# ---- block 1 ----
==> block_1/power_grid.png <==
The bar under the picture is 50 microns long. Pins as bars on the die edge.
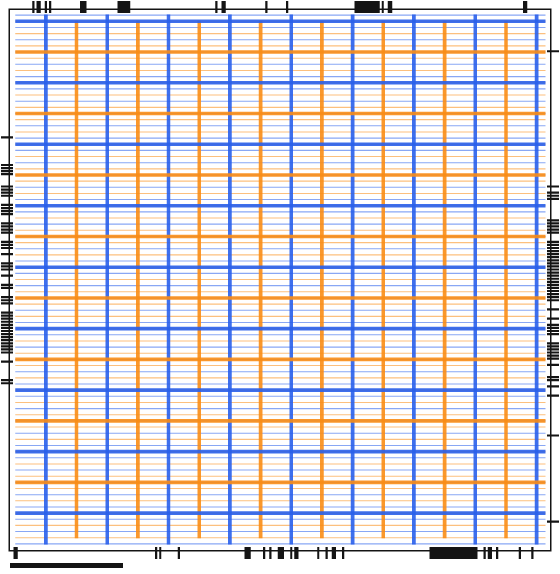

<file path="src/rtl/mips_cpu_store_pkg.sv">
// Shared opcodes, drain-state encoding and entry layout for the store buffer.
// Entry fields are sized for the widest supported configuration; users slice them down.
package mips_cpu_store_pkg;

  localparam logic [5:0] OP_SB = 6'b101000;
  localparam logic [5:0] OP_SH = 6'b101001;
  localparam logic [5:0] OP_SW = 6'b101011;

  localparam int unsigned SB_MAX_ADDR_W = 64;
  localparam int unsigned SB_MAX_DATA_W = 64;
  localparam int unsigned SB_MAX_LANES  = SB_MAX_DATA_W / 8;

  typedef enum logic {
    IDLE  = 1'b0,
    WRITE = 1'b1
  } drain_state_t;

  typedef struct packed {
    logic                     valid;
    logic [SB_MAX_ADDR_W-1:0] waddr;
    logic [SB_MAX_DATA_W-1:0] data;
    logic [SB_MAX_LANES-1:0]  be;
  } sb_entry_t;

endpackage

</file>
<file path="src/rtl/mips_cpu_store_align.sv">
// Places big-endian register bytes of SB/SH/SW onto memory byte lanes and
// produces lane enables; flags misaligned halfword/word stores and unknown opcodes.
module mips_cpu_store_align
  import mips_cpu_store_pkg::*;
#(
  parameter  int unsigned DATA_W = 32,
  localparam int unsigned LANES  = DATA_W / 8,
  localparam int unsigned OFF_W  = $clog2(LANES)
) (
  input  logic [5:0]        op,
  input  logic [OFF_W-1:0]  offset,
  input  logic [31:0]       st_data,
  output logic [DATA_W-1:0] lane_data,
  output logic [LANES-1:0]  be,
  output logic              err
);

  always_comb begin
    lane_data = '0;
    be        = '0;
    err       = 1'b0;
    case (op)
      OP_SB: begin
        lane_data[offset*8 +: 8] = st_data[7:0];
        be[offset]               = 1'b1;
      end
      OP_SH: begin
        if (offset[0]) begin
          err = 1'b1;
        end else begin
          lane_data[offset*8 +: 8]     = st_data[15:8];
          lane_data[(offset+1)*8 +: 8] = st_data[7:0];
          be[offset]                   = 1'b1;
          be[offset+1]                 = 1'b1;
        end
      end
      OP_SW: begin
        if (offset[1:0] != 2'b00) begin
          err = 1'b1;
        end else begin
          for (int unsigned i = 0; i < 4; i++) begin
            lane_data[(offset+i)*8 +: 8] = st_data[31-8*i -: 8];
            be[offset+i]                 = 1'b1;
          end
        end
      end
      default: err = 1'b1;
    endcase
  end

endmodule

</file>
<file path="src/rtl/mips_cpu_store_buffer.sv">
// Buffered store path: aligns SB/SH/SW, queues them in a DEPTH-entry FIFO and drains
// over a write/waitrequest handshake. Define MIPS_CPU_STORE_COALESCE_EN to merge same-word stores.
module mips_cpu_store_buffer
  import mips_cpu_store_pkg::*;
#(
  parameter int unsigned DEPTH  = 4,
  parameter int unsigned ADDR_W = 32,
  parameter int unsigned DATA_W = 32
) (
  input  logic                       clk,
  input  logic                       reset_n,
  input  logic                       st_valid,
  output logic                       st_ready,
  input  logic [5:0]                 st_op,
  input  logic [ADDR_W-1:0]          st_addr,
  input  logic [31:0]                st_data,
  output logic                       st_err,
  output logic                       mem_write,
  output logic [ADDR_W-1:0]          mem_addr,
  output logic [DATA_W-1:0]          mem_writedata,
  output logic [DATA_W/8-1:0]        mem_byteenable,
  input  logic                       mem_waitrequest,
  input  logic [ADDR_W-1:0]          ld_addr,
  output logic                       ld_hazard,
  output logic                       empty,
  output logic [$clog2(DEPTH+1)-1:0] count
);

  localparam int unsigned LANES = DATA_W / 8;
  localparam int unsigned OFF_W = $clog2(LANES);
  localparam int unsigned WA_W  = ADDR_W - OFF_W;
  localparam int unsigned PTR_W = $clog2(DEPTH);
  localparam int unsigned CNT_W = $clog2(DEPTH + 1);

  sb_entry_t          entries [DEPTH];
  logic [PTR_W-1:0]   head, tail, yng, load_idx;
  drain_state_t       state_q, state_d;

  logic [DATA_W-1:0]  a_data, mg_data;
  logic [LANES-1:0]   a_be, mg_be;
  logic               a_err;
  logic [WA_W-1:0]    st_wa;
  logic               merge_hit, accept, do_push, do_merge, pop, load;

  logic               mw_d;
  logic [ADDR_W-1:0]  ma_d;
  logic [DATA_W-1:0]  md_d;
  logic [LANES-1:0]   mb_d;

  mips_cpu_store_align #(.DATA_W(DATA_W)) u_align (
    .op        (st_op),
    .offset    (st_addr[OFF_W-1:0]),
    .st_data   (st_data),
    .lane_data (a_data),
    .be        (a_be),
    .err       (a_err)
  );

  assign st_wa = st_addr[ADDR_W-1:OFF_W];
  assign yng   = tail - PTR_W'(1);

`ifdef MIPS_CPU_STORE_COALESCE_EN
  // The head already on the bus is frozen; merging into it would change a write in flight.
  assign merge_hit = (count != '0) && (entries[yng].waddr[WA_W-1:0] == st_wa) &&
                     !(mem_write && (yng == head));
`else
  assign merge_hit = 1'b0;
`endif

  assign st_ready = (count < CNT_W'(DEPTH)) || merge_hit;
  assign accept   = st_valid && st_ready;
  assign do_push  = accept && !a_err && !merge_hit;
  assign do_merge = accept && !a_err && merge_hit;
  assign empty    = (count == '0);

  always_comb begin
    mg_data = entries[yng].data[DATA_W-1:0];
    for (int unsigned k = 0; k < LANES; k++) begin
      if (a_be[k]) mg_data[k*8 +: 8] = a_data[k*8 +: 8];
    end
    mg_be = entries[yng].be[LANES-1:0] | a_be;
  end

  always_comb begin
    ld_hazard = 1'b0;
    for (int unsigned i = 0; i < DEPTH; i++) begin
      if (entries[i].valid && (entries[i].waddr[WA_W-1:0] == ld_addr[ADDR_W-1:OFF_W]))
        ld_hazard = 1'b1;
    end
  end

  always_comb begin
    state_d  = state_q;
    mw_d     = mem_write;
    ma_d     = mem_addr;
    md_d     = mem_writedata;
    mb_d     = mem_byteenable;
    pop      = 1'b0;
    load     = 1'b0;
    load_idx = head;
    case (state_q)
      IDLE: begin
        if (entries[head].valid) begin
          state_d = WRITE;
          load    = 1'b1;
        end
      end
      WRITE: begin
        if (!mem_waitrequest) begin
          pop = 1'b1;
          if (count > CNT_W'(1)) begin
            load     = 1'b1;
            load_idx = head + PTR_W'(1);
          end else begin
            state_d = IDLE;
            mw_d    = 1'b0;
          end
        end
      end
      default: state_d = IDLE;
    endcase
    if (load) begin
      mw_d = 1'b1;
      ma_d = {entries[load_idx].waddr[WA_W-1:0], {OFF_W{1'b0}}};
      // A same-cycle merge into the entry being loaded must reach the bus too.
      if (do_merge && (load_idx == yng)) begin
        md_d = mg_data;
        mb_d = mg_be;
      end else begin
        md_d = entries[load_idx].data[DATA_W-1:0];
        mb_d = entries[load_idx].be[LANES-1:0];
      end
    end
  end

  always_ff @(posedge clk or negedge reset_n) begin
    if (!reset_n) begin
      state_q        <= IDLE;
      head           <= '0;
      tail           <= '0;
      count          <= '0;
      st_err         <= 1'b0;
      mem_write      <= 1'b0;
      mem_addr       <= '0;
      mem_writedata  <= '0;
      mem_byteenable <= '0;
      for (int unsigned i = 0; i < DEPTH; i++) entries[i] <= '0;
    end else begin
      state_q        <= state_d;
      st_err         <= accept && a_err;
      mem_write      <= mw_d;
      mem_addr       <= ma_d;
      mem_writedata  <= md_d;
      mem_byteenable <= mb_d;
      if (pop) begin
        entries[head].valid <= 1'b0;
        head                <= head + PTR_W'(1);
      end
      if (do_push) begin
        entries[tail].valid <= 1'b1;
        entries[tail].waddr <= SB_MAX_ADDR_W'(st_wa);
        entries[tail].data  <= SB_MAX_DATA_W'(a_data);
        entries[tail].be    <= SB_MAX_LANES'(a_be);
        tail                <= tail + PTR_W'(1);
      end
      if (do_merge) begin
        entries[yng].data <= SB_MAX_DATA_W'(mg_data);
        entries[yng].be   <= SB_MAX_LANES'(mg_be);
      end
      if (do_push && !pop)      count <= count + CNT_W'(1);
      else if (!do_push && pop) count <= count - CNT_W'(1);
    end
  end

endmodule

</file>
<file path="config.mk">
export PLATFORM = sky130hd
export DESIGN_NAME = mips_cpu_store_buffer
export DESIGN_NICKNAME = d
export VERILOG_FILES = /design/src/rtl/mips_cpu_store_pkg.sv /design/src/rtl/mips_cpu_store_align.sv /design/src/rtl/mips_cpu_store_buffer.sv
export SDC_FILE = /design/constraint.sdc
export NUM_CORES = 1
export LEC_CHECK = 0
export ABC_AREA = 1
export CORE_MARGIN = 2
export CORE_UTILIZATION = 35
export CTS_BUF_LIST = sky130_fd_sc_hd__clkbuf_8 sky130_fd_sc_hd__clkbuf_16
export CTS_CLUSTER_SIZE = 16
export DETAILED_ROUTE_END_ITERATION = 8
export GPL_ROUTABILITY_DRIVEN = 0
export GPL_TIMING_DRIVEN = 0
export SYNTH_ARGS = -nofsm -noshare
export SYNTH_HDL_FRONTEND = slang
export SYNTH_SLANG_ARGS = --single-unit
</file>
<file path="constraint.sdc">
create_clock -name clk -period 2 [get_ports clk]
set_clock_uncertainty 0.1 [all_clocks]
set_input_delay 0.4 -clock clk [delete_from_list [all_inputs] [get_ports clk]]
set_output_delay 0.4 -clock clk [all_outputs]
set_load 0.03 [all_outputs]
</file>
# ---- block 2 ----
**config.mk**
```make
export PLATFORM = sky130hd
export DESIGN_NAME = ntsc_timing_ctrl
export DESIGN_NICKNAME = d
export VERILOG_FILES = /design/src/rtl/ntsc_timing_ctrl.sv
export SDC_FILE = /design/constraint.sdc
export NUM_CORES = 1
export LEC_CHECK = 0
export ABC_AREA = 1
export CAP_MARGIN = 25
export CORE_MARGIN = 10
export CORE_UTILIZATION = 40
export DETAILED_ROUTE_END_ITERATION = 8
export GPL_TIMING_DRIVEN = 0
export MAX_ROUTING_LAYER = met4
export PLACE_DENSITY = 0.61
export REMOVE_ABC_BUFFERS = 1
export SYNTH_ARGS = -nofsm -noshare
export SYNTH_HDL_FRONTEND = slang
export SYNTH_SLANG_ARGS = --single-unit
```
**constraint.sdc**
```tcl
create_clock -name clk -period 2.25 [get_ports clk]
set_input_delay 0.225 -clock clk [delete_from_list [all_inputs] [get_ports clk]]
set_output_delay 0.225 -clock clk [all_outputs]
set_load 0.03 [all_outputs]
```
**src/rtl/ntsc_timing_ctrl.sv**
```systemverilog
// ntsc_timing_ctrl: pixel divider, h/v counters, line-type FSM and registered
// sync / burst / active-window decode for a 262-line progressive NTSC frame.
module ntsc_timing_ctrl #(
    parameter int CLK_DIV     = 4,
    parameter int H_TOTAL     = 794,
    parameter int H_SYNC      = 59,
    parameter int H_BACK      = 72,
    parameter int H_ACTIVE    = 600,
    parameter int H_EQ        = 29,
    parameter int H_BURST_OFF = 7,
    parameter int H_BURST_LEN = 31,
    parameter int V_TOTAL     = 262,
    parameter int V_ACTIVE    = 240
) (
    input  logic       clk,
    input  logic       rst_n,
    input  logic       enable,
    output logic       pix_en,
    output logic [9:0] x,
    output logic [8:0] y,
    output logic       active_video,
    output logic       sync_n,
    output logic       burst,
    output logic       line_start,
    output logic       frame_start
);
    localparam int DW = CLK_DIV > 1 ? $clog2(CLK_DIV) : 1;
    localparam logic [DW-1:0] DLAST = DW'(CLK_DIV - 1);
    localparam logic [9:0] HLAST = 10'(H_TOTAL - 1);
    localparam logic [9:0] HALF  = 10'(H_TOTAL / 2);
    localparam logic [9:0] HSY   = 10'(H_SYNC);
    localparam logic [9:0] HEQ   = 10'(H_EQ);
    localparam logic [9:0] HEQ2  = 10'(H_TOTAL / 2 + H_EQ);
    localparam logic [9:0] HBRD  = 10'(H_TOTAL / 2 - H_SYNC);
    localparam logic [9:0] HBRD2 = 10'(H_TOTAL - H_SYNC);
    localparam logic [9:0] BST   = 10'(H_SYNC + H_BURST_OFF);
    localparam logic [9:0] BEND  = 10'(H_SYNC + H_BURST_OFF + H_BURST_LEN);
    localparam logic [9:0] AST   = 10'(H_SYNC + H_BACK);
    localparam logic [9:0] AEND  = 10'(H_SYNC + H_BACK + H_ACTIVE);
    localparam logic [8:0] VLAST = 9'(V_TOTAL - 1);
    localparam logic [8:0] VBL   = 9'(V_TOTAL - V_ACTIVE);

    typedef enum logic [2:0] {PREEQ, VSYNC, POSTEQ, BLANK, ACTIVE} line_t;

    logic [DW-1:0] div_cnt;
    logic [9:0] hcnt, hn;
    logic [8:0] vcnt, vn;
    logic run, tick, hwrap, wide, eq, low, bu_d, av_d;
    line_t state, sn;

    // run=0 means no pixel issued yet: the first tick presents pixel (0,0) as a wrap
    always_comb begin
        tick  = div_cnt == DLAST;
        hwrap = !run || hcnt == HLAST;
        hn    = hwrap ? 10'd0 : hcnt + 10'd1;
        vn    = !run ? 9'd0 : hwrap ? (vcnt == VLAST ? 9'd0 : vcnt + 9'd1) : vcnt;
        sn    = !hwrap ? state : vn < 9'd3 ? PREEQ : vn < 9'd6 ? VSYNC :
                vn < 9'd9 ? POSTEQ : vn < VBL ? BLANK : ACTIVE;
        wide  = sn == BLANK || sn == ACTIVE;
        eq    = sn == PREEQ || sn == POSTEQ;
        low   = wide ? hn < HSY :
                eq   ? (hn < HEQ || (hn >= HALF && hn < HEQ2)) :
                       (hn < HBRD || (hn >= HALF && hn < HBRD2));
        bu_d  = wide && hn >= BST && hn < BEND;
        av_d  = sn == ACTIVE && hn >= AST && hn < AEND;
    end

    always_ff @(posedge clk or negedge rst_n) begin
        if (!rst_n) begin
            {div_cnt, hcnt, vcnt, run, pix_en, x, y, active_video, burst, line_start, frame_start} <= '0;
            sync_n <= 1'b1;
            state  <= PREEQ;
        end else if (!enable) begin
            {div_cnt, hcnt, vcnt, run, pix_en, x, y, active_video, burst, line_start, frame_start} <= '0;
            sync_n <= 1'b1;
            state  <= PREEQ;
        end else begin
            div_cnt     <= tick ? '0 : div_cnt + 1'b1;
            pix_en      <= tick;
            line_start  <= tick && hwrap;
            frame_start <= tick && hwrap && vn == 9'd0;
            if (tick) begin
                run          <= 1'b1;
                hcnt         <= hn;
                vcnt         <= vn;
                state        <= sn;
                sync_n       <= !low;
                burst        <= bu_d;
                active_video <= av_d;
                x            <= av_d ? hn - AST : 10'd0;
                y            <= sn == ACTIVE ? vn - VBL : 9'd0;
            end
        end
    end
endmodule

```
# ---- block 3 ----
File: src/rtl/uart_pkg.sv
// Shared types and helpers for the UART receive/pack path.
package uart_pkg;

  typedef enum logic [1:0] {
    S_RX_IDLE,
    S_RX_START,
    S_RX_DATA,
    S_RX_STOP
  } rx_state_t;

  // Clock cycles per serial bit (integer division).
  function automatic int unsigned clks_per_bit(input int unsigned freq_hz,
                                               input int unsigned baud);
    return freq_hz / baud;
  endfunction

endpackage

File: src/rtl/uart_rx_byte.sv
// 8N1 serial byte receiver: synchronizer, falling-edge start detect and
// mid-bit sampling; emits one-cycle rx_valid / rx_frame_err pulses.
module uart_rx_byte
  import uart_pkg::*;
#(
  parameter int unsigned CLKS_PER_BIT = 16
) (
  input  logic       clk,
  input  logic       rst_n,
  input  logic       rx,
  input  logic       enable,
  input  logic       restart,
  output logic [7:0] rx_data,
  output logic       rx_valid,
  output logic       rx_frame_err
);

  localparam int unsigned CNT_W = (CLKS_PER_BIT > 1) ? $clog2(CLKS_PER_BIT) : 1;
  localparam int unsigned HALF_LAST_I = (CLKS_PER_BIT / 2 > 0) ? CLKS_PER_BIT / 2 - 1 : 0;
  localparam logic [CNT_W-1:0] CNT_LAST = CNT_W'(CLKS_PER_BIT - 1);
  localparam logic [CNT_W-1:0] CNT_HALF = CNT_W'(HALF_LAST_I);

  logic [1:0]       sync;
  logic             rx_prev;
  logic             rx_s;
  rx_state_t        state, state_d;
  logic [CNT_W-1:0] cnt, cnt_d;
  logic [2:0]       bit_idx, bit_d;
  logic [7:0]       shreg, shreg_d;
  logic [7:0]       data_d;
  logic             valid_d, ferr_d;

  assign rx_s = sync[1];

  // Synchronizer plus one extra stage for falling-edge detection.
  always_ff @(posedge clk or negedge rst_n) begin
    if (!rst_n) begin
      sync    <= 2'b11;
      rx_prev <= 1'b1;
    end else begin
      sync    <= {sync[0], rx};
      rx_prev <= sync[1];
    end
  end

  always_ff @(posedge clk or negedge rst_n) begin
    if (!rst_n) begin
      state        <= S_RX_IDLE;
      cnt          <= '0;
      bit_idx      <= '0;
      shreg        <= '0;
      rx_data      <= '0;
      rx_valid     <= 1'b0;
      rx_frame_err <= 1'b0;
    end else begin
      state        <= state_d;
      cnt          <= cnt_d;
      bit_idx      <= bit_d;
      shreg        <= shreg_d;
      rx_data      <= data_d;
      rx_valid     <= valid_d;
      rx_frame_err <= ferr_d;
    end
  end

  always_comb begin
    state_d = state;
    cnt_d   = cnt;
    bit_d   = bit_idx;
    shreg_d = shreg;
    data_d  = rx_data;
    valid_d = 1'b0;
    ferr_d  = 1'b0;
    case (state)
      S_RX_IDLE: begin
        if (enable && rx_prev && !rx_s) begin
          state_d = S_RX_START;
          cnt_d   = '0;
        end
      end
      S_RX_START: begin
        // A start bit that is high again at mid-bit was a glitch.
        if (cnt == CNT_HALF) begin
          cnt_d   = '0;
          bit_d   = '0;
          state_d = rx_s ? S_RX_IDLE : S_RX_DATA;
        end else begin
          cnt_d = cnt + CNT_W'(1);
        end
      end
      S_RX_DATA: begin
        if (cnt == CNT_LAST) begin
          cnt_d   = '0;
          shreg_d = {rx_s, shreg[7:1]};
          bit_d   = bit_idx + 3'd1;
          if (bit_idx == 3'd7) state_d = S_RX_STOP;
        end else begin
          cnt_d = cnt + CNT_W'(1);
        end
      end
      S_RX_STOP: begin
        if (cnt == CNT_LAST) begin
          cnt_d   = '0;
          state_d = S_RX_IDLE;
          if (rx_s) begin
            data_d  = shreg;
            valid_d = 1'b1;
          end else begin
            ferr_d = 1'b1;
          end
        end else begin
          cnt_d = cnt + CNT_W'(1);
        end
      end
      default: state_d = S_RX_IDLE;
    endcase
    if (restart) begin
      state_d = S_RX_IDLE;
      cnt_d   = '0;
      valid_d = 1'b0;
      ferr_d  = 1'b0;
    end
  end

endmodule

File: src/rtl/uart_rx_packer.sv
// Receives UART bytes, packs pairs big-endian into 16-bit words and writes
// them to sequential SRAM addresses for one load session.
module uart_rx_packer
  import uart_pkg::*;
#(
  parameter int unsigned C_S_AXI_ACLK_FREQ_HZ = 100000000,
  parameter int unsigned C_BAUDRATE           = 9600,
  parameter int unsigned MEMORY_ADDR_WIDTH    = 18,
  parameter int unsigned MEMORY_DATA_WIDTH    = 16,
  parameter int unsigned NUM_WORDS            = 2**18
) (
  input  logic                         S_AXI_ACLK,
  input  logic                         S_AXI_ARESETN,
  input  logic                         UART_RX_I,
  input  logic                         Initialize,
  output logic                         Enable,
  output logic [MEMORY_ADDR_WIDTH-1:0] SRAM_address,
  output logic [MEMORY_DATA_WIDTH-1:0] SRAM_write_data,
  output logic                         SRAM_we_n,
  output logic                         Frame_error
);

  localparam int unsigned CPB = clks_per_bit(C_S_AXI_ACLK_FREQ_HZ, C_BAUDRATE);
  localparam logic [MEMORY_ADDR_WIDTH-1:0] LAST_ADDR = MEMORY_ADDR_WIDTH'(NUM_WORDS - 1);

  logic [7:0] rx_data;
  logic       rx_valid;
  logic       rx_frame_err;
  logic [7:0] hi_byte;
  logic       phase;
  logic       byte_take;

  uart_rx_byte #(
    .CLKS_PER_BIT(CPB)
  ) u_rx (
    .clk         (S_AXI_ACLK),
    .rst_n       (S_AXI_ARESETN),
    .rx          (UART_RX_I),
    .enable      (Enable),
    .restart     (Initialize),
    .rx_data     (rx_data),
    .rx_valid    (rx_valid),
    .rx_frame_err(rx_frame_err)
  );

  // Bytes only count inside an active session; a pending lone byte dies with it.
  assign byte_take = rx_valid & Enable & ~Initialize;

  always_ff @(posedge S_AXI_ACLK or negedge S_AXI_ARESETN) begin
    if (!S_AXI_ARESETN) begin
      Enable          <= 1'b0;
      SRAM_address    <= '0;
      SRAM_write_data <= '0;
      SRAM_we_n       <= 1'b1;
      Frame_error     <= 1'b0;
      hi_byte         <= '0;
      phase           <= 1'b0;
    end else begin
      SRAM_we_n <= 1'b1;
      if (byte_take) begin
        if (phase) begin
          SRAM_write_data <= MEMORY_DATA_WIDTH'({hi_byte, rx_data});
          SRAM_we_n       <= 1'b0;
          phase           <= 1'b0;
        end else begin
          hi_byte <= rx_data;
          phase   <= 1'b1;
        end
      end
      if (rx_frame_err && Enable) Frame_error <= 1'b1;
      // Address advances after the strobe; the final word ends the session.
      if (!SRAM_we_n) begin
        if (SRAM_address == LAST_ADDR) Enable <= 1'b0;
        else SRAM_address <= SRAM_address + MEMORY_ADDR_WIDTH'(1);
      end
      if (Initialize) begin
        SRAM_address <= '0;
        phase        <= 1'b0;
        Frame_error  <= 1'b0;
        Enable       <= 1'b1;
      end
    end
  end

endmodule

File: config.mk
export PLATFORM = sky130hd
export DESIGN_NAME = uart_rx_packer
export DESIGN_NICKNAME = d
export VERILOG_FILES = /design/src/rtl/uart_pkg.sv /design/src/rtl/uart_rx_byte.sv /design/src/rtl/uart_rx_packer.sv
export SDC_FILE = /design/constraint.sdc
export NUM_CORES = 1
export LEC_CHECK = 0
export ABC_AREA = 1
export CAP_MARGIN = 20
export CORE_UTILIZATION = 48
export CTS_BUF_LIST = sky130_fd_sc_hd__clkbuf_4
export CTS_CLUSTER_SIZE = 40
export DETAILED_ROUTE_END_ITERATION = 8
export MAX_ROUTING_LAYER = met4
export PLACE_DENSITY_LB_ADDON = 0.3
export SLEW_MARGIN = 30
export SYNTH_ARGS = -nofsm -noshare
export SYNTH_HDL_FRONTEND = slang
export SYNTH_SLANG_ARGS = --single-unit
File: constraint.sdc
create_clock -name S_AXI_ACLK -period 2.4 [get_ports S_AXI_ACLK]
set_clock_uncertainty 0.1 [all_clocks]
set_input_delay 0.48 -clock S_AXI_ACLK [delete_from_list [all_inputs] [get_ports S_AXI_ACLK]]
set_output_delay 0.48 -clock S_AXI_ACLK [all_outputs]
set_load 0.01 [all_outputs]
# ---- block 4 ----
==> src/rtl/parking_gate_arbiter.sv <==
// Two-lane parking gate arbiter: round-robin entry/exit grant, password wait, gate timeout, occupancy tracking.
// Optional PARKING_GATE_STATS_EN adds 16-bit completed-transaction counters per direction.
module parking_gate_arbiter #(
    parameter int unsigned CAPACITY = 8,
    parameter int unsigned TIMEOUT  = 16
) (
    input  logic        clk,
    input  logic        rst_n,
    input  logic        entry_req,
    input  logic        exit_req,
    input  logic        pass_ok,
    input  logic        car_passed,
    output logic        grant_entry,
    output logic        grant_exit,
    output logic        gate_open,
    output logic        lot_full,
`ifdef PARKING_GATE_STATS_EN
    output logic [3:0]  free_slots,
    output logic [15:0] entry_count,
    output logic [15:0] exit_count
`else
    output logic [3:0]  free_slots
`endif
);

    typedef enum logic [2:0] {
        IDLE,
        GRANT_ENTRY,
        GRANT_EXIT,
        OPEN,
        CLOSE
    } state_t;

    localparam logic [3:0] CAP       = 4'(CAPACITY);
    localparam logic [7:0] WAIT_LAST = 8'(TIMEOUT - 1);
    localparam logic       DIR_ENTRY = 1'b1;
    localparam logic       DIR_EXIT  = 1'b0;

    state_t     state_q, state_d;
    logic [3:0] occ_q, occ_d;
    logic [7:0] wait_q, wait_d;
    logic       last_dir_q, last_dir_d;
    logic       entry_elig, exit_elig, timed_out, done;

    always_ff @(posedge clk or negedge rst_n) begin
        if (!rst_n) begin
            state_q    <= IDLE;
            occ_q      <= '0;
            wait_q     <= '0;
            last_dir_q <= DIR_EXIT;
        end else begin
            state_q    <= state_d;
            occ_q      <= occ_d;
            wait_q     <= wait_d;
            last_dir_q <= last_dir_d;
        end
    end

    // last_dir is written on every grant, so it also names the direction of the transaction in flight.
    always_comb begin
        state_d    = state_q;
        occ_d      = occ_q;
        last_dir_d = last_dir_q;
        done       = 1'b0;
        entry_elig = entry_req && (occ_q != CAP);
        exit_elig  = exit_req && (occ_q != 4'd0);
        timed_out  = (wait_q == WAIT_LAST);
        case (state_q)
            IDLE: begin
                if (entry_elig && (!exit_elig || last_dir_q == DIR_EXIT)) begin
                    state_d    = GRANT_ENTRY;
                    last_dir_d = DIR_ENTRY;
                end else if (exit_elig) begin
                    state_d    = GRANT_EXIT;
                    last_dir_d = DIR_EXIT;
                end
            end
            GRANT_ENTRY: begin
                if (pass_ok)        state_d = OPEN;
                else if (timed_out) state_d = IDLE;
            end
            GRANT_EXIT: state_d = OPEN;
            OPEN: begin
                if (car_passed) begin
                    state_d = CLOSE;
                    done    = 1'b1;
                    if (last_dir_q == DIR_ENTRY) begin
                        if (occ_q != CAP) occ_d = occ_q + 4'd1;
                    end else begin
                        if (occ_q != 4'd0) occ_d = occ_q - 4'd1;
                    end
                end else if (timed_out) begin
                    state_d = CLOSE;
                end
            end
            CLOSE:   state_d = IDLE;
            default: state_d = IDLE;
        endcase

        if (state_d != state_q)
            wait_d = '0;
        else if (state_q == GRANT_ENTRY || state_q == OPEN)
            wait_d = wait_q + 8'd1;
        else
            wait_d = '0;
    end

    always_comb begin
        grant_entry = (last_dir_q == DIR_ENTRY) &&
                      (state_q == GRANT_ENTRY || state_q == OPEN || state_q == CLOSE);
        grant_exit  = (last_dir_q == DIR_EXIT) &&
                      (state_q == GRANT_EXIT || state_q == OPEN || state_q == CLOSE);
        gate_open   = (state_q == OPEN);
        lot_full    = (occ_q == CAP);
        free_slots  = CAP - occ_q;
    end

`ifdef PARKING_GATE_STATS_EN
    logic [15:0] entry_cnt_q, entry_cnt_d, exit_cnt_q, exit_cnt_d;

    always_ff @(posedge clk or negedge rst_n) begin
        if (!rst_n) begin
            entry_cnt_q <= '0;
            exit_cnt_q  <= '0;
        end else begin
            entry_cnt_q <= entry_cnt_d;
            exit_cnt_q  <= exit_cnt_d;
        end
    end

    always_comb begin
        entry_cnt_d = entry_cnt_q;
        exit_cnt_d  = exit_cnt_q;
        if (done && last_dir_q == DIR_ENTRY) entry_cnt_d = entry_cnt_q + 16'd1;
        if (done && last_dir_q == DIR_EXIT)  exit_cnt_d  = exit_cnt_q + 16'd1;
    end

    assign entry_count = entry_cnt_q;
    assign exit_count  = exit_cnt_q;
`endif

endmodule

==> config.mk <==
export PLATFORM = sky130hd
export DESIGN_NAME = parking_gate_arbiter
export DESIGN_NICKNAME = d
export VERILOG_FILES = /design/src/rtl/parking_gate_arbiter.sv
export SDC_FILE = /design/constraint.sdc
export NUM_CORES = 1
export LEC_CHECK = 0
export ABC_AREA = 1
export CAP_MARGIN = 20
export CELL_PAD_IN_SITES_DETAIL_PLACEMENT = 1
export CELL_PAD_IN_SITES_GLOBAL_PLACEMENT = 1
export CORE_MARGIN = 5
export CORE_UTILIZATION = 37
export CTS_CLUSTER_DIAMETER = 150
export DETAILED_ROUTE_END_ITERATION = 6
export GPL_TIMING_DRIVEN = 0
export PLACE_DENSITY_LB_ADDON = 0.3
export SYNTH_ARGS = -nofsm -noshare
export SYNTH_HDL_FRONTEND = slang
export SYNTH_SLANG_ARGS = --single-unit
==> constraint.sdc <==
create_clock -name clk -period 1.5 [get_ports clk]
set_input_delay 0.15 -clock clk [delete_from_list [all_inputs] [get_ports clk]]
set_output_delay 0.15 -clock clk [all_outputs]
set_load 0.01 [all_outputs]
==> block_3/congestion.png <==
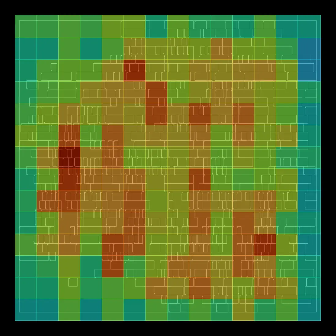
grt met3 use: 3.974%
Routed WL per cell: 13.55 microns

==> deck_impl_summary.md, block 3 <==
Key Metrics from the Run

Run status
  – Status: completed

Finish
  – Number of logic gates: 372
  – Clock network share of area: 2.876%
  – Reg with most FFs: SRAM_address
  – Clock buffers: 10
  – Biggest regs: SRAM_address x18, SRAM_write_data x16, u_rx.cnt x14
  – Comb/total area: 38.09%
  – Post-route cell area: 5002 sq um
  – Largest register FFs: 18
  – Final Net Count: 580
  – Flip-flops: 86
  – Comb area: between 1500 and 2000 sq um
  – Plain + repair buffers: about 49

Power and ir drop
  – Overall power: 0.002691 W
  – Clk. pwr: approximately 0.00085 W
  – P_int: about 0.0019 W
  – Net Sw Frac: 29.15%
  – Seq group: roughly 0.0015 W
  – Worst vdd ir: 0.2683 mV

Yosys
  – EDFF count, synth: 0
  – Largest cells by area after synthesis: dfrtp_1 (47%), nand2_1 (12%), nor2_1 (5.1%)
  – Seq/Total Area, Yosys: 49.83%
  – Area leader, netlist: dfrtp_1
  – Avg Inst Size Synth: approximately 8.3 sq um
  – Yosys warning count: 0

Critical path
  – Critical Path End Type: primary output
  – Delay-heaviest family, CP: flip-flops
  – WP depth: 1
  – Crit Path Max Fanout: 3
  – Reg2reg start: SRAM_address[0]
  – Reg2reg path depth: 10
  – Critical path data arrival time: 1.52 ns
  – Critical R2R Capture: SRAM_address[12]

STA
  – Fmax: about 480 MHz
  – Relative slew margins: a little over three fifths
  – Max Slew Vio Count: 0
  – Tcrit/Tclk final: 87.49%

Clock network
  – CTS Buf Count: 9
  – Post-CTS Hold Buffers: 1
  – Clock slew at reported path FFs: 0.14 ns
  – Clk sink count: 86
  – CTS tree: yes

Drt
  – Final WL: 9202 microns
  – Post-Route M1 WL: 4362 microns
  – Initial DRT Pass Iterations: 5
  – DR WL met3: 287 microns
  – Post-route ant nets: 0

Placed design
  – GP Congestion: 0.9493
  – Inst Count DP: 662

Min path
  – Hold path depth: 0

GRT
  – First-pass GRT wire length: between 15000 and 20000 microns
  – Global route overflow: 0

Floorplan
  – Total core area: roughly 8700 sq um
-- block 3: cell families (layout without fill, tap and decap cells) --
group / after synthesis / in the layout / synth area share (%)
AND/OR/NAND/NOR: 269 / 269 / 27.20
XOR/XNOR: 11 / 11 / 2.226
buffers and inverters: 62 / 113 / 6.156
multiplexers: 9 / 9 / 2.312
flip-flops: 86 / 86 / 49.83
AND-OR/OR-AND: 73 / 73 / 9.393
adder cells (fa/ha/maj): 10 / 10 / 2.890
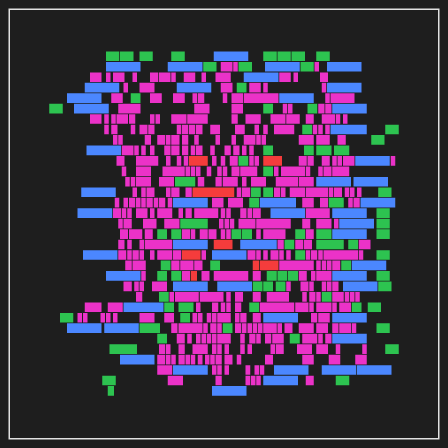
(block_2/placement_by_type.png)
class	colour	cells
other buffers and delay cells	green	78
flops	blue	50
combinational and other logic	magenta	396
clock drivers and dummy loads	red	8

==> deck_impl_summary.md, block 2 <==
Key Metrics from the Run

Critical path
  – Critical Path End Type: flop
  – Crit path top cell by count: nand2_4
  – Critical R2R Capture: y[1]
  – Crit-path cells: inv_2, ha_4, nand2_4, nor2_4, nand2_4, a21oi_4, o21ai_4, inv_2, ha_4, inv_4, nand2_4, nand2_4, nand3_4, nor2_4, nor2_4, buf_6, nand4_1, buf_4, o21ai_1
  – Req. time, crit path: 2.49 ns
  – CP max stage cell: dfrtp_1
  – Crit Path Max Fanout: 6

Run status
  – Violated checks: negative setup slack
  – Status: finished, violations left

STA
  – # setup viols final: 25
  – PnR worst setup slack: -0.3887 ns

Finish
  – Flip-flops: 50
  – Layout Cells excl Fill: 637

Clock network
  – Clk sink count: 50

Placed design
  – Inst Count DP: slightly below 600

Yosys
  – Area leader, netlist: dfrtp_1
  – Adder and majority gate portion of the synthesized area: 3.751%
  – Top cells by count: nand2_1 (124), inv_1 (54), dfrtp_1 (49), nor2_1 (40), nand3_1 (37)
  – Top-area cell share: about 37%
  – Cell variety after synth: 32
  – Async set-reset flop share out of synthesis: 100.0%
  – Register bit total from synthesis: roughly 50

Drt
  – Final WL: 9884 microns
  – Post-route ant nets: 0

Power and ir drop
  – Top power group: sequential cells
  – Clk. pwr: between 0.0006 and 0.0007 W
  – P_int: 0.001316 W
  – Seq group: 0.000915 W
  – Clock Power Share: between 30% and 40%

GRT
  – Global route overflow: 0
  – First-pass GRT wire length: roughly 15000 microns
[block 2: sequential cells by signal, indices dropped and copies added, names as in the netlist]
signal        flops
div_cnt           2
state             3
pix_en            1
x                10
vcnt              9
hcnt             10
burst             1
line_start        1
y                 9
run               1
frame_start       1
active_video      1
sync_n            1
[block 2: critical path: cells and delay by family (launching register included)]
| family | cells | cell delay (ns) |
|---|---|---|
| flip-flops | 1 | 0.42 |
| AND/OR/NAND/NOR | 9 | 0.85 |
| AND-OR/OR-AND | 3 | 0.41 |
| adder cells (fa/ha/maj) | 2 | 0.31 |
| buffers and inverters | 5 | 0.56 |
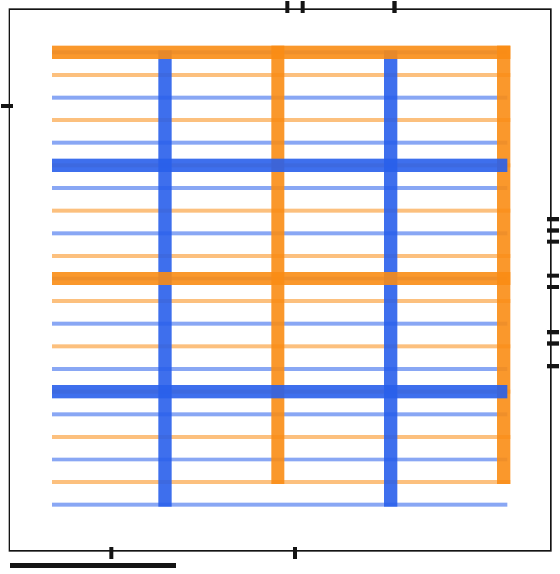
(block_4/power_grid.png)
The bar under the picture is 20 microns long. Pins as bars on the die edge.
net	colour
VDD	orange
VSS	blue
signal pins	14
met4 straps	4
rows	20

==> block_4/clk_routes.png <==
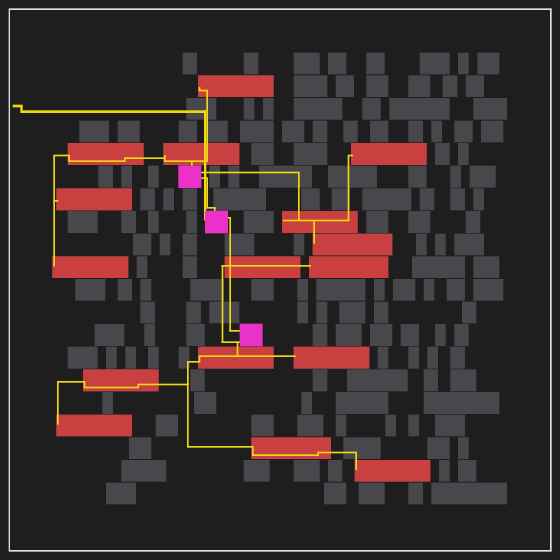
[clock drivers] magenta | count: 3
[flip-flops] red | count: 16
[clock wires] yellow | length: 240 microns
routed clock nets	4

==> deck_impl_summary.md, block 4 <==
Key Metrics from the Run

GRT
  – GR Util met1: 16.88%
  – Via count of the first global-routing pass: 1137

Yosys
  – Yosys warning count: 0
  – Syn Nets: 144
  – Synth Instances: between 100 and 150
  – Largest cells by area after synthesis: dfrtp_1 (36%), nor3_2 (7.2%), nand2_1 (7.1%)
  – EDFF count, synth: 0
  – Main flop type: dfrtp_1
  – Seq/Total Area, Yosys: 35.87%
  – Register bit total from synthesis: 16
  – Synth Cell Area: 1116 sq um

Clock network
  – CTS Buf Count: 3
  – Clock slew at reported path FFs: 0.10 ns
  – Post-CTS Hold Buffers: 0

Finish
  – Plain + repair buffers: 32
  – Synthesis-to-finish area growth: 38.56%
  – Comb/total area: 48.54%
  – Largest class: logic gates
  – Largest register FFs: 8
  – Clock buffers: 3
  – Layout Cells excl Fill: 200
  – Ant. Diodes: 0
  – Sequential cell area share: a little over a quarter
  – Flip-flops: 16

STA
  – Relative slew margins: 49.17%
  – # setup viols final: 8
  – WHS: slightly above 0.3 ns
  – PnR worst setup slack: -0.02881 ns
  – Final hold viol count: 0

Power and ir drop
  – Worst vdd ir: 0.6464 mV
  – Combinational Power Share: 72.0%
  – Sw Pwr: between 0.0015 and 0.002 W
  – P_int: 0.001637 W

Critical path
  – Req. time, crit path: 1.71 ns
  – Crit path largest cell delay: roughly 0.43 ns
  – Setup slack, reg-to-reg: -0.03 ns
  – WP buf/inv: 3
  – Crit Path Max Fanout: 8
  – Startpoint class of the critical path: flop
  – CP max stage cell: dfrtp_1

Run status
  – Violated checks: negative setup slack
  – Status: finished, violations left

Floorplan
  – Die ar.: 4215 sq um
  – Total core area: 2978 sq um
  – FP Core Util: 37.48%
  – Die X: 64.92 microns

Run
  – Count of tool warnings: 28

Drt
  – DR vias: 1024
  – DR WL met3: 82 microns
  – Final WL: 3238 microns

Placed design
  – Placed cell area: 1287 sq um
block 4: power groups by stage:
stage                     Sequential [W]  Clock, W  Combinational (W)
after floorplan                 0.000667         0            0.00126
after global placement          0.000692         0            0.00173
after detailed placement        0.000702         0            0.00181
after CTS                       0.000662  0.000240            0.00211
after global routing            0.000698  0.000264            0.00257
final                           0.000686  0.000229            0.00235
block 4: cell families after synthesis:
group | Yosys count | synth area share (%)
AND-OR/OR-AND | 19 | 11.10
XOR/XNOR | 5 | 3.924
adder cells (fa/ha/maj) | 5 | 6.278
buffers and inverters | 21 | 7.399
flip-flops | 16 | 35.87
AND/OR/NAND/NOR | 67 | 35.43
==> block_1/clk_routes.png <==
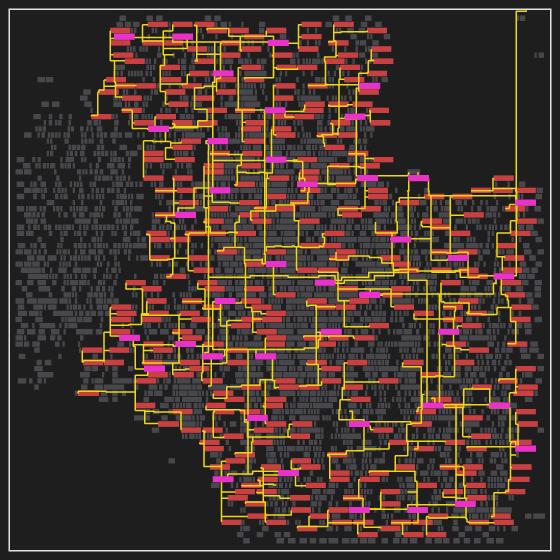
[clock wires] yellow | length: 5200 microns
[flip-flops] red | count: 344
[clock drivers] magenta | count: 40
routed clock nets	41

## Picture notes: block_1/power_grid.png
net	colour
VDD	orange
VSS	blue
signal pins	182
met4 straps	17

==> deck_impl_summary.md, block 1 <==
Key Metrics from the Run

Drt
  – Initial DRT Pass Iterations: 6

STA
  – WHS: -0.3267 ns
  – # setup viols final: 238
  – Fmax: 365.5 MHz
  – Min Tclk post-route: 2.736 ns
  – Worst slew pin tran: 0.6356 ns
  – Relative slew margins: 57.62%
  – Max Slew Vio Count: 0
  – Final hold viol count: 75
  – PnR worst setup slack: -0.7363 ns
  – RSZ-0062 raised after global routing: true

Critical path
  – Crit-path cells: xnor2_2, nand3_1, nor2_1, nand2_1, nor2_1, nor2_1, nand2_1, buf_6
  – WP buf/inv: 1
  – Reg2reg path depth: 15
  – Crit path top cell by count: nor2_1
  – Critical path data arrival time: 2.24 ns
  – Crit. Startpoint: entries[495]
  – Req. time, crit path: 1.50 ns
  – Setup slack, reg-to-reg: -0.26 ns

Yosys
  – Yosys warning count: 0
  – Yosys chip area: 19310 sq um
  – And+or+nand+nor area frac: 35.36%
  – XOR/XNOR share of the synthesized area: 0.6802%
  – Top-area cell share: 44.57%
  – Yosys Instances: 2866
  – Area leader, netlist: dfrtp_1
  – Register bit total from synthesis: 344
  – Synth Cell Area: 19310 sq um

Power and ir drop
  – P_int: 0.02087 W
  – Sw Pwr: 0.01656 W
  – Clk. pwr: 0.00730 W
  – Sequential fraction of design power: between 20% and 30%
  – Combinational Power Share: 54.3%
  – Pwr per Cell Area: 1317 nW/um^2
  – Net Sw Frac: 44.25%
  – Overall power: 0.03743 W
  – Worst vdd ir: ~0.74 mV

Finish
  – Clock buffers: 49
  – Reg with most FFs: entries
  – Number of logic gates: 2133
  – Synthesis-to-finish area growth: 47.12%
  – NonClk Buf Share: 20.27%
  – Final Net Count: 3355
  – Clock network share of area: 4.469%
  – Share of layout cells above drive strength 1: 23.41%
  – Largest register FFs: around 270
  – Top cells excl fill/tap: nand2_1 (1252), dfrtp_1 (342), inv_1 (241)
  – Plain + repair buffers: 449
  – Sequential cell area share: 30.30%

GRT
  – Via count of the first global-routing pass: between 15000 and 20000
  – Initial antenna violation count: 1
  – Largest net degree at the start of global routing: 119

Clock network
  – Post-CTS Setup Inserts: roughly 46
  – CTS Buf Count: around 40
  – Clock slew at reported path FFs: 0.06 ns
  – H-tree levels: 2
  – Root buf cell: clkbuf_16

Placed design
  – Worst slack, placed: -1.366 ns
  – Placed cell area: 22160 sq um

Floorplan
  – Tap cell count: about 700
  – Rows: between 80 and 90
  – Die X: 238.9 microns

Run status
  – Violated checks: negative hold slack, negative setup slack
  – Status: finished, violations left
## block 1: metrics by stage
stage | utilization [%] | std cells
after floorplan | - | 2867
after global placement | 40.22 | 3748
after detailed placement | 40.38 | 3751
after CTS | 45.03 | 3867
after global routing | 51.78 | 3959
final | 51.78 | 3959
## block 1: per-layer routing
metal / share of wire, % / track usage (%) / routed length [microns]
met1: 38 / 36.86 / 34260
met2: 43 / 43.23 / 38530
met3: 11 / 4.169 / 9607
met4: 7.5 / 13.18 / 6650
met5: 0.011 / 0 / 10

# ---- block 5 ----
**src/rtl/dmem_arbiter_pkg.sv**
```systemverilog
`default_nettype none
// ============================================================================
//  Module      : dmem_arbiter_pkg
//  Description : Shared types and encodings for the data-memory arbiter:
//                FSM states, owner identifiers and rw_type (func3) codes.
//  Revision    : 1.0  initial release
// ============================================================================
package dmem_arbiter_pkg;

    // Arbiter FSM states
    typedef enum logic [1:0] {
        ST_IDLE = 2'd0,     // ready to issue
        ST_WAIT = 2'd1,     // read in flight
        ST_DONE = 2'd2      // read data returned, completion cycle
    } state_t;

    // Owner / grant identifiers (also the bit index into the request vector)
    localparam logic c_OWNER_CORE = 1'b0;
    localparam logic c_OWNER_EXT  = 1'b1;

    // rw_type encodings (func3); passed through untouched to the RAM wrapper
    localparam logic [2:0] c_RW_LB  = 3'b000;
    localparam logic [2:0] c_RW_LH  = 3'b001;
    localparam logic [2:0] c_RW_LW  = 3'b010;
    localparam logic [2:0] c_RW_LBU = 3'b100;
    localparam logic [2:0] c_RW_LHU = 3'b101;
    localparam logic [2:0] c_RW_SB  = 3'b000;
    localparam logic [2:0] c_RW_SH  = 3'b001;
    localparam logic [2:0] c_RW_SW  = 3'b010;

endpackage : dmem_arbiter_pkg
`default_nettype wire

```
**src/rtl/dmem_arbiter_rr_arb2.sv**
```systemverilog
`default_nettype none
// ============================================================================
//  Module      : rr_arb2
//  Description : Two-way round-robin picker. Bit 0 = core, bit 1 = external.
//                On a tie the requester that was not granted last wins.
//                Purely combinational; the caller owns the 'last' register.
//  Revision    : 1.0  initial release
// ============================================================================
module rr_arb2
    import dmem_arbiter_pkg::*;
(
    input  logic [1:0] req,
    input  logic       last,
    output logic [1:0] gnt_onehot
);

    // Single requester passes straight through; a tie goes to the other side of 'last'
    always_comb begin
        gnt_onehot = req;
        if (req == 2'b11) begin
            gnt_onehot = (last == c_OWNER_EXT) ? 2'b01 : 2'b10;
        end
    end

endmodule : rr_arb2
`default_nettype wire

```
**src/rtl/dmem_arbiter.sv**
```systemverilog
`default_nettype none
// ============================================================================
//  Module      : dmem_arbiter
//  Description : Shares the single data-RAM port between the core load/store
//                port and an external master (loader / DMA). Round-robin,
//                one transaction at a time, fixed RAM read latency.
//  Revision    : 1.0  initial release
// ============================================================================
module dmem_arbiter
    import dmem_arbiter_pkg::*;
#(
    parameter int ADDR_W   = 32,
    parameter int DATA_W   = 32,
    parameter int READ_LAT = 1
) (
    input  logic              clk,
    input  logic              rst_n,
    // core load/store port
    input  logic              core_r_en,
    input  logic              core_w_en,
    input  logic [ADDR_W-1:0] core_addr,
    input  logic [DATA_W-1:0] core_wdata,
    input  logic [2:0]        core_rw_type,
    output logic [DATA_W-1:0] core_rdata,
    output logic              core_stall,
    // external master port
    input  logic              ext_req,
    input  logic              ext_we,
    input  logic [ADDR_W-1:0] ext_addr,
    input  logic [DATA_W-1:0] ext_wdata,
    input  logic [2:0]        ext_rw_type,
    output logic              ext_gnt,
    output logic              ext_rvalid,
    output logic [DATA_W-1:0] ext_rdata,
    // RAM port
    output logic              mem_r_en,
    output logic              mem_w_en,
    output logic [ADDR_W-1:0] mem_addr,
    output logic [DATA_W-1:0] mem_wdata,
    output logic [2:0]        mem_rw_type,
    input  logic [DATA_W-1:0] mem_rdata
);

    // Zero latency means the read completes in the issue cycle itself.
    localparam logic       c_COMB_READ = (READ_LAT == 0);
    // Number of WAIT cycles between issue and DONE, so that DONE lands exactly
    // READ_LAT cycles after mem_r_en (LAT=1 goes straight to DONE).
    localparam logic [2:0] c_LAT_M1    = (READ_LAT > 0) ? 3'(READ_LAT - 1) : 3'd0;

    state_t            r_state, w_state_nxt;
    logic [2:0]        r_cnt, w_cnt_nxt;
    logic              r_owner, w_owner_nxt;
    logic              r_last, w_last_nxt;
    logic [DATA_W-1:0] r_core_rdata, r_ext_rdata;

    logic              w_core_req;
    logic [1:0]        w_gnt;
    logic              w_we;
    logic              w_core_cap;
    logic              w_ext_cap;

    assign w_core_req = core_r_en | core_w_en;

    rr_arb2 u_arb (
        .req        ({ext_req, w_core_req}),
        .last       (r_last),
        .gnt_onehot (w_gnt)
    );

    // Next-state, RAM strobes/muxes and handshake outputs
    always_comb begin
        w_state_nxt = r_state;
        w_cnt_nxt   = r_cnt;
        w_owner_nxt = r_owner;
        w_last_nxt  = r_last;
        w_we        = 1'b0;
        w_core_cap  = 1'b0;
        w_ext_cap   = 1'b0;
        mem_r_en    = 1'b0;
        mem_w_en    = 1'b0;
        mem_addr    = '0;
        mem_wdata   = '0;
        mem_rw_type = 3'b000;
        core_stall  = w_core_req;   // any pending core access stalls unless it completes now
        ext_gnt     = 1'b0;
        ext_rvalid  = 1'b0;

        case (r_state)
            ST_IDLE: begin
                // Nothing may reach the RAM while reset is asserted
                if (rst_n && (w_gnt != 2'b00)) begin
                    if (w_gnt[1]) begin
                        w_last_nxt  = c_OWNER_EXT;
                        ext_gnt     = 1'b1;
                        w_we        = ext_we;
                        mem_addr    = ext_addr;
                        mem_wdata   = ext_wdata;
                        mem_rw_type = ext_rw_type;
                    end else begin
                        w_last_nxt  = c_OWNER_CORE;
                        w_we        = core_w_en;    // r_en & w_en together acts as a write
                        mem_addr    = core_addr;
                        mem_wdata   = core_wdata;
                        mem_rw_type = core_rw_type;
                    end

                    if (w_we) begin
                        // Writes finish in the issue cycle
                        mem_w_en = 1'b1;
                        if (!w_gnt[1]) begin
                            core_stall = 1'b0;
                        end
                    end else begin
                        mem_r_en = 1'b1;
                        if (c_COMB_READ) begin
                            if (w_gnt[1]) begin
                                ext_rvalid = 1'b1;
                                w_ext_cap  = 1'b1;
                            end else begin
                                core_stall = 1'b0;
                                w_core_cap = 1'b1;
                            end
                        end else begin
                            w_owner_nxt = w_gnt[1] ? c_OWNER_EXT : c_OWNER_CORE;
                            w_cnt_nxt   = c_LAT_M1;
                            w_state_nxt = (c_LAT_M1 == 3'd0) ? ST_DONE : ST_WAIT;
                        end
                    end
                end
            end

            ST_WAIT: begin
                w_cnt_nxt = r_cnt - 3'd1;
                if (r_cnt == 3'd1) begin
                    w_state_nxt = ST_DONE;
                end
            end

            ST_DONE: begin
                // Data is on mem_rdata now; no new issue in this cycle
                w_state_nxt = ST_IDLE;
                if (r_owner == c_OWNER_CORE) begin
                    core_stall = 1'b0;
                    w_core_cap = 1'b1;
                end else begin
                    ext_rvalid = 1'b1;
                    w_ext_cap  = 1'b1;
                end
            end

            default: begin
                w_state_nxt = ST_IDLE;
            end
        endcase
    end

    // Read data is forwarded in the completion cycle and held afterwards
    assign core_rdata = w_core_cap ? mem_rdata : r_core_rdata;
    assign ext_rdata  = w_ext_cap  ? mem_rdata : r_ext_rdata;

    // State, latency counter, owner, round-robin history and read-data holding registers
    always_ff @(posedge clk or negedge rst_n) begin
        if (!rst_n) begin
            r_state      <= ST_IDLE;
            r_cnt        <= 3'd0;
            r_owner      <= c_OWNER_CORE;
            r_last       <= c_OWNER_EXT;
            r_core_rdata <= '0;
            r_ext_rdata  <= '0;
        end else begin
            r_state <= w_state_nxt;
            r_cnt   <= w_cnt_nxt;
            r_owner <= w_owner_nxt;
            r_last  <= w_last_nxt;
            if (w_core_cap) begin
                r_core_rdata <= mem_rdata;
            end
            if (w_ext_cap) begin
                r_ext_rdata <= mem_rdata;
            end
        end
    end

endmodule : dmem_arbiter
`default_nettype wire

```
**config.mk**
```make
export PLATFORM = sky130hd
export DESIGN_NAME = dmem_arbiter
export DESIGN_NICKNAME = d
export VERILOG_FILES = /design/src/rtl/dmem_arbiter_pkg.sv /design/src/rtl/dmem_arbiter_rr_arb2.sv /design/src/rtl/dmem_arbiter.sv
export SDC_FILE = /design/constraint.sdc
export NUM_CORES = 1
export LEC_CHECK = 0
export CELL_PAD_IN_SITES_DETAIL_PLACEMENT = 0
export CELL_PAD_IN_SITES_GLOBAL_PLACEMENT = 1
export CORE_AREA = 8 8 119 175
export CTS_CLUSTER_DIAMETER = 30
export DETAILED_ROUTE_END_ITERATION = 10
export DIE_AREA = 0 0 127 183
export GPL_TIMING_DRIVEN = 0
export PLACE_DENSITY_LB_ADDON = 0.1
export SLEW_MARGIN = 10
export SYNTH_ARGS = -nofsm -noshare
export SYNTH_HDL_FRONTEND = slang
export SYNTH_HIERARCHICAL = 1
export SYNTH_SLANG_ARGS = --single-unit
```
**constraint.sdc**
```tcl
create_clock -name clk -period 2.1 [get_ports clk]
set_input_delay 0.525 -clock clk [delete_from_list [all_inputs] [get_ports clk]]
set_output_delay 0.525 -clock clk [all_outputs]
set_load 0.05 [all_outputs]
```
# ---- block 6 ----
==> config.mk <==
export PLATFORM = sky130hd
export DESIGN_NAME = address_multiply_scheduler
export DESIGN_NICKNAME = d
export VERILOG_FILES = /design/src/rtl/cray2_amu_pkg.sv /design/src/rtl/amu_tag_pipe.sv /design/src/rtl/address_multiply_scheduler.sv
export SDC_FILE = /design/constraint.sdc
export NUM_CORES = 1
export LEC_CHECK = 0
export CAP_MARGIN = 20
export CORE_ASPECT_RATIO = 0.5
export CORE_MARGIN = 2
export CORE_UTILIZATION = 41
export CTS_CLUSTER_DIAMETER = 40
export CTS_CLUSTER_SIZE = 10
export DETAILED_ROUTE_END_ITERATION = 8
export PLACE_DENSITY_LB_ADDON = 0.2
export SLEW_MARGIN = 20
export SYNTH_ARGS = -nofsm -noshare
export SYNTH_HDL_FRONTEND = slang
export SYNTH_HIERARCHICAL = 1
export SYNTH_SLANG_ARGS = --single-unit
==> constraint.sdc <==
create_clock -name clk -period 6.9 [get_ports clk]
set_input_delay 2.07 -clock clk [delete_from_list [all_inputs] [get_ports clk]]
set_output_delay 2.07 -clock clk [all_outputs]
set_load 0.02 [all_outputs]
==> src/rtl/cray2_amu_pkg.sv <==
// Shared constants and types for the A-register multiply scheduler.
package cray2_amu_pkg;

  localparam logic [6:0] OP_AMUL0 = 7'o22;
  localparam logic [6:0] OP_AMUL1 = 7'o23;

  localparam int unsigned AIDX_W          = 3;
  localparam int unsigned DEFAULT_LATENCY = 7;

  typedef struct packed {
    logic              valid;
    logic [AIDX_W-1:0] idx;
  } amu_tag_t;

  function automatic logic is_amul(input logic [6:0] op);
    return (op == OP_AMUL0) || (op == OP_AMUL1);
  endfunction

endpackage

==> src/rtl/amu_tag_pipe.sv <==
// Fixed-depth shift register of destination tags that tracks in-flight multiplies.
module amu_tag_pipe
  import cray2_amu_pkg::*;
#(
  parameter int unsigned DEPTH = DEFAULT_LATENCY
) (
  input  logic     clk,
  input  logic     rst_n,
  input  amu_tag_t in_tag,
  output amu_tag_t out_tag
);

  amu_tag_t stage_q [DEPTH];

  always_ff @(posedge clk or negedge rst_n) begin
    if (!rst_n) begin
      for (int s = 0; s < DEPTH; s++) stage_q[s] <= '0;
    end else begin
      stage_q[0] <= in_tag;
      for (int s = 1; s < DEPTH; s++) stage_q[s] <= stage_q[s-1];
    end
  end

  assign out_tag = stage_q[DEPTH-1];

endmodule

==> src/rtl/address_multiply_scheduler.sv <==
// Issue/hazard control for the A-register multiplier: reserves destinations, tracks
// in-flight operations and writes the product back after a fixed latency.
module address_multiply_scheduler
  import cray2_amu_pkg::*;
#(
  parameter int unsigned LATENCY = DEFAULT_LATENCY,
  parameter int unsigned NREG    = 8
) (
  input  logic                               clk,
  input  logic                               rst_n,
  input  logic                               i_issue_valid,
  output logic                               o_issue_ready,
  input  logic [6:0]                         i_opcode,
  input  logic [AIDX_W-1:0]                  i_ai,
  input  logic [AIDX_W-1:0]                  i_aj,
  input  logic [AIDX_W-1:0]                  i_ak,
  input  logic [NREG-1:0]                    i_ext_busy,
  output logic [AIDX_W-1:0]                  o_rd_j,
  output logic [AIDX_W-1:0]                  o_rd_k,
  output logic                               o_rd_en,
  input  logic [31:0]                        i_product,
  output logic                               o_wb_en,
  output logic [AIDX_W-1:0]                  o_wb_addr,
  output logic [31:0]                        o_wb_data,
  output logic [NREG-1:0]                    o_a_busy,
  output logic                               o_illegal,
  output logic [$clog2(LATENCY+1)-1:0]       o_outstanding
);

  localparam int unsigned CNT_W = $clog2(LATENCY + 1);

  logic             legal;
  logic             hazard;
  logic             fire;
  logic             wb;
  logic [NREG-1:0]  busy_q, busy_d;
  logic [CNT_W-1:0] cnt_q, cnt_d;
  amu_tag_t         issue_tag;
  amu_tag_t         wb_tag;

  assign legal  = is_amul(i_opcode);
  // WAW on the destination counts as a hazard too, so each register has at most one owner.
  assign hazard = busy_q[i_ai] | busy_q[i_aj] | busy_q[i_ak] |
                  i_ext_busy[i_ai] | i_ext_busy[i_aj] | i_ext_busy[i_ak];

  assign o_issue_ready = legal ? !hazard : 1'b1;

  // Gated by rst_n so nothing is issued or flagged while reset is held.
  assign fire      = rst_n & i_issue_valid & legal & !hazard;
  assign o_illegal = rst_n & i_issue_valid & !legal;

  assign o_rd_en = fire;
  assign o_rd_j  = i_aj;
  assign o_rd_k  = i_ak;

  assign issue_tag = '{valid: fire, idx: i_ai};

  amu_tag_pipe #(
    .DEPTH (LATENCY)
  ) u_tag_pipe (
    .clk     (clk),
    .rst_n   (rst_n),
    .in_tag  (issue_tag),
    .out_tag (wb_tag)
  );

  assign wb        = wb_tag.valid;
  assign o_wb_en   = wb;
  assign o_wb_addr = wb_tag.idx;
  assign o_wb_data = i_product;

  always_comb begin
    busy_d = busy_q;
    if (wb)   busy_d[wb_tag.idx] = 1'b0;
    if (fire) busy_d[i_ai]       = 1'b1;
    cnt_d = cnt_q + CNT_W'(fire) - CNT_W'(wb);
  end

  always_ff @(posedge clk or negedge rst_n) begin
    if (!rst_n) begin
      busy_q <= '0;
      cnt_q  <= '0;
    end else begin
      busy_q <= busy_d;
      cnt_q  <= cnt_d;
    end
  end

  assign o_a_busy      = busy_q;
  assign o_outstanding = cnt_q;

endmodule

# ---- block 7 ----
--- src/rtl/text_uart_tx.sv ---
// Character FIFO feeding an async serialiser: start bit, 7 data bits LSB first,
// optional even parity, then 1 or 2 stop bits. The line idles high.
module text_uart_tx #(
  parameter int CLKS_PER_BIT = 4,
  parameter int FIFO_DEPTH   = 8,
  parameter int PARITY_EN    = 1,
  parameter int STOP_BITS    = 1
) (
  input  logic        clk,
  input  logic        reset,
  input  logic [6:0]  char_in,
  input  logic        char_valid,
  output logic        char_ready,
  output logic        tx_bit,
  output logic        tx_busy,
  output logic        frame_done,
  output logic [15:0] frame_count
);

  localparam int AW = $clog2(FIFO_DEPTH);
  localparam int CW = (CLKS_PER_BIT > 1) ? $clog2(CLKS_PER_BIT) : 1;
  localparam logic [CW-1:0] CYC_LAST  = CW'(CLKS_PER_BIT - 1);
  localparam logic [1:0]    STOP_LAST = 2'(STOP_BITS - 1);
  localparam logic [AW:0]   FULL_CNT  = (AW+1)'(FIFO_DEPTH);

  typedef enum logic [2:0] {IDLE, START, DATA, PARITY, STOP} state_t;

  logic [6:0]    mem_q [FIFO_DEPTH];
  logic [6:0]    mem_d [FIFO_DEPTH];
  logic [AW-1:0] wr_ptr_q, wr_ptr_d, rd_ptr_q, rd_ptr_d;
  logic [AW:0]   cnt_q, cnt_d;

  state_t        state_q, state_d;
  logic [CW-1:0] cyc_q, cyc_d;
  logic [2:0]    bit_q, bit_d;
  logic [6:0]    shift_q, shift_d;
  logic          parity_q, parity_d;
  logic          tx_bit_q, tx_bit_d;
  logic          tx_busy_q, tx_busy_d;
  logic          frame_done_q, frame_done_d;
  logic [15:0]   frame_count_q, frame_count_d;

  logic       full, empty, push, pop, cyc_last;
  logic [6:0] head;

  assign full       = (cnt_q == FULL_CNT);
  assign empty      = (cnt_q == '0);
  assign push       = char_valid && !full;
  assign head       = mem_q[rd_ptr_q];
  assign cyc_last   = (cyc_q == CYC_LAST);
  assign char_ready = !full;

  // A pop while full frees a slot only next cycle; push is already gated by full.
  always_comb begin
    mem_d = mem_q;
    if (push) mem_d[wr_ptr_q] = char_in;
    wr_ptr_d = wr_ptr_q + AW'(push);
    rd_ptr_d = rd_ptr_q + AW'(pop);
    cnt_d    = cnt_q + (AW+1)'(push) - (AW+1)'(pop);
  end

  always_comb begin
    state_d       = state_q;
    cyc_d         = cyc_q;
    bit_d         = bit_q;
    shift_d       = shift_q;
    parity_d      = parity_q;
    frame_count_d = frame_count_q;
    frame_done_d  = 1'b0;
    tx_bit_d      = 1'b1;
    pop           = 1'b0;
    if (state_q != IDLE) cyc_d = cyc_last ? '0 : cyc_q + 1'b1;
    case (state_q)
      IDLE: begin
        if (!empty) begin
          pop      = 1'b1;
          shift_d  = head;
          parity_d = ^head;
          cyc_d    = '0;
          bit_d    = '0;
          state_d  = START;
        end
      end
      START: begin
        tx_bit_d = 1'b0;
        if (cyc_last) state_d = DATA;
      end
      DATA: begin
        tx_bit_d = shift_q[0];
        if (cyc_last) begin
          shift_d = shift_q >> 1;
          if (bit_q == 3'd6) begin
            bit_d   = '0;
            state_d = (PARITY_EN != 0) ? PARITY : STOP;
          end else begin
            bit_d = bit_q + 1'b1;
          end
        end
      end
      PARITY: begin
        tx_bit_d = parity_q;
        if (cyc_last) state_d = STOP;
      end
      STOP: begin
        if (cyc_last) begin
          if (bit_q[1:0] == STOP_LAST) begin
            bit_d         = '0;
            frame_done_d  = 1'b1;
            frame_count_d = frame_count_q + 16'd1;
            // Back-to-back frames: reload straight into START with no idle bit.
            if (!empty) begin
              pop      = 1'b1;
              shift_d  = head;
              parity_d = ^head;
              state_d  = START;
            end else begin
              state_d = IDLE;
            end
          end else begin
            bit_d = bit_q + 1'b1;
          end
        end
      end
      default: state_d = IDLE;
    endcase
    tx_busy_d = (state_d != IDLE);
  end

  always_ff @(posedge clk) begin
    if (reset) begin
      mem_q         <= '{default: '0};
      wr_ptr_q      <= '0;
      rd_ptr_q      <= '0;
      cnt_q         <= '0;
      state_q       <= IDLE;
      cyc_q         <= '0;
      bit_q         <= '0;
      shift_q       <= '0;
      parity_q      <= 1'b0;
      tx_bit_q      <= 1'b1;
      tx_busy_q     <= 1'b0;
      frame_done_q  <= 1'b0;
      frame_count_q <= '0;
    end else begin
      mem_q         <= mem_d;
      wr_ptr_q      <= wr_ptr_d;
      rd_ptr_q      <= rd_ptr_d;
      cnt_q         <= cnt_d;
      state_q       <= state_d;
      cyc_q         <= cyc_d;
      bit_q         <= bit_d;
      shift_q       <= shift_d;
      parity_q      <= parity_d;
      tx_bit_q      <= tx_bit_d;
      tx_busy_q     <= tx_busy_d;
      frame_done_q  <= frame_done_d;
      frame_count_q <= frame_count_d;
    end
  end

  assign tx_bit      = tx_bit_q;
  assign tx_busy     = tx_busy_q;
  assign frame_done  = frame_done_q;
  assign frame_count = frame_count_q;

endmodule

--- config.mk ---
export PLATFORM = sky130hd
export DESIGN_NAME = text_uart_tx
export DESIGN_NICKNAME = d
export VERILOG_FILES = /design/src/rtl/text_uart_tx.sv
export SDC_FILE = /design/constraint.sdc
export NUM_CORES = 1
export LEC_CHECK = 0
export ABC_CLOCK_PERIOD_IN_PS = 2600
export CORE_UTILIZATION = 30
export CTS_CLUSTER_SIZE = 16
export DETAILED_ROUTE_END_ITERATION = 12
export GPL_ROUTABILITY_DRIVEN = 0
export GPL_TIMING_DRIVEN = 1
export SYNTH_ARGS = -nofsm -noshare
export SYNTH_HDL_FRONTEND = slang
export SYNTH_SLANG_ARGS = --single-unit
export TNS_END_PERCENT = 1
--- constraint.sdc ---
create_clock -name clk -period 2.6 [get_ports clk]
set_input_delay 0.78 -clock clk [delete_from_list [all_inputs] [get_ports clk]]
set_output_delay 0.78 -clock clk [all_outputs]
set_load 0.01 [all_outputs]
==> block_6/power_grid.png <==
The bar under the picture is 20 microns long. Pins as bars on the die edge.
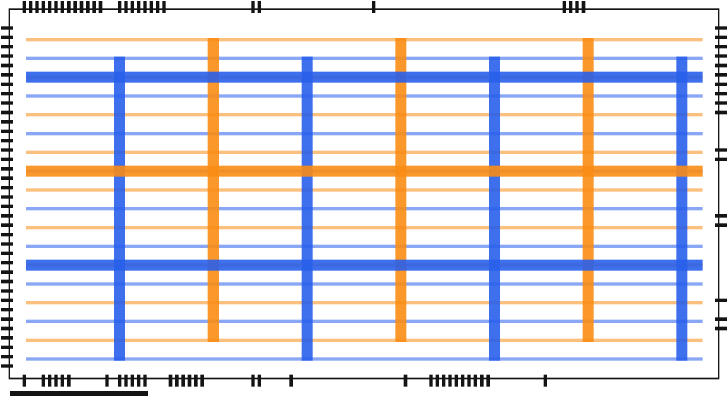
net	colour
VSS	blue
VDD	orange
rows	17
met5 straps	3
met4 straps	7

==> deck_impl_summary.md, block 6 <==
Key Metrics from the Run

Critical path
  – Crit Path Max Fanout: 14
  – Critical Path End Type: primary output
  – WP buf/inv: 2
  – Crit Path Category: in -> out

Yosys
  – Count leader, synth: buf_4
  – Cell variety after synth: 33
  – Yosys Instances: approximately 190
  – Yosys warning count: 6
  – Synth Cell Area: 1989 sq um

Clock network
  – Root buf cell: clkbuf_8
  – Post-CTS Hold Buffers: 0
  – Clock latency (worst-skew pair): 0.29 ns
  – CTS tree: yes
  – Post-CTS Setup Inserts: 0

Placed design
  – IO buf count: 49

Power and ir drop
  – Combinational Power Share: 12.9%
  – LEAKAGE: 0.9230 nW

STA
  – Min Tclk post-route: 6.681 ns
  – # setup viols final: 0

Run status
  – Status: completed

Drt
  – Post-route ant nets: 0

Floorplan
  – Die X: around 100 microns

GRT
  – Largest net degree at the start of global routing: about 42
  – First-pass GRT wire length: 7044 microns

Min path
  – Hold path depth: 0
-- block 6: logic make-up after synthesis --
group,synth area share [%]
AND/OR/NAND/NOR,18.55
buffers and inverters,17.67
flip-flops,49.06
AND-OR/OR-AND,10.06
multiplexers,1.509
adder cells (fa/ha/maj),2.264
XOR/XNOR,0.8807
-- block 6: metal layers --
metal	routed length [microns]	global-route usage [%]	share of wire (%)
met2	2231	29.74	48
met4	56	5.111	1.2
met3	498	8.058	11
met5	0	0	0
met1	1873	20.87	40
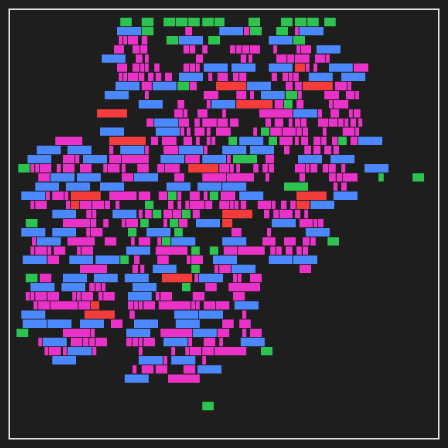
(block_7/placement_by_type.png)
class	colour	cells
clock drivers and dummy loads	red	16
flops	blue	101
combinational and other logic	magenta	348
other buffers and delay cells	green	51

==> deck_impl_summary.md, block 7 <==
Key Metrics from the Run

Power and ir drop
  – Net Sw Frac: 29.82%
  – Sequential fraction of design power: 39.5%
  – Combinational Power Share: 27.3%

Min path
  – Hold path depth: 2

Critical path
  – Crit. Startpoint: cnt_q[2]
  – Critical path data arrival time: 1.69 ns
  – Req. time, crit path: 1.82 ns

GRT
  – Gr busiest metal: met2
  – Initial antenna violation count: 0

Clock network
  – Clk sink count: 101
  – Clock latency (worst-skew pair): 0.35 ns
  – CTS tree: yes
  – CTS resizes: 1

Yosys
  – Aoi share: between 7 and 8%
  – Top logic family: multiplexers
  – Seq/Total Area, Yosys: ~43%
  – Async set-reset flop share out of synthesis: 0%
  – Cell variety after synth: 41
  – Count leader, synth: dfxtp_1

Finish
  – Share of layout cells above drive strength 1: 10.66%
  – Plain + repair buffers: 51
  – # fillers: between 1500 and 2000
  – Sequential cell area share: 35.90%

Drt
  – DR WL met3: 371 microns

Run status
  – Status: completed

STA
  – # setup viols final: 0
  – Final hold viol count: 0

Floorplan
  – Die X: 127.3 microns

Placed design
  – Post-DP HPWL: 6892 microns
## block 7: sequential cells by signal, indices dropped and copies added (netlist names), 2 cells and up
name,cells
rd_ptr_q,3
cyc_q,2
frame_count,16
shift_q,7
bit_q,3
mem_q,56
cnt_q,4
wr_ptr_q,3
state_q,3
## block 7: cells in the final DEF (no fill, tap or decap), drive strengths merged, types with 10 or more instances in the layout
master / count
a21oi: 30
buf: 23
clkdlybuf4s50: 27
dfxtp: 101
ha: 13
inv: 14
mux2i: 58
mux4: 14
nand2: 26
nand3: 14
nor2: 80
o21ai: 14
or3: 10
xnor2: 13
==> block_5/power_grid.png <==
The bar under the picture is 50 microns long. Pins as bars on the die edge.
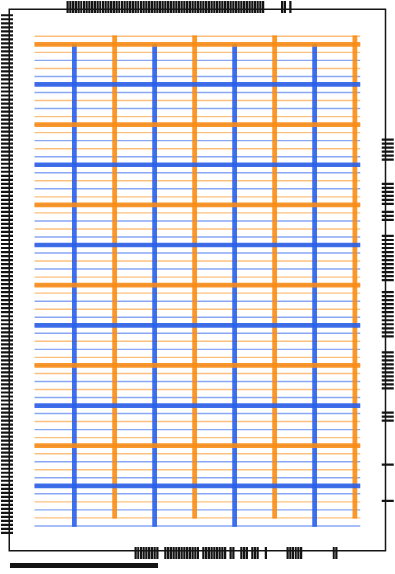
net	colour
VSS	blue
VDD	orange
rows	61
signal pins	308
met1 rails	62

==> deck_impl_summary.md, block 5 <==
Key Metrics from the Run

Yosys
  – Register bit total from synthesis: 67
  – Aoi share: 1.885%
  – Async set-reset flop share out of synthesis: 100.0%
  – Seq/Total Area, Yosys: 46.81%
  – Synth Instances: 306
  – Largest cells by area after synthesis: dfrtp_1 (46%), mux2_2 (20%), mux2i_1 (19%)
  – Cell variety after synth: 20
  – Syn Nets: 478
  – Top logic family: multiplexers
  – Yosys warning count: 6
  – Main flop type: dfrtp_1

Clock network
  – CTS tree: yes
  – Post-CTS Hold Buffers: 0
  – Max Buffers Root-to-Sink: 2

Critical path
  – Crit path to: mem_wdata[4]
  – Startpoint class of the critical path: primary input
  – Reg2reg path depth: 7
  – WP buf/inv: 5
  – WP depth: 9
  – Crit-path cells: buf_6, or2_4, a21boi_4, buf_6, buf_12, clkbuf_16, mux2i_4, nor2_4, buf_8
  – Delay-heaviest family, CP: buffers and inverters
  – Crit path largest cell delay: 0.27 ns
  – Req. time, crit path: 1.57 ns
  – CP max stage cell: or2_4

Placed design
  – Inst Count DP: 834

GRT
  – Via count of the first global-routing pass: about 4500
  – Grt met3 use: between 6 and 7%
  – Grt met2 use: 30.15%
  – GR Util met1: 15.07%
  – Gr busiest metal: met2
  – Initial antenna violation count: 1

Drt
  – DR vias: between 4000 and 5000
  – DR WL met3: between 1500 and 2000 microns
  – Post-Route M1 WL: 6441 microns
  – Post-route ant nets: 0

Finish
  – Layout Cells excl Fill: 922
  – Ant. Diodes: 0
  – Post-route cell area: 10920 sq um
  – Final Net Count: 869
  – Share of layout cells above drive strength 1: 65.95%

Floorplan
  – Die ar.: 23240 sq um
  – Rows: 61
  – Die span in y: 183 microns
  – Ports: 308
  – Die X: 127 microns

Run status
  – Violated checks: negative setup slack
  – Status: finished, violations left

STA
  – PnR worst setup slack: -0.4454 ns
  – # setup viols final: 134
  – Final hold viol count: 0
  – Total negative setup slack: -33.91 ns

Power and ir drop
  – Pwr per Cell Area: roughly 1200 nW/um^2
  – Clock Power Share: 11.3%
  – LEAKAGE: 4.551 nW
  – P_int: between 0.007 and 0.008 W
  – Combinational Power Share: 72.7%

Run
  – Max-cap violations: 0
-- block 5: area by class of cell --
type                       count  area share, %
buffer                        15          2.932
clock buffer                  10          2.096
clock inverter                 6         0.6644
inverter                       5         0.2291
multi-input combinational    214          31.72
sequential                    67          15.38
tap                          220          2.520
timing repair buffer         385          44.46
-- block 5: what timing repair did --
action                      CTS  global route
setup endpoints to repair   138           136
gates cloned                 13             9
pin swaps                    12            57
resized                    1054           394
buffers inserted             20            41
-- block 5: registers in the layout (all words and copies together) (netlist names) --
signal        cells
r_state           1
r_core_rdata     32
r_last            1
r_owner           1
r_ext_rdata      32

# ---- block 8 ----
==> block_8/placement_by_type.png <==
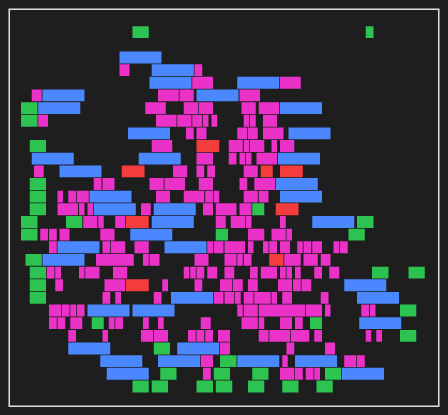

--- src/rtl/kf_iter_sequencer.sv ---
// kf_iter_sequencer: iteration sequencer for the Kalman filter stages (INIT->SP->CKG->SCU->SCO per iteration)
// Ports: clk/rst_n (async active-low), start (edge), abort (sync level), iter_cfg, mdi_valid,
//   sp/ckg/sco_done, scu_done_s/p in; en_init/sp/ckg/scu/sco, busy, iter_idx, skip_cnt,
//   iter_done_pulse, filter_done, end_valid, timeout_err, err_stage out.
module kf_iter_sequencer #(
  parameter int MAX_ITER        = 10,
  parameter int ITER_W          = $clog2(MAX_ITER + 1),
  parameter int INIT_DELAY      = 10,
  parameter int END_DELAY       = 10,
  parameter int MDI_WAIT_CYCLES = 0,
  parameter int TIMEOUT_CYCLES  = 4096
) (
  input  logic              clk,
  input  logic              rst_n,
  input  logic              start,
  input  logic              abort,
  input  logic [ITER_W-1:0] iter_cfg,
  input  logic              mdi_valid,
  input  logic              sp_done,
  input  logic              ckg_done,
  input  logic              sco_done,
  input  logic              scu_done_s,
  input  logic              scu_done_p,
  output logic              en_init,
  output logic              en_sp,
  output logic              en_ckg,
  output logic              en_scu,
  output logic              en_sco,
  output logic              busy,
  output logic [ITER_W-1:0] iter_idx,
  output logic [ITER_W-1:0] skip_cnt,
  output logic              iter_done_pulse,
  output logic              filter_done,
  output logic              end_valid,
  output logic              timeout_err,
  output logic [2:0]        err_stage
);
  localparam int INIT_N = INIT_DELAY > 0 ? INIT_DELAY : 1;
  localparam int END_N  = END_DELAY > 0 ? END_DELAY : 1;
  localparam int LIM_A  = INIT_N > END_N ? INIT_N : END_N;
  localparam int LIM_B  = MDI_WAIT_CYCLES > TIMEOUT_CYCLES ? MDI_WAIT_CYCLES : TIMEOUT_CYCLES;
  localparam int LIM    = LIM_A > LIM_B ? LIM_A : LIM_B;
  localparam int CW     = $clog2(LIM + 1);
  localparam logic [CW-1:0] INIT_LAST = CW'(INIT_N - 1);
  localparam logic [CW-1:0] END_LAST  = CW'(END_N - 1);
  localparam logic [CW-1:0] MDI_LAST  = CW'(MDI_WAIT_CYCLES > 0 ? MDI_WAIT_CYCLES - 1 : 0);
  localparam logic [CW-1:0] TO_LAST   = CW'(TIMEOUT_CYCLES > 0 ? TIMEOUT_CYCLES - 1 : 0);
  localparam logic          MDI_EN    = MDI_WAIT_CYCLES > 0;
  localparam logic          WD_EN     = TIMEOUT_CYCLES > 0;
  localparam logic [ITER_W-1:0] MAX_V = ITER_W'(MAX_ITER);
  typedef enum logic [3:0] {
    S_IDLE, S_INIT, S_WAIT, S_SP, S_CKG, S_SCU, S_SCO, S_LAST, S_DONE, S_ERR
  } state_t;
  state_t state, state_nx;
  logic [CW-1:0] cnt;
  logic [ITER_W-1:0] n_iter;
  logic start_d, skip, got_s, got_p, entered;
  logic start_edge, scu_both, wd, mdi_to, last_iter;
  assign start_edge = start & ~start_d;
  assign scu_both   = (got_s | scu_done_s) & (got_p | scu_done_p);
  assign wd         = WD_EN & (cnt == TO_LAST);
  assign mdi_to     = MDI_EN & (cnt == MDI_LAST);
  assign last_iter  = iter_idx == n_iter - ITER_W'(1);
  always_comb begin
    state_nx = state;
    if (abort) state_nx = S_IDLE;
    else
      case (state)
        S_IDLE: state_nx = start_edge ? S_INIT : S_IDLE;
        S_INIT: state_nx = cnt == INIT_LAST ? S_WAIT : S_INIT;
        S_WAIT: state_nx = mdi_valid | mdi_to ? S_SP : S_WAIT;
        S_SP:   state_nx = sp_done ? (skip ? S_SCO : S_CKG) : wd ? S_ERR : S_SP;
        S_CKG:  state_nx = ckg_done ? S_SCU : wd ? S_ERR : S_CKG;
        S_SCU:  state_nx = scu_both ? S_SCO : wd ? S_ERR : S_SCU;
        S_SCO:  state_nx = sco_done ? (last_iter ? S_LAST : S_WAIT) : wd ? S_ERR : S_SCO;
        S_LAST: state_nx = cnt == END_LAST ? S_DONE : S_LAST;
        S_DONE: state_nx = S_IDLE;
        S_ERR:  state_nx = S_ERR;
        default: state_nx = S_IDLE;
      endcase
  end
  always_ff @(posedge clk or negedge rst_n)
    if (!rst_n) state <= S_IDLE;
    else state <= state_nx;
  always_ff @(posedge clk or negedge rst_n)
    if (!rst_n) begin
      start_d     <= 1'b0;
      cnt         <= '0;
      entered     <= 1'b0;
      n_iter      <= '0;
      iter_idx    <= '0;
      skip_cnt    <= '0;
      skip        <= 1'b0;
      got_s       <= 1'b0;
      got_p       <= 1'b0;
      end_valid   <= 1'b0;
      timeout_err <= 1'b0;
      err_stage   <= '0;
    end else begin
      start_d <= start;
      entered <= state_nx != state;
      cnt     <= state_nx != state ? '0 : cnt + CW'(cnt != '1);
      if (abort) begin
        end_valid   <= 1'b0;
        timeout_err <= 1'b0;
        err_stage   <= '0;
        got_s       <= 1'b0;
        got_p       <= 1'b0;
      end else begin
        if (state == S_IDLE && start_edge) begin
          n_iter      <= iter_cfg == '0 || iter_cfg > MAX_V ? MAX_V : iter_cfg;
          iter_idx    <= '0;
          skip_cnt    <= '0;
          end_valid   <= 1'b0;
          timeout_err <= 1'b0;
          err_stage   <= '0;
        end
        if (state == S_WAIT && (mdi_valid | mdi_to)) begin
          skip <= ~mdi_valid;
          if (!mdi_valid && skip_cnt != '1) skip_cnt <= skip_cnt + ITER_W'(1);
        end
        if (state == S_SCU) begin
          got_s <= ~scu_both & (got_s | scu_done_s);
          got_p <= ~scu_both & (got_p | scu_done_p);
        end
        if (state == S_SCO && sco_done && !last_iter) iter_idx <= iter_idx + ITER_W'(1);
        if (state == S_LAST && state_nx == S_DONE) end_valid <= 1'b1;
        if (state_nx == S_ERR && state != S_ERR) begin
          timeout_err <= 1'b1;
          err_stage   <= state == S_SP ? 3'd1 : state == S_CKG ? 3'd2 : state == S_SCU ? 3'd3 : 3'd4;
        end
      end
    end
  assign en_init         = state == S_INIT;
  assign en_sp           = state == S_SP;
  assign en_ckg          = state == S_CKG;
  assign en_scu          = state == S_SCU;
  assign en_sco          = state == S_SCO;
  assign busy            = state != S_IDLE && state != S_ERR && state != S_DONE;
  assign iter_done_pulse = en_sco & entered;
  assign filter_done     = state == S_DONE;
endmodule

--- config.mk ---
export PLATFORM = sky130hd
export DESIGN_NAME = kf_iter_sequencer
export DESIGN_NICKNAME = d
export VERILOG_FILES = /design/src/rtl/kf_iter_sequencer.sv
export SDC_FILE = /design/constraint.sdc
export NUM_CORES = 1
export LEC_CHECK = 0
export CAP_MARGIN = 25
export CORE_AREA = 2 2 90 83
export DETAILED_ROUTE_END_ITERATION = 10
export DIE_AREA = 0 0 92 85
export PLACE_DENSITY = 0.65
export SLEW_MARGIN = 10
export SYNTH_ARGS = -nofsm -noshare
export SYNTH_HDL_FRONTEND = slang
export SYNTH_SLANG_ARGS = --single-unit
--- constraint.sdc ---
create_clock -name clk -period 4.9 [get_ports clk]
set_input_delay 1.225 -clock clk [delete_from_list [all_inputs] [get_ports clk]]
set_output_delay 1.225 -clock clk [all_outputs]
set_load 0.005 [all_outputs]
# ---- block 9 ----
--- config.mk ---
export PLATFORM = sky130hd
export DESIGN_NAME = toggle_debounce
export DESIGN_NICKNAME = d
export VERILOG_FILES = /design/src/rtl/toggle_pkg.sv /design/src/rtl/sync2.sv /design/src/rtl/toggle_debounce.sv
export SDC_FILE = /design/constraint.sdc
export NUM_CORES = 1
export LEC_CHECK = 0
export ABC_AREA = 1
export CAP_MARGIN = 25
export CORE_MARGIN = 4
export CORE_UTILIZATION = 55
export DETAILED_ROUTE_END_ITERATION = 16
export GPL_ROUTABILITY_DRIVEN = 1
export PLACE_DENSITY = 0.74
export SLEW_MARGIN = 5
export SYNTH_ARGS = -nofsm -noshare
export SYNTH_HDL_FRONTEND = slang
export SYNTH_SLANG_ARGS = --single-unit
--- constraint.sdc ---
create_clock -name clk -period 1.7 [get_ports clk]
set_input_delay 0.34 -clock clk [delete_from_list [all_inputs] [get_ports clk]]
set_output_delay 0.34 -clock clk [all_outputs]
set_load 0.1 [all_outputs]
--- src/rtl/toggle_pkg.sv ---
// Shared definitions for the push-button conditioning stage feeding the toggle flip-flop.
package toggle_pkg;

  typedef enum logic [2:0] {
    ST_INIT      = 3'd0,
    ST_STABLE_LO = 3'd1,
    ST_WAIT_HI   = 3'd2,
    ST_STABLE_HI = 3'd3,
    ST_WAIT_LO   = 3'd4
  } state_e;

  localparam int DEBOUNCE_DEFAULT = 50000;
  localparam int DEBOUNCE_SIM     = 4;

endpackage

--- src/rtl/sync2.sv ---
// Two-flop synchroniser for any asynchronous level input; both stages reset to 0.
module sync2 (
  input  logic clk,
  input  logic restn,
  input  logic d_i,
  output logic q_o
);

  logic meta_q;
  logic sync_q;

  // NOTE: sequential state uses non-blocking assignment so both stages shift on the same edge.
  always_ff @(posedge clk or negedge restn) begin
    if (!restn) begin
      meta_q <= 1'b0;
      sync_q <= 1'b0;
    end else begin
      meta_q <= d_i;
      sync_q <= meta_q;
    end
  end

  assign q_o = sync_q;

endmodule

--- src/rtl/toggle_debounce.sv ---
// Synchronises and debounces a raw button, emitting one t_out pulse per qualified press.
module toggle_debounce
  import toggle_pkg::*;
#(
  parameter int DEBOUNCE_CYCLES = DEBOUNCE_DEFAULT,
  parameter int CNT_W           = 16
) (
  input  logic clk,
  input  logic restn,
  input  logic btn_in,
  input  logic en,
  output logic t_out,
  output logic btn_level,
  output logic busy
);

  if (DEBOUNCE_CYCLES < 2 || DEBOUNCE_CYCLES > (2 ** CNT_W) - 1) begin : g_bad_params
    $error("toggle_debounce: DEBOUNCE_CYCLES must lie in 2 .. 2**CNT_W-1");
  end

  localparam logic [CNT_W-1:0] CNT_LAST = CNT_W'(DEBOUNCE_CYCLES - 1);

  logic             btn_s;
  logic             prev_q;
  state_e           state_q, state_d;
  logic [CNT_W-1:0] cnt_q, cnt_d;
  logic             t_out_q, t_out_d;
  logic             cnt_done;
  logic [CNT_W-1:0] cnt_inc;

  sync2 u_sync (
    .clk   (clk),
    .restn (restn),
    .d_i   (btn_in),
    .q_o   (btn_s)
  );

  assign cnt_done = (cnt_q == CNT_LAST);
  assign cnt_inc  = cnt_done ? cnt_q : cnt_q + 1'b1;

  always_ff @(posedge clk or negedge restn) begin
    if (!restn) begin
      state_q <= ST_INIT;
      cnt_q   <= '0;
      prev_q  <= 1'b0;
      t_out_q <= 1'b0;
    end else begin
      state_q <= state_d;
      cnt_q   <= cnt_d;
      prev_q  <= btn_s;
      t_out_q <= t_out_d;
    end
  end

  // NOTE: every output of this block is defaulted first so no path leaves one unassigned (no latch).
  always_comb begin
    state_d = state_q;
    cnt_d   = cnt_q;
    t_out_d = 1'b0;
    case (state_q)
      ST_INIT: begin
        if (btn_s != prev_q) begin
          cnt_d = '0;
        end else if (cnt_done) begin
          state_d = btn_s ? ST_STABLE_HI : ST_STABLE_LO;
          cnt_d   = '0;
        end else begin
          cnt_d = cnt_inc;
        end
      end
      ST_STABLE_LO: begin
        if (btn_s) begin
          state_d = ST_WAIT_HI;
          cnt_d   = '0;
        end
      end
      ST_WAIT_HI: begin
        if (!btn_s) begin
          state_d = ST_STABLE_LO;
          cnt_d   = '0;
        end else if (cnt_done) begin
          // Only a qualified press pulses; en is looked at in this commit cycle alone.
          state_d = ST_STABLE_HI;
          cnt_d   = '0;
          t_out_d = en;
        end else begin
          cnt_d = cnt_inc;
        end
      end
      ST_STABLE_HI: begin
        if (!btn_s) begin
          state_d = ST_WAIT_LO;
          cnt_d   = '0;
        end
      end
      ST_WAIT_LO: begin
        if (btn_s) begin
          state_d = ST_STABLE_HI;
          cnt_d   = '0;
        end else if (cnt_done) begin
          state_d = ST_STABLE_LO;
          cnt_d   = '0;
        end else begin
          cnt_d = cnt_inc;
        end
      end
      default: begin
        state_d = ST_INIT;
        cnt_d   = '0;
      end
    endcase
  end

  assign t_out     = t_out_q;
  assign btn_level = (state_q == ST_STABLE_HI) || (state_q == ST_WAIT_LO);
  assign busy      = (state_q == ST_INIT) || (state_q == ST_WAIT_HI) || (state_q == ST_WAIT_LO);

endmodule
# ---- block 10 ----
File: src/rtl/norm_param_sequencer.sv
// rtl/norm_param_sequencer.sv - per-tile (mean, inv_var) sequencer for the norm unit behind matmul
// Loads table entries at tile boundaries, gates row strobes into norm, pulses done after drain.
module norm_param_sequencer #(
  parameter int DWIDTH       = 8,
  parameter int NUM_ENTRIES  = 8,
  parameter int AW           = 3,
  parameter int CNT_W        = 8,
  parameter int NORM_LATENCY = 1
) (
  input  logic              clk,
  input  logic              resetn,
  input  logic              cfg_we,
  input  logic [AW-1:0]     cfg_addr,
  input  logic [DWIDTH-1:0] cfg_mean,
  input  logic [DWIDTH-1:0] cfg_inv_var,
  input  logic              start,
  input  logic              abort,
  input  logic [AW:0]       num_tiles,
  input  logic [CNT_W-1:0]  rows_per_tile,
  input  logic              mm_data_available,
  output logic              enable_norm,
  output logic              norm_in_available,
  output logic [DWIDTH-1:0] mean,
  output logic [DWIDTH-1:0] inv_var,
  output logic              busy,
  output logic              done,
  output logic              beat_dropped
);

  typedef enum logic [1:0] {S_IDLE, S_RUN, S_DRAIN, S_DONE} state_t;

  localparam int DCW = (NORM_LATENCY > 1) ? $clog2(NORM_LATENCY) : 1;

  state_t            state, next_state;
  logic [DWIDTH-1:0] tbl_mean    [NUM_ENTRIES];
  logic [DWIDTH-1:0] tbl_inv_var [NUM_ENTRIES];
  logic [AW:0]       tiles_lat;
  logic [CNT_W-1:0]  rows_lat;
  logic [CNT_W-1:0]  row_cnt;
  logic [AW-1:0]     tile_idx;
  logic [AW-1:0]     next_tile;
  logic [DCW-1:0]    drain_cnt;
  logic              addr_ok;
  logic              start_ok;
  logic              last_row;
  logic              last_tile;
  logic              drain_last;

  // With a power-of-two table every encodable address is in range.
  generate
    if (NUM_ENTRIES < (1 << AW)) begin : g_addr_chk
      assign addr_ok = (cfg_addr < AW'(NUM_ENTRIES));
    end else begin : g_addr_full
      assign addr_ok = 1'b1;
    end
  endgenerate

  assign start_ok   = (num_tiles != '0) && (num_tiles <= (AW+1)'(NUM_ENTRIES)) &&
                      (rows_per_tile != '0);
  assign last_row   = (row_cnt == rows_lat - 1'b1);
  assign last_tile  = ({1'b0, tile_idx} == tiles_lat - 1'b1);
  assign next_tile  = tile_idx + 1'b1;
  assign drain_last = (drain_cnt == DCW'(NORM_LATENCY - 1));

  always_ff @(posedge clk or negedge resetn) begin
    if (!resetn) begin
      state <= S_IDLE;
    end else begin
      state <= next_state;
    end
  end

  always_comb begin
    next_state = state;
    if (abort) begin
      next_state = S_IDLE;
    end else begin
      case (state)
        S_IDLE:  if (start) next_state = start_ok ? S_RUN : S_DONE;
        S_RUN:   if (mm_data_available && last_row && last_tile) next_state = S_DRAIN;
        S_DRAIN: if (drain_last) next_state = S_DONE;
        default: next_state = S_IDLE;
      endcase
    end
  end

  always_comb begin
    enable_norm       = (state == S_RUN) || (state == S_DRAIN);
    busy              = (state == S_RUN) || (state == S_DRAIN);
    norm_in_available = (state == S_RUN) && mm_data_available;
    done              = (state == S_DONE);
  end

  // Table writes use non-blocking assignment, so a same-edge load sees the old entry.
  always_ff @(posedge clk or negedge resetn) begin
    if (!resetn) begin
      for (int i = 0; i < NUM_ENTRIES; i++) begin
        tbl_mean[i]    <= '0;
        tbl_inv_var[i] <= '0;
      end
    end else if (cfg_we && addr_ok) begin
      tbl_mean[cfg_addr]    <= cfg_mean;
      tbl_inv_var[cfg_addr] <= cfg_inv_var;
    end
  end

  always_ff @(posedge clk or negedge resetn) begin
    if (!resetn) begin
      tiles_lat <= '0;
      rows_lat  <= '0;
      row_cnt   <= '0;
      tile_idx  <= '0;
      drain_cnt <= '0;
      mean      <= '0;
      inv_var   <= '0;
    end else if (abort) begin
      row_cnt   <= '0;
      tile_idx  <= '0;
      drain_cnt <= '0;
    end else begin
      case (state)
        S_IDLE: begin
          if (start && start_ok) begin
            tiles_lat <= num_tiles;
            rows_lat  <= rows_per_tile;
            row_cnt   <= '0;
            tile_idx  <= '0;
            drain_cnt <= '0;
            mean      <= tbl_mean[0];
            inv_var   <= tbl_inv_var[0];
          end
        end
        S_RUN: begin
          if (mm_data_available) begin
            if (last_row) begin
              row_cnt <= '0;
              // Final tile keeps its parameters through the drain.
              if (!last_tile) begin
                tile_idx <= next_tile;
                mean     <= tbl_mean[next_tile];
                inv_var  <= tbl_inv_var[next_tile];
              end
            end else begin
              row_cnt <= row_cnt + 1'b1;
            end
          end
        end
        S_DRAIN: drain_cnt <= drain_cnt + 1'b1;
        default: begin
          drain_cnt <= '0;
          row_cnt   <= '0;
          tile_idx  <= '0;
        end
      endcase
    end
  end

  // A dropped beat in the same cycle as an accepted start still records the drop.
  always_ff @(posedge clk or negedge resetn) begin
    if (!resetn) begin
      beat_dropped <= 1'b0;
    end else if (mm_data_available && (state != S_RUN)) begin
      beat_dropped <= 1'b1;
    end else if ((state == S_IDLE) && start && start_ok && !abort) begin
      beat_dropped <= 1'b0;
    end
  end

endmodule

File: config.mk
export PLATFORM = sky130hd
export DESIGN_NAME = norm_param_sequencer
export DESIGN_NICKNAME = d
export VERILOG_FILES = /design/src/rtl/norm_param_sequencer.sv
export SDC_FILE = /design/constraint.sdc
export NUM_CORES = 1
export LEC_CHECK = 0
export CAP_MARGIN = 20
export CORE_MARGIN = 2
export CORE_UTILIZATION = 40
export DETAILED_ROUTE_END_ITERATION = 10
export HOLD_SLACK_MARGIN = 0.12
export PLACE_DENSITY = 0.62
export SLEW_MARGIN = 15
export SYNTH_ARGS = -nofsm -noshare
export SYNTH_HDL_FRONTEND = slang
export SYNTH_SLANG_ARGS = --single-unit
File: constraint.sdc
create_clock -name clk -period 4.8 [get_ports clk]
set_clock_uncertainty 0.05 [all_clocks]
set_input_delay 0.48 -clock clk [delete_from_list [all_inputs] [get_ports clk]]
set_output_delay 0.48 -clock clk [all_outputs]
set_load 0.01 [all_outputs]
# ---- block 11 ----
File: src/rtl/la_muxarb4_if.sv
// la_muxarb4_if: requester/arbiter bundle for la_muxarb4.
// The lock signal exists only when LA_MUXARB4_LOCK_EN is defined.
interface la_muxarb4_if;
    logic [3:0] req;
    logic       done;
    logic [3:0] gnt;
    logic       s0;
    logic       s1;
    logic       active;
`ifdef LA_MUXARB4_LOCK_EN
    logic       lock;
    modport master(output req, done, lock, input gnt, s0, s1, active);
    modport slave(input req, done, lock, output gnt, s0, s1, active);
`else
    modport master(output req, done, input gnt, s0, s1, active);
    modport slave(input req, done, output gnt, s0, s1, active);
`endif
endinterface

File: src/rtl/la_muxarb4.sv
// la_muxarb4: 4-way round-robin arbiter owning the select lines of a shared 4:1 mux.
// Define LA_MUXARB4_LOCK_EN to add a lock input that pins the current grant.
module la_muxarb4 #(
    parameter string PROP    = "DEFAULT",
    parameter int    HOLDMAX = 16,
    parameter int    GAP     = 1
) (
    input logic         clk,
    input logic         nreset,
    la_muxarb4_if.slave bus
);
    localparam logic [1:0] ST_IDLE  = 2'd0;
    localparam logic [1:0] ST_GRANT = 2'd1;
    localparam logic [1:0] ST_GAP   = 2'd2;
    localparam int CW = HOLDMAX > 2 ? $clog2(HOLDMAX) : 1;
    localparam logic [CW-1:0] CMAX = CW'(HOLDMAX == 0 ? 0 : HOLDMAX - 1);

    logic [1:0]    state_q, state_d, sel_q, sel_d, ptr_q, ptr_d, arb_ptr, win;
    logic [3:0]    gnt_q, gnt_d;
    logic [CW-1:0] cnt_q, cnt_d;
    logic          lock, in_grant, hold, others, timeout, rel, take;

`ifdef LA_MUXARB4_LOCK_EN
    assign lock = bus.lock;
`else
    assign lock = 1'b0;
`endif

    always_comb begin
        in_grant = state_q == ST_GRANT;
        others   = |(bus.req & ~gnt_q);
        timeout  = HOLDMAX != 0 && cnt_q == CMAX && others;
        rel      = in_grant && (!bus.req[sel_q] || (!lock && (bus.done || timeout)));
        hold     = in_grant && !rel;
        // on release the just-served owner moves to lowest priority
        arb_ptr  = in_grant ? sel_q + 2'd1 : ptr_q;
        win      = arb_ptr;
        for (int i = 3; i >= 0; i--)
            if (bus.req[arb_ptr + 2'(i)]) win = arb_ptr + 2'(i);
        take     = |bus.req && (!in_grant || (rel && GAP == 0));
        state_d  = (take || hold) ? ST_GRANT : (rel && GAP != 0) ? ST_GAP : ST_IDLE;
        gnt_d    = take ? 4'(1) << win : hold ? gnt_q : 4'b0;
        sel_d    = take ? win : sel_q;
        ptr_d    = rel ? sel_q + 2'd1 : ptr_q;
        cnt_d    = !hold ? '0 : (HOLDMAX == 0 || cnt_q == CMAX) ? cnt_q : cnt_q + CW'(1);
    end

    always_ff @(posedge clk or negedge nreset) begin
        if (!nreset) begin
            state_q <= ST_IDLE;
            gnt_q   <= '0;
            sel_q   <= '0;
            ptr_q   <= '0;
            cnt_q   <= '0;
        end else begin
            state_q <= state_d;
            gnt_q   <= gnt_d;
            sel_q   <= sel_d;
            ptr_q   <= ptr_d;
            cnt_q   <= cnt_d;
        end
    end

    assign bus.gnt    = gnt_q;
    assign bus.s0     = sel_q[0];
    assign bus.s1     = sel_q[1];
    assign bus.active = |gnt_q;
endmodule
File: src/flat_wrapper.sv
// flat-port wrapper written by rule: the top's interface ports become plain ports
module la_muxarb4_flat 
#(
    parameter string PROP    = "       ",
    parameter int    HOLDMAX = 16,
    parameter int    GAP     = 1
)
  (clk, nreset, bus_req, bus_done, bus_gnt, bus_s0, bus_s1, bus_active);
  la_muxarb4_if bus_i ();
  input logic clk;
  input logic nreset;
  input wire logic [$bits(bus_i.req)-1:0] bus_req;
  input wire logic [$bits(bus_i.done)-1:0] bus_done;
  output wire logic [$bits(bus_i.gnt)-1:0] bus_gnt;
  output wire logic [$bits(bus_i.s0)-1:0] bus_s0;
  output wire logic [$bits(bus_i.s1)-1:0] bus_s1;
  output wire logic [$bits(bus_i.active)-1:0] bus_active;
  assign bus_i.req = bus_req;
  assign bus_i.done = bus_done;
  assign bus_gnt = bus_i.gnt;
  assign bus_s0 = bus_i.s0;
  assign bus_s1 = bus_i.s1;
  assign bus_active = bus_i.active;
  la_muxarb4 #(.PROP(PROP), .HOLDMAX(HOLDMAX), .GAP(GAP)) u_core (.clk(clk), .nreset(nreset), .bus(bus_i));
endmodule
File: config.mk
export PLATFORM = sky130hd
export DESIGN_NAME = la_muxarb4_flat
export DESIGN_NICKNAME = d
export VERILOG_FILES = /design/src/rtl/la_muxarb4_if.sv /design/src/rtl/la_muxarb4.sv /design/src/flat_wrapper.sv
export SDC_FILE = /design/constraint.sdc
export NUM_CORES = 1
export LEC_CHECK = 0
export CAP_MARGIN = 20
export CORE_MARGIN = 2
export CORE_UTILIZATION = 35
export CTS_CLUSTER_DIAMETER = 150
export DETAILED_ROUTE_END_ITERATION = 10
export GPL_TIMING_DRIVEN = 0
export PLACE_DENSITY = 0.69
export SYNTH_ARGS = -nofsm -noshare
export SYNTH_HDL_FRONTEND = slang
export SYNTH_SLANG_ARGS = --single-unit
File: constraint.sdc
create_clock -name clk -period 3.7 [get_ports clk]
set_input_delay 0.74 -clock clk [delete_from_list [all_inputs] [get_ports clk]]
set_output_delay 0.74 -clock clk [all_outputs]
set_load 0.01 [all_outputs]
==> block_8/power_grid.png <==
The bar under the picture is 20 microns long. Pins as bars on the die edge.
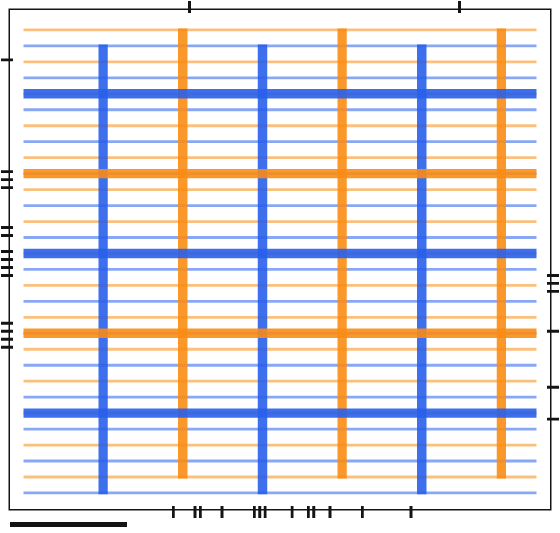
net	colour
VDD	orange
VSS	blue
rows	29
signal pins	35
met5 straps	5
met1 rails	30
met4 straps	6

==> block_8/wires.png <==
The bar under the picture is 20 microns long.
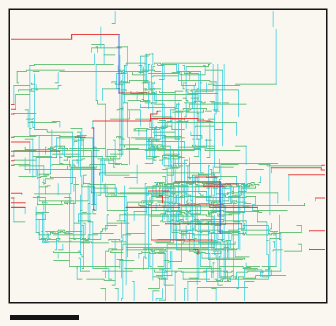
layer	colour	wire length
metal 1	green	2640 microns
metal 2	cyan	2370 microns
metal 4	blue	55.8 microns
metal 3	red	287 microns

## Picture notes: block_8/placement_by_type.png
class	colour	cells
clock drivers and dummy loads	red	8
other buffers and delay cells	green	38
flops	blue	39
combinational and other logic	magenta	193

==> deck_impl_summary.md, block 8 <==
Key Metrics from the Run

Clock network
  – CTS Buf Count: 5
  – Clock latency (worst-skew pair): 0.30 ns
  – Clock slew at reported path FFs: about 0.09 ns
  – Max Buffers Root-to-Sink: 2
  – CTS tree: yes
  – Post-CTS Hold Buffers: 0

Yosys
  – Seq/Total Area, Yosys: 41.78%
  – Area leader, netlist: dfrtp_1
  – Yosys Instances: ~240
  – Largest cells by area after synthesis: dfrtp_1 (42%), nor4_2 (5.9%), xnor2_1 (3.0%)
  – Avg Inst Size Synth: 9.613 sq um
  – And+or+nand+nor area frac: between 30% and 40%
  – Yosys warning count: 0
  – Register bit total from synthesis: 39
  – Top cells by count: dfrtp_1 (39), nor2_1 (18), nand2_1 (16), inv_1 (13)
  – Yosys chip area: about 2300 sq um
  – Aoi share: 12.64%
  – Multiplexer share: 0.8570%
  – Adder and majority gate portion of the synthesized area: 2.142%

Min path
  – Hold path depth: 2

Critical path
  – WP buf/inv: 1
  – Crit path to: en_ckg
  – Delay-heaviest family, CP: simple AND/OR/NAND/NOR gates
  – Startpoint class of the critical path: flop
  – Setup slack, reg-to-reg: about 2.1 ns

Floorplan
  – Ports: 35
  – Total core area: 6894 sq um
  – Tap cell count: 93
  – Die ar.: around 8000 sq um
  – Die span in y: 85 microns
  – FP Core Util: 33.88%

Run
  – Count of tool warnings: 26

GRT
  – Largest net degree at the start of global routing: approximately 40
  – Initial antenna violation count: 0
  – Via count of the first global-routing pass: 1850
  – Grt met2 use: approximately 22%
  – Gr busiest metal: met2
  – Gr usage total: 14.24%

Finish
  – Largest register FFs: 13
  – Comb/total area: around 44%
  – Flip-flops: 39
  – Comb area: between 1000 and 1500 sq um
  – Sequential cell area share: about a third
  – NonClk Buf Share: 12.77%
  – Number of logic gates: 180
  – Final Core Density: 41.49%
  – Share of layout cells above drive strength 1: roughly 11%
  – Flip-flop and latch area: 975.9 sq um

STA
  – Worst slew pin tran: just under 0.9 ns
  – Max Slew Vio Count: 0
  – Min Tclk post-route: 3.463 ns
  – Relative slew margins: 41.70%
  – Fmax: 288.7 MHz

Run status
  – Status: completed

Drt
  – Routed wl met2: 2365 microns
  – Post-Route M1 WL: 2636 microns
  – DR WL met3: about 290 microns
  – Initial DRT Pass Iterations: 4
  – DR DRC count: 0

Placed design
  – Placed cell area: about 2800 sq um
  – IO buf count: 34
  – Post-DP HPWL: 3756 microns

Power and ir drop
  – Worst vdd ir: 0.1039 mV
-- block 8: report_power, final --
group / internal, W / total [W] / switching, W
clock: 0.000115 / 0.000237 / 0.000122
combinational: 0.0000503 / 0.000104 / 0.0000532
sequential: 0.000340 / 0.000362 / 0.0000219
total: 0.000505 / 0.000702 / 0.000197
-- block 8: per-stage QoR --
stage / total power [W] / std cells
final: 0.0007020 / 371
after detailed placement: 0.0004721 / 362
after floorplan: 0.0004331 / 243
after CTS: 0.0007122 / 370
after global routing: 0.0007443 / 371
after global placement: 0.0004683 / 362
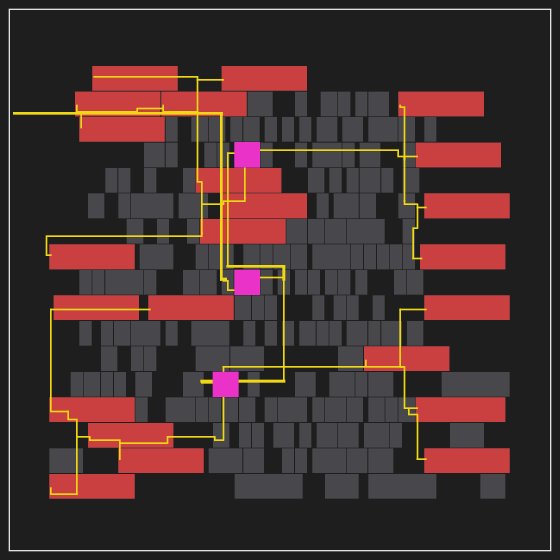
(block_9/clk_routes.png)
[clock wires] yellow | length: 310 microns
[flip-flops] red | count: 23
[clock drivers] magenta | count: 3
routed clock nets	4
flops lie	widely spread

==> deck_impl_summary.md, block 9 <==
Key Metrics from the Run

Run status
  – Status: completed

Placed design
  – GP Congestion: 0.8153
  – Placed cell area: 1475 sq um

Floorplan
  – Die span in y: 57.62 microns
  – FP Core Util: 59.48%

Finish
  – Layout Cells excl Fill: about 220
  – Final Core Density: 66.96%
  – Largest register FFs: 16
  – Most frequent logic cell in the layout: nand2_1
  – Reg with most FFs: cnt_q
  – Final Net Count: slightly below 200
  – # fillers: 196
  – Synthesis-to-finish area growth: 12.57%

Power and ir drop
  – Net Sw Frac: a little under half
  – Sw Pwr: 0.0009191 W
  – P_int: 0.001034 W
  – Seq group: between 0.0006 and 0.0007 W

Critical path
  – Startpoint class of the critical path: flop
  – Crit path largest cell delay: 0.46 ns
  – Crit-path cells: nor2_2, nand2_1, nand2_2, buf_12
  – Delay-heaviest family, CP: flip-flops
  – Reg2reg path depth: 8

Yosys
  – Count leader, synth: nand2_1
  – Main flop type: dfrtp_1
  – Top cells by count: nand2_1 (42), dfrtp_1 (23), inv_1 (21), nor2_1 (19), nand3_1 (13)
  – Cell variety after synth: 28
  – Register bit total from synthesis: 23
  – Synth Instances: 176

Clock network
  – Max Buffers Root-to-Sink: 2
  – Clk sink count: 23
  – CTS Buf Count: 3
  – Root buf cell: clkbuf_4
  – H-tree levels: 1

GRT
  – Gr usage total: 18.49%
  – Grt met2 use: a little over a quarter
  – First-pass GRT wire length: 4781 microns

STA
  – Relative slew margins: ~80%
  – Min Tclk post-route: between 1.5 and 2 ns
  – Max Slew Vio Count: 0
  – PnR worst setup slack: 0.07665 ns
  – RSZ-0062 raised after global routing: false
  – Tcrit/Tclk final: a little over nine tenths

Drt
  – Post-Route M1 WL: 1283 microns
  – Post-route ant nets: 0
  – DR WL met3: roughly 160 microns
  – Routed WL per cell: 12.94 microns

Min path
  – HP Class: in -> async

Run
  – Max-cap violations: 0
## block 9: final cells by class
type	instances	area share, %
multi-input combinational	127	44.34
clock buffer	3	1.478
timing repair buffer	9	7.389
clock inverter	1	0.3284
inverter	25	6.322
tap	28	2.299
sequential	23	37.85
## block 9: repair_timing
action	4_1_cts	5_1_grt
setup endpoints to repair	0	2
buffers inserted	0	2
gates resized	0	4
## block 9: kinds of logic after synthesis
family,share of synthesized area [%]
adders and majority gates,0.9241
and+or+nand+nor,36.78
xor gates and xnor gates,3.235
AOI/OAI and AO/OA,8.596
buffers and inverters,7.949
DFF,42.51
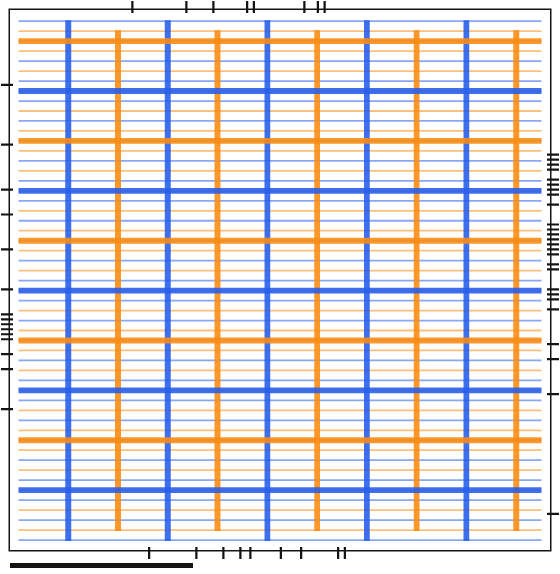
(block_10/power_grid.png)
The bar under the picture is 50 microns long. Pins as bars on the die edge.
net	colour
VDD	orange
VSS	blue
met1 rails	53
met4 straps	10
rows	52
met5 straps	10

==> block_10/placement_by_type.png <==
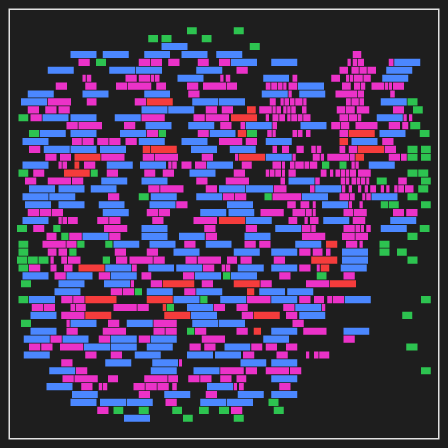
class	colour	cells
other buffers and delay cells	green	75
flops	blue	171
clock drivers and dummy loads	red	30
combinational and other logic	magenta	396

==> deck_impl_summary.md, block 10 <==
Key Metrics from the Run

Run status
  – Status: completed

Yosys
  – Top-area cell share: a little over half
  – Yosys Instances: 598
  – Aoi share: 4.499%
  – Synth Cell Area: 8204 sq um

GRT
  – Global route overflow: 0
  – GR Util met1: 24.46%

Critical path
  – Startpoint class of the critical path: flop
  – Crit. Startpoint: state[1]

Floorplan
  – Die span in y: about 150 microns
  – Die X: about 150 microns

STA
  – # setup viols final: 0
  – Fmax: ~330 MHz

Drt
  – Vias per cell: 5.421
  – Routed wl met2: 8717 microns

Finish
  – Biggest regs: tbl_inv_var x64, tbl_mean x64
  – Synthesis-to-finish area growth: 18.67%

Run
  – Count of tool warnings: 29

Min path
  – HP Class: reg -> reg

Clock network
  – Clock slew at reported path FFs: ~0.060 ns
  – Post-CTS Hold Buffers: 1
[block 10: final cells by class]
type | instances | share of cell area, %
inverters | 16 | 0.6169
clock buffers | 18 | 4.408
repair buffers | 75 | 7.287
flip-flops and latches | 171 | 43.97
multi-input cells | 380 | 38.79
well taps | 270 | 3.470
clock inverters | 12 | 1.465
[block 10: report_power, final]
part / total [W] / switching (W) / internal, W
combinational: 0.00140 / 0.000626 / 0.000772
clock: 0.00134 / 0.000574 / 0.000768
sequential: 0.00206 / 0.000243 / 0.00181
total: 0.00480 / 0.00144 / 0.00336
==> block_11/congestion.png <==
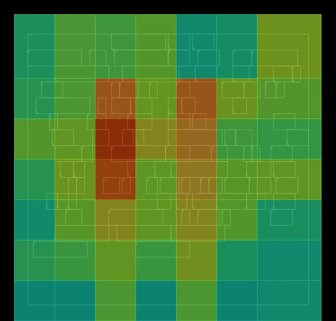
Final Core Density: 45.42%
GR Util met1: 18.59%
Routed WL per cell: 13.37 microns
grt met2 use: 22.50%

==> deck_impl_summary.md, block 11 <==
Key Metrics from the Run

Run status
  – Status: completed

Placed design
  – Worst slack, placed: 1.075 ns
  – GP Congestion: 0.7335

Finish
  – Post-route cell area: 1005 sq um
  – Number of logic gates: 55
  – Comb area: 430.4 sq um
  – Synthesis-to-finish area growth: 22.97%
  – Clock network share of area: around 2.2%
  – # fillers: 231
  – Flip-flops: 14
  – NonClk Buf Share: 13.95%

Drt
  – Final WL: 1631 microns
  – Post-Route M1 WL: 777 microns

STA
  – Max Slew Vio Count: 0
  – Final hold viol count: 0
  – WHS: 0.5391 ns
  – PnR worst setup slack: 1.296 ns
  – Total negative setup slack: 0 ns
  – Tcrit/Tclk final: 64.97%
  – Worst Skew: ~0.0004 ns

Power and ir drop
  – Worst vdd ir: 0.4347 mV

Critical path
  – Reg2reg path depth: 6
  – WP depth: 2
  – Critical R2R Capture: u_core.bus.gnt[2]
  – Reg2reg start: u_core.state_q[1]
  – Crit. Startpoint: u_core.bus.gnt[0]
  – CP max stage cell: or4_1
  – Crit path largest cell delay: 0.51 ns

Floorplan
  – Die ar.: 2737 sq um
  – Tap cell count: 28
  – Ports: 14
  – Total core area: 2212 sq um
  – FP Core Util: a little under two fifths
  – Die X: 52.32 microns

Yosys
  – Async set-reset flop share out of synthesis: 100.0%
  – Cell variety after synth: 34
  – And+or+nand+nor area frac: 20.21%
  – Register bit total from synthesis: 14
  – Seq/Total Area, Yosys: 42.88%

GRT
  – Via count of the first global-routing pass: approximately 650
  – First-pass GRT wire length: 2822 microns

Clock network
  – CTS resizes: 0
  – Post-CTS Hold Buffers: 0
  – Clk sink count: 14
  – H-tree levels: 1

Min path
  – Hold_sp: u_core.bus.gnt[3]

Run
  – Max-cap violations: 0
## block 11: synthesized netlist by cell type (3+ instances only)
library cell   n  area share (%)
nand2b_1       4             3.1
inv_1          7             3.2
nor2_1         7             3.2
nand2_1        4             1.8
mux2i_1        3             3.7
mux2_2         3             4.1
nand3_1        3             1.8
dfrtp_1       14              43
## block 11: power by group
part,switching (W),leakage [nW],internal [W]
sequential,0.0000452,0.180,0.000205
combinational,0.000197,0.255,0.000222
clock,0.0000401,0.0138,0.0000376
total,0.000283,0.448,0.000465

# ---- block 12 ----
==> block_12/power_grid.png <==
The bar under the picture is 10 microns long. Pins as bars on the die edge.
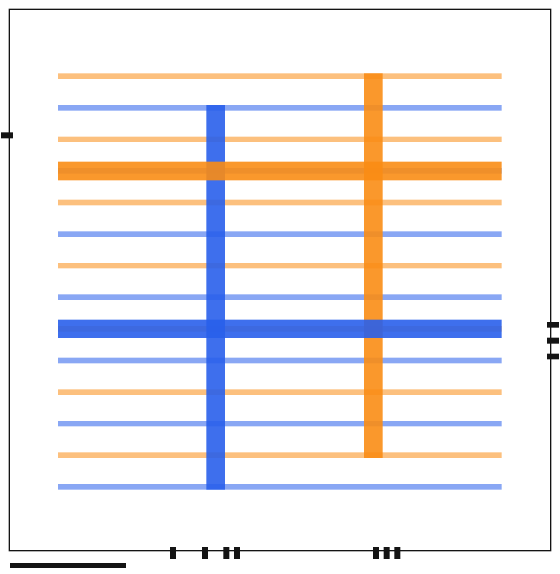
==> block_12/placement_by_type.png <==
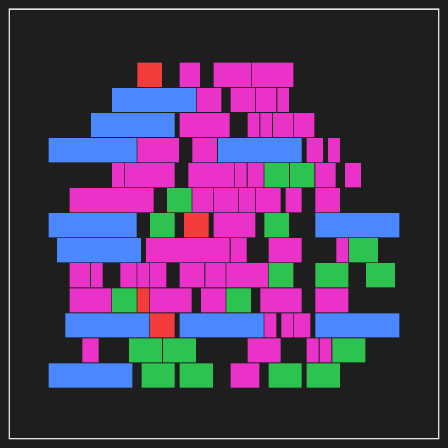
==> block_12/clk_routes.png <==
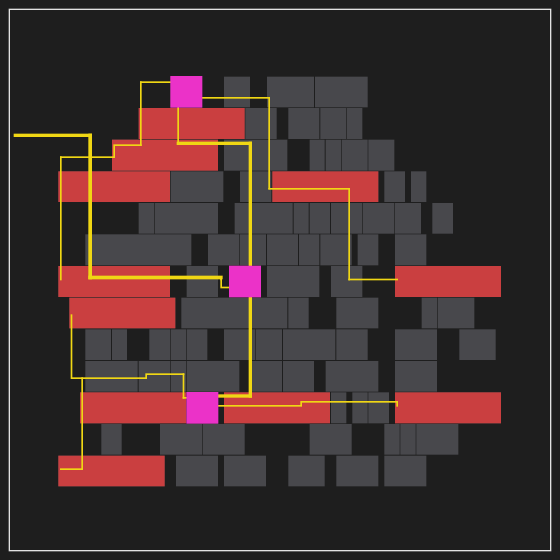
## config.mk

```make
export PLATFORM = sky130hd
export DESIGN_NAME = rs_pulse_driver
export DESIGN_NICKNAME = d
export VERILOG_FILES = /design/src/rtl/rs_pulse_driver.sv
export SDC_FILE = /design/constraint.sdc
export NUM_CORES = 1
export LEC_CHECK = 0
export CORE_MARGIN = 4
export CORE_UTILIZATION = 45
export CTS_CLUSTER_DIAMETER = 40
export CTS_CLUSTER_SIZE = 12
export DETAILED_ROUTE_END_ITERATION = 6
export PLACE_DENSITY = 0.72
export SLEW_MARGIN = 20
export SYNTH_ARGS = -nofsm -noshare
export SYNTH_HDL_FRONTEND = slang
export SYNTH_SLANG_ARGS = --single-unit
export TNS_END_PERCENT = 20
```

## constraint.sdc

```tcl
create_clock -name clk -period 1.78 [get_ports clk]
set_clock_uncertainty 0.2 [all_clocks]
set_input_delay 0.178 -clock clk [delete_from_list [all_inputs] [get_ports clk]]
set_output_delay 0.178 -clock clk [all_outputs]
set_load 0.02 [all_outputs]
```

## src/rtl/rs_pulse_driver.sv

```systemverilog
// Command-side driver for an RS flip-flop: turns SET/RESET/TOGGLE/NOP commands
// into registered, mutually exclusive s/r pulses and tracks the expected q.
//
// state | meaning
// IDLE  | ready for a command
// PULSE | s or r driven high for PULSE_W cycles
// GAP   | both low for GAP_W cycles after the pulse
// DONE  | one-cycle completion strobe
module rs_pulse_driver #(
  parameter int PULSE_W        = 2,
  parameter int GAP_W          = 1,
  parameter int CNT_W          = 4,
  parameter int INIT_Q         = 0,
  parameter int SKIP_REDUNDANT = 1
) (
  input  logic       clk,
  input  logic       rst_n,
  input  logic       cmd_valid,
  input  logic [1:0] cmd_op,
  output logic       cmd_ready,
  output logic       s,
  output logic       r,
  output logic       q_shadow,
  output logic       busy,
  output logic       done
);

  localparam longint CNT_MAX = (longint'(1) << CNT_W) - 1;

  if (CNT_W < 1 || CNT_W > 30) begin : g_bad_cnt_w
    $error("rs_pulse_driver: CNT_W out of range");
  end
  if (PULSE_W < 1 || longint'(PULSE_W) > CNT_MAX) begin : g_bad_pulse_w
    $error("rs_pulse_driver: PULSE_W out of range");
  end
  if (GAP_W < 0 || longint'(GAP_W) > CNT_MAX) begin : g_bad_gap_w
    $error("rs_pulse_driver: GAP_W out of range");
  end
  if (INIT_Q < 0 || INIT_Q > 1) begin : g_bad_init_q
    $error("rs_pulse_driver: INIT_Q must be 0 or 1");
  end
  if (SKIP_REDUNDANT < 0 || SKIP_REDUNDANT > 1) begin : g_bad_skip
    $error("rs_pulse_driver: SKIP_REDUNDANT must be 0 or 1");
  end

  typedef enum logic [1:0] {IDLE, PULSE, GAP, DONE} state_t;

  localparam logic [1:0] OP_NOP   = 2'b00;
  localparam logic [1:0] OP_SET   = 2'b01;
  localparam logic [1:0] OP_RESET = 2'b10;

  state_t             state, state_next;
  logic [CNT_W-1:0]   cnt, cnt_next;
  logic               tgt, tgt_next;
  logic               q_next;
  logic               op_tgt;
  logic               accept;

  assign accept = cmd_valid && cmd_ready;
  assign busy   = (state != IDLE);
  assign done   = (state == DONE);

  always_comb begin
    case (cmd_op)
      OP_SET:   op_tgt = 1'b1;
      OP_RESET: op_tgt = 1'b0;
      default:  op_tgt = ~q_shadow;
    endcase
  end

  always_comb begin
    state_next = state;
    cnt_next   = cnt;
    tgt_next   = tgt;
    q_next     = q_shadow;
    case (state)
      IDLE: begin
        if (accept) begin
          tgt_next = op_tgt;
          if (cmd_op == OP_NOP || (SKIP_REDUNDANT != 0 && op_tgt == q_shadow)) begin
            state_next = DONE;
          end else begin
            state_next = PULSE;
            cnt_next   = CNT_W'(PULSE_W);
          end
        end
      end
      PULSE: begin
        if (cnt == CNT_W'(1)) begin
          q_next     = tgt;
          cnt_next   = CNT_W'(GAP_W);
          state_next = (GAP_W == 0) ? DONE : GAP;
        end else begin
          cnt_next = cnt - CNT_W'(1);
        end
      end
      GAP: begin
        cnt_next = cnt - CNT_W'(1);
        if (cnt == CNT_W'(1)) state_next = DONE;
      end
      default: state_next = IDLE;
    endcase
  end

  // s/r and ready come from next-state so they line up exactly with the state they describe
  always_ff @(posedge clk or negedge rst_n) begin
    if (!rst_n) begin
      state     <= IDLE;
      cnt       <= '0;
      tgt       <= 1'b0;
      q_shadow  <= (INIT_Q != 0);
      s         <= 1'b0;
      r         <= 1'b0;
      cmd_ready <= 1'b0;
    end else begin
      state     <= state_next;
      cnt       <= cnt_next;
      tgt       <= tgt_next;
      q_shadow  <= q_next;
      s         <= (state_next == PULSE) && tgt_next;
      r         <= (state_next == PULSE) && !tgt_next;
      cmd_ready <= (state_next == IDLE);
    end
  end

  a_sr_exclusive: assert property (@(posedge clk) disable iff (!rst_n) !(s && r));

endmodule

```

==> deck_impl_summary.md <==
Key Metrics from the Run

Finish
  – Top cells excl fill/tap: dfrtp_1 (9), clkdlybuf4s50_1 (8), buf_4 (8)
  – Synthesis-to-finish area growth: 38.09%
  – Reg with most FFs: cnt
  – Largest register FFs: 4
  – Share of layout cells above drive strength 1: 32.58%
  – Biggest regs: cnt x4, state x2
  – Most frequent logic cell in the layout: dfrtp_1
  – Final Net Count: 103

Critical path
  – Crit Path Category: reg -> reg
  – Critical Path End Type: flop
  – WP buf/inv: 2
  – Setup slack, reg-to-reg: -0.10 ns
  – Crit-path cells: inv_4, ha_4, or4b_4, o211ai_1, a21o_1, inv_2, nor2_2
  – WP depth: 7
  – CP max stage cell: or4b_4

Run status
  – Status: finished, violations left
  – Violated checks: negative setup slack

Yosys
  – Async set-reset flop share out of synthesis: 100.0%
  – Synth Instances: 67
  – Aoi share: 14.45%
  – And+or+nand+nor area frac: approximately a fifth
  – Area leader, netlist: dfrtp_1
  – EDFF count, synth: 0
  – XOR/XNOR share of the synthesized area: 0%
  – Yosys warning count: 0
  – Yosys chip area: 666.9 sq um
  – Register bit total from synthesis: 11
  – Top logic family: simple AND/OR/NAND/NOR gates
  – Adder and majority gate portion of the synthesized area: between 15 and 20%
  – Seq/Total Area, Yosys: 41.28%
  – Largest cells by area after synthesis: dfrtp_1 (41%), ha_1 (15%), inv_1 (5.1%)

STA
  – Final hold viol count: 0
  – # setup viols final: 7
  – PnR worst setup slack: -0.1026 ns
  – Worst slew pin tran: 0.5058 ns
  – RSZ-0062 raised after global routing: true
  – WHS: 0.03722 ns

Power and ir drop
  – Worst vdd ir: a little under 1 mV
  – P_int: 0.0009189 W
  – Net Sw Frac: 42.59%
  – Sw Pwr: 0.0006816 W
  – Combinational Power Share: 60.6%

Floorplan
  – Ports: 11
  – FP Core Util: 49.40%

Drt
  – Routed WL per cell: 13.57 microns
  – DR vias: 562
  – Vias per cell: 5.404
  – DR DRC count: 0

Clock network
  – Clock latency (worst-skew pair): 0.27 ns
  – Clk sink count: 11

Run
  – Count of tool warnings: 34

GRT
  – First-pass GRT wire length: around 2400 microns
  – Largest net degree at the start of global routing: 12
  – Initial antenna violation count: 0

Placed design
  – Inst Count DP: 100
  – GP Congestion: between 0.7 and 0.8
  – Worst slack, placed: -0.1189 ns
About block_12/power_grid.png:
net	colour
VDD	orange
VSS	blue
met4 straps	2
met5 straps	2
signal pins	11
met1 rails	14
rows	13

About block_12/placement_by_type.png:
class	colour	cells
other buffers and delay cells	green	18
combinational and other logic	magenta	56
clock drivers and dummy loads	red	4
flops	blue	11

About block_12/clk_routes.png:
[clock drivers] magenta | count: 3
[clock wires] yellow | length: 177 microns
[flip-flops] red | count: 11
routed clock nets	4

-- routing by layer --
layer  routed length, microns  vias to the layer above  GRT usage, %
li1                         -                      284             -
met1                      661                      266         20.24
met2                      663                        7         25.00
met3                       52                        5         2.734
met4                       34                        0         10.23
met5                        0                        -             0
-- cell type report --
cell class	instances	area (sq um)
fill	102	429.2
timing repair buffer	18	157.7
clock buffer	4	26.28
sequential	11	277.8
multi-input combinational	47	404.1
inverter	9	36.28
tap	15	18.77


==> layout pictures side by side <==
Placed cells, one colour a class.
Plate I
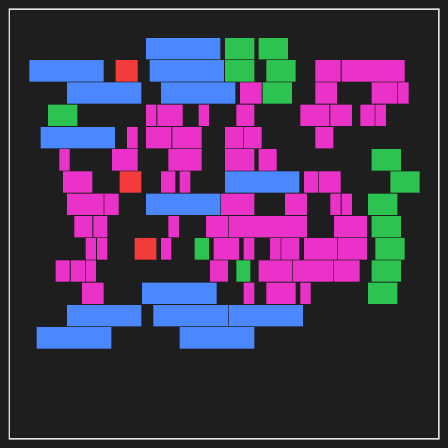
Plate II
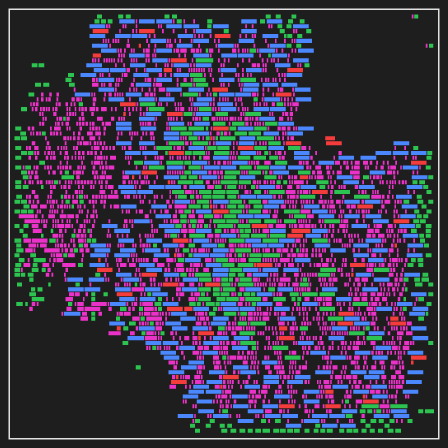
Plate III
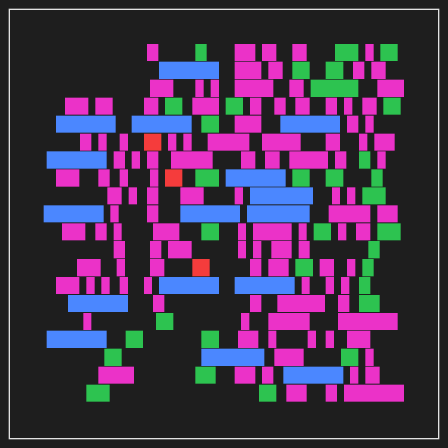
Plate IV
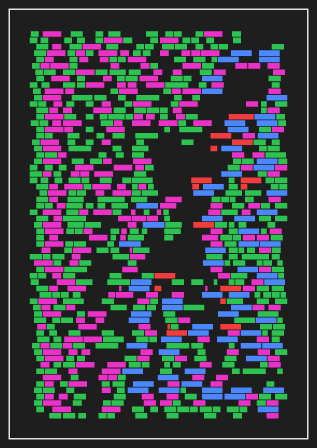
Plate V
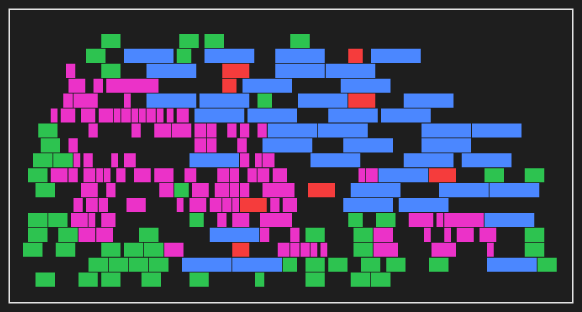
Plate VI
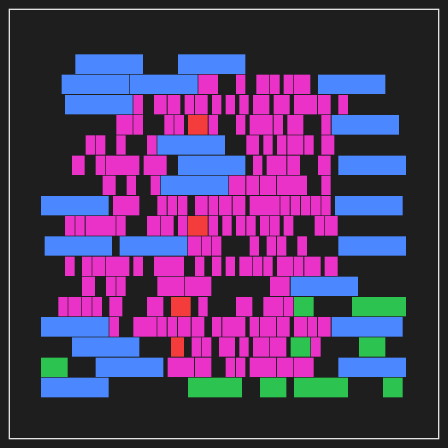
Plate V comes from block 6.
Plate I comes from block 11.
Plate VI comes from block 9.
Plate III comes from block 4.
Plate IV comes from block 5.
Plate II comes from block 1.

Key to Plate V:
class	colour	cells
clock drivers and dummy loads	red	8
other buffers and delay cells	green	55
flops	blue	39
combinational and other logic	magenta	101


==> layout pictures side by side <==
PDN straps and rails.
picture 1
The bar under the picture is 20 microns long. Pins as bars on the die edge.
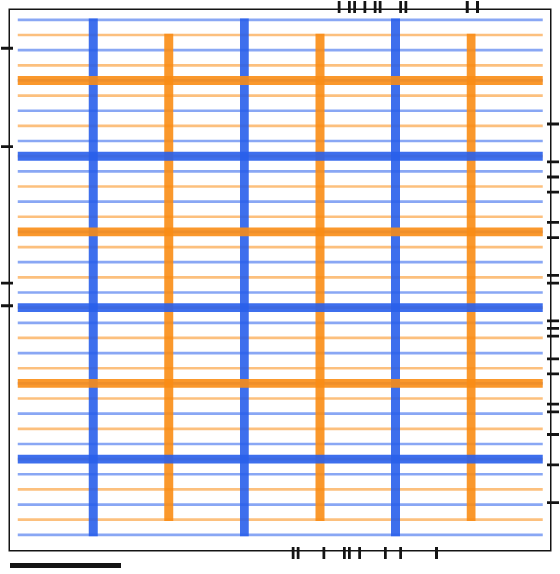
picture 2
The bar under the picture is 50 microns long. Pins as bars on the die edge.
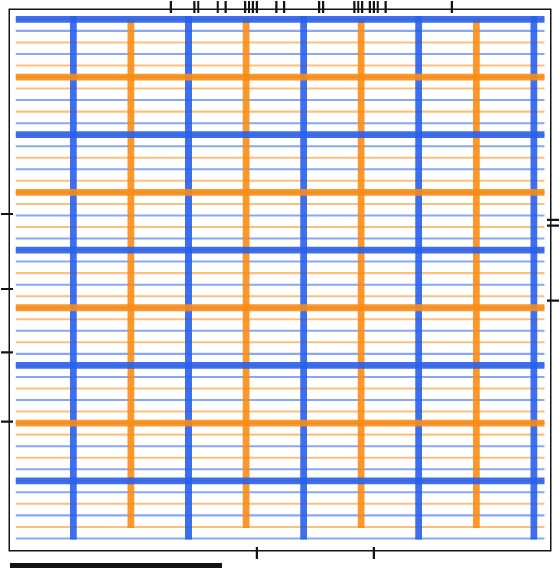
picture 3
The bar under the picture is 20 microns long. Pins as bars on the die edge.
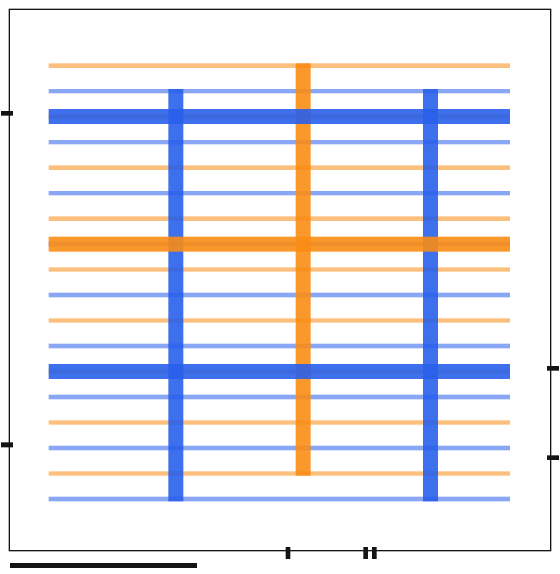
picture 4
The bar under the picture is 20 microns long. Pins as bars on the die edge.
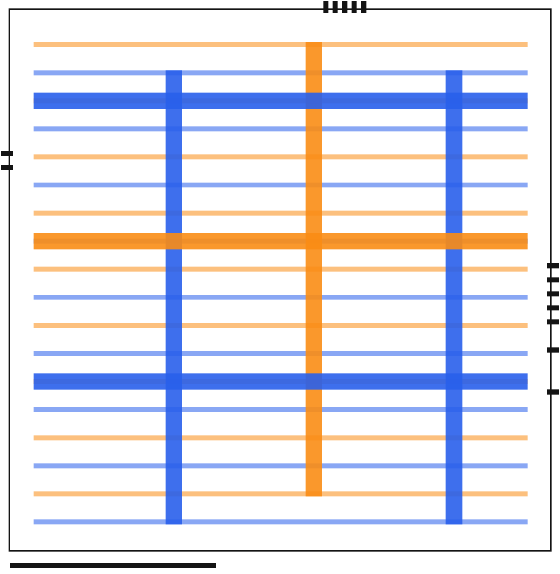
picture 5
The bar under the picture is 20 microns long. Pins as bars on the die edge.
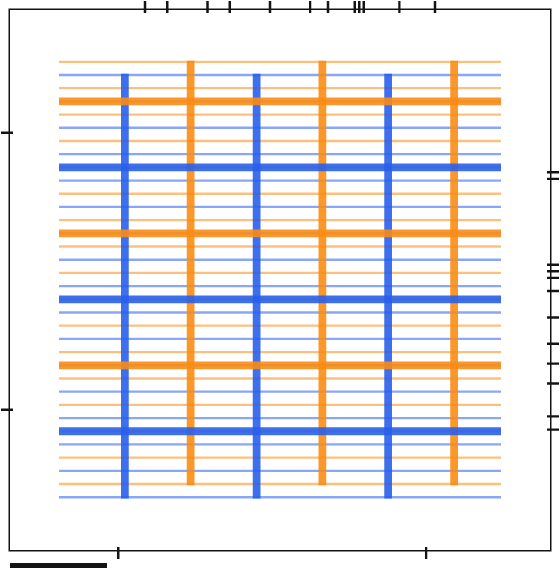
Picture 1 comes from block 3.
Picture 4 comes from block 11.
Picture 5 comes from block 2.
Picture 3 comes from block 9.
Picture 2 comes from block 7.
- most pins: picture 1
- fewest pins: picture 3

Key to picture 2:
net	colour
VSS	blue
VDD	orange
met1 rails	46
met4 straps	9
rows	45

Power figures rest on the tool's default switching activity, not on a simulated workload.
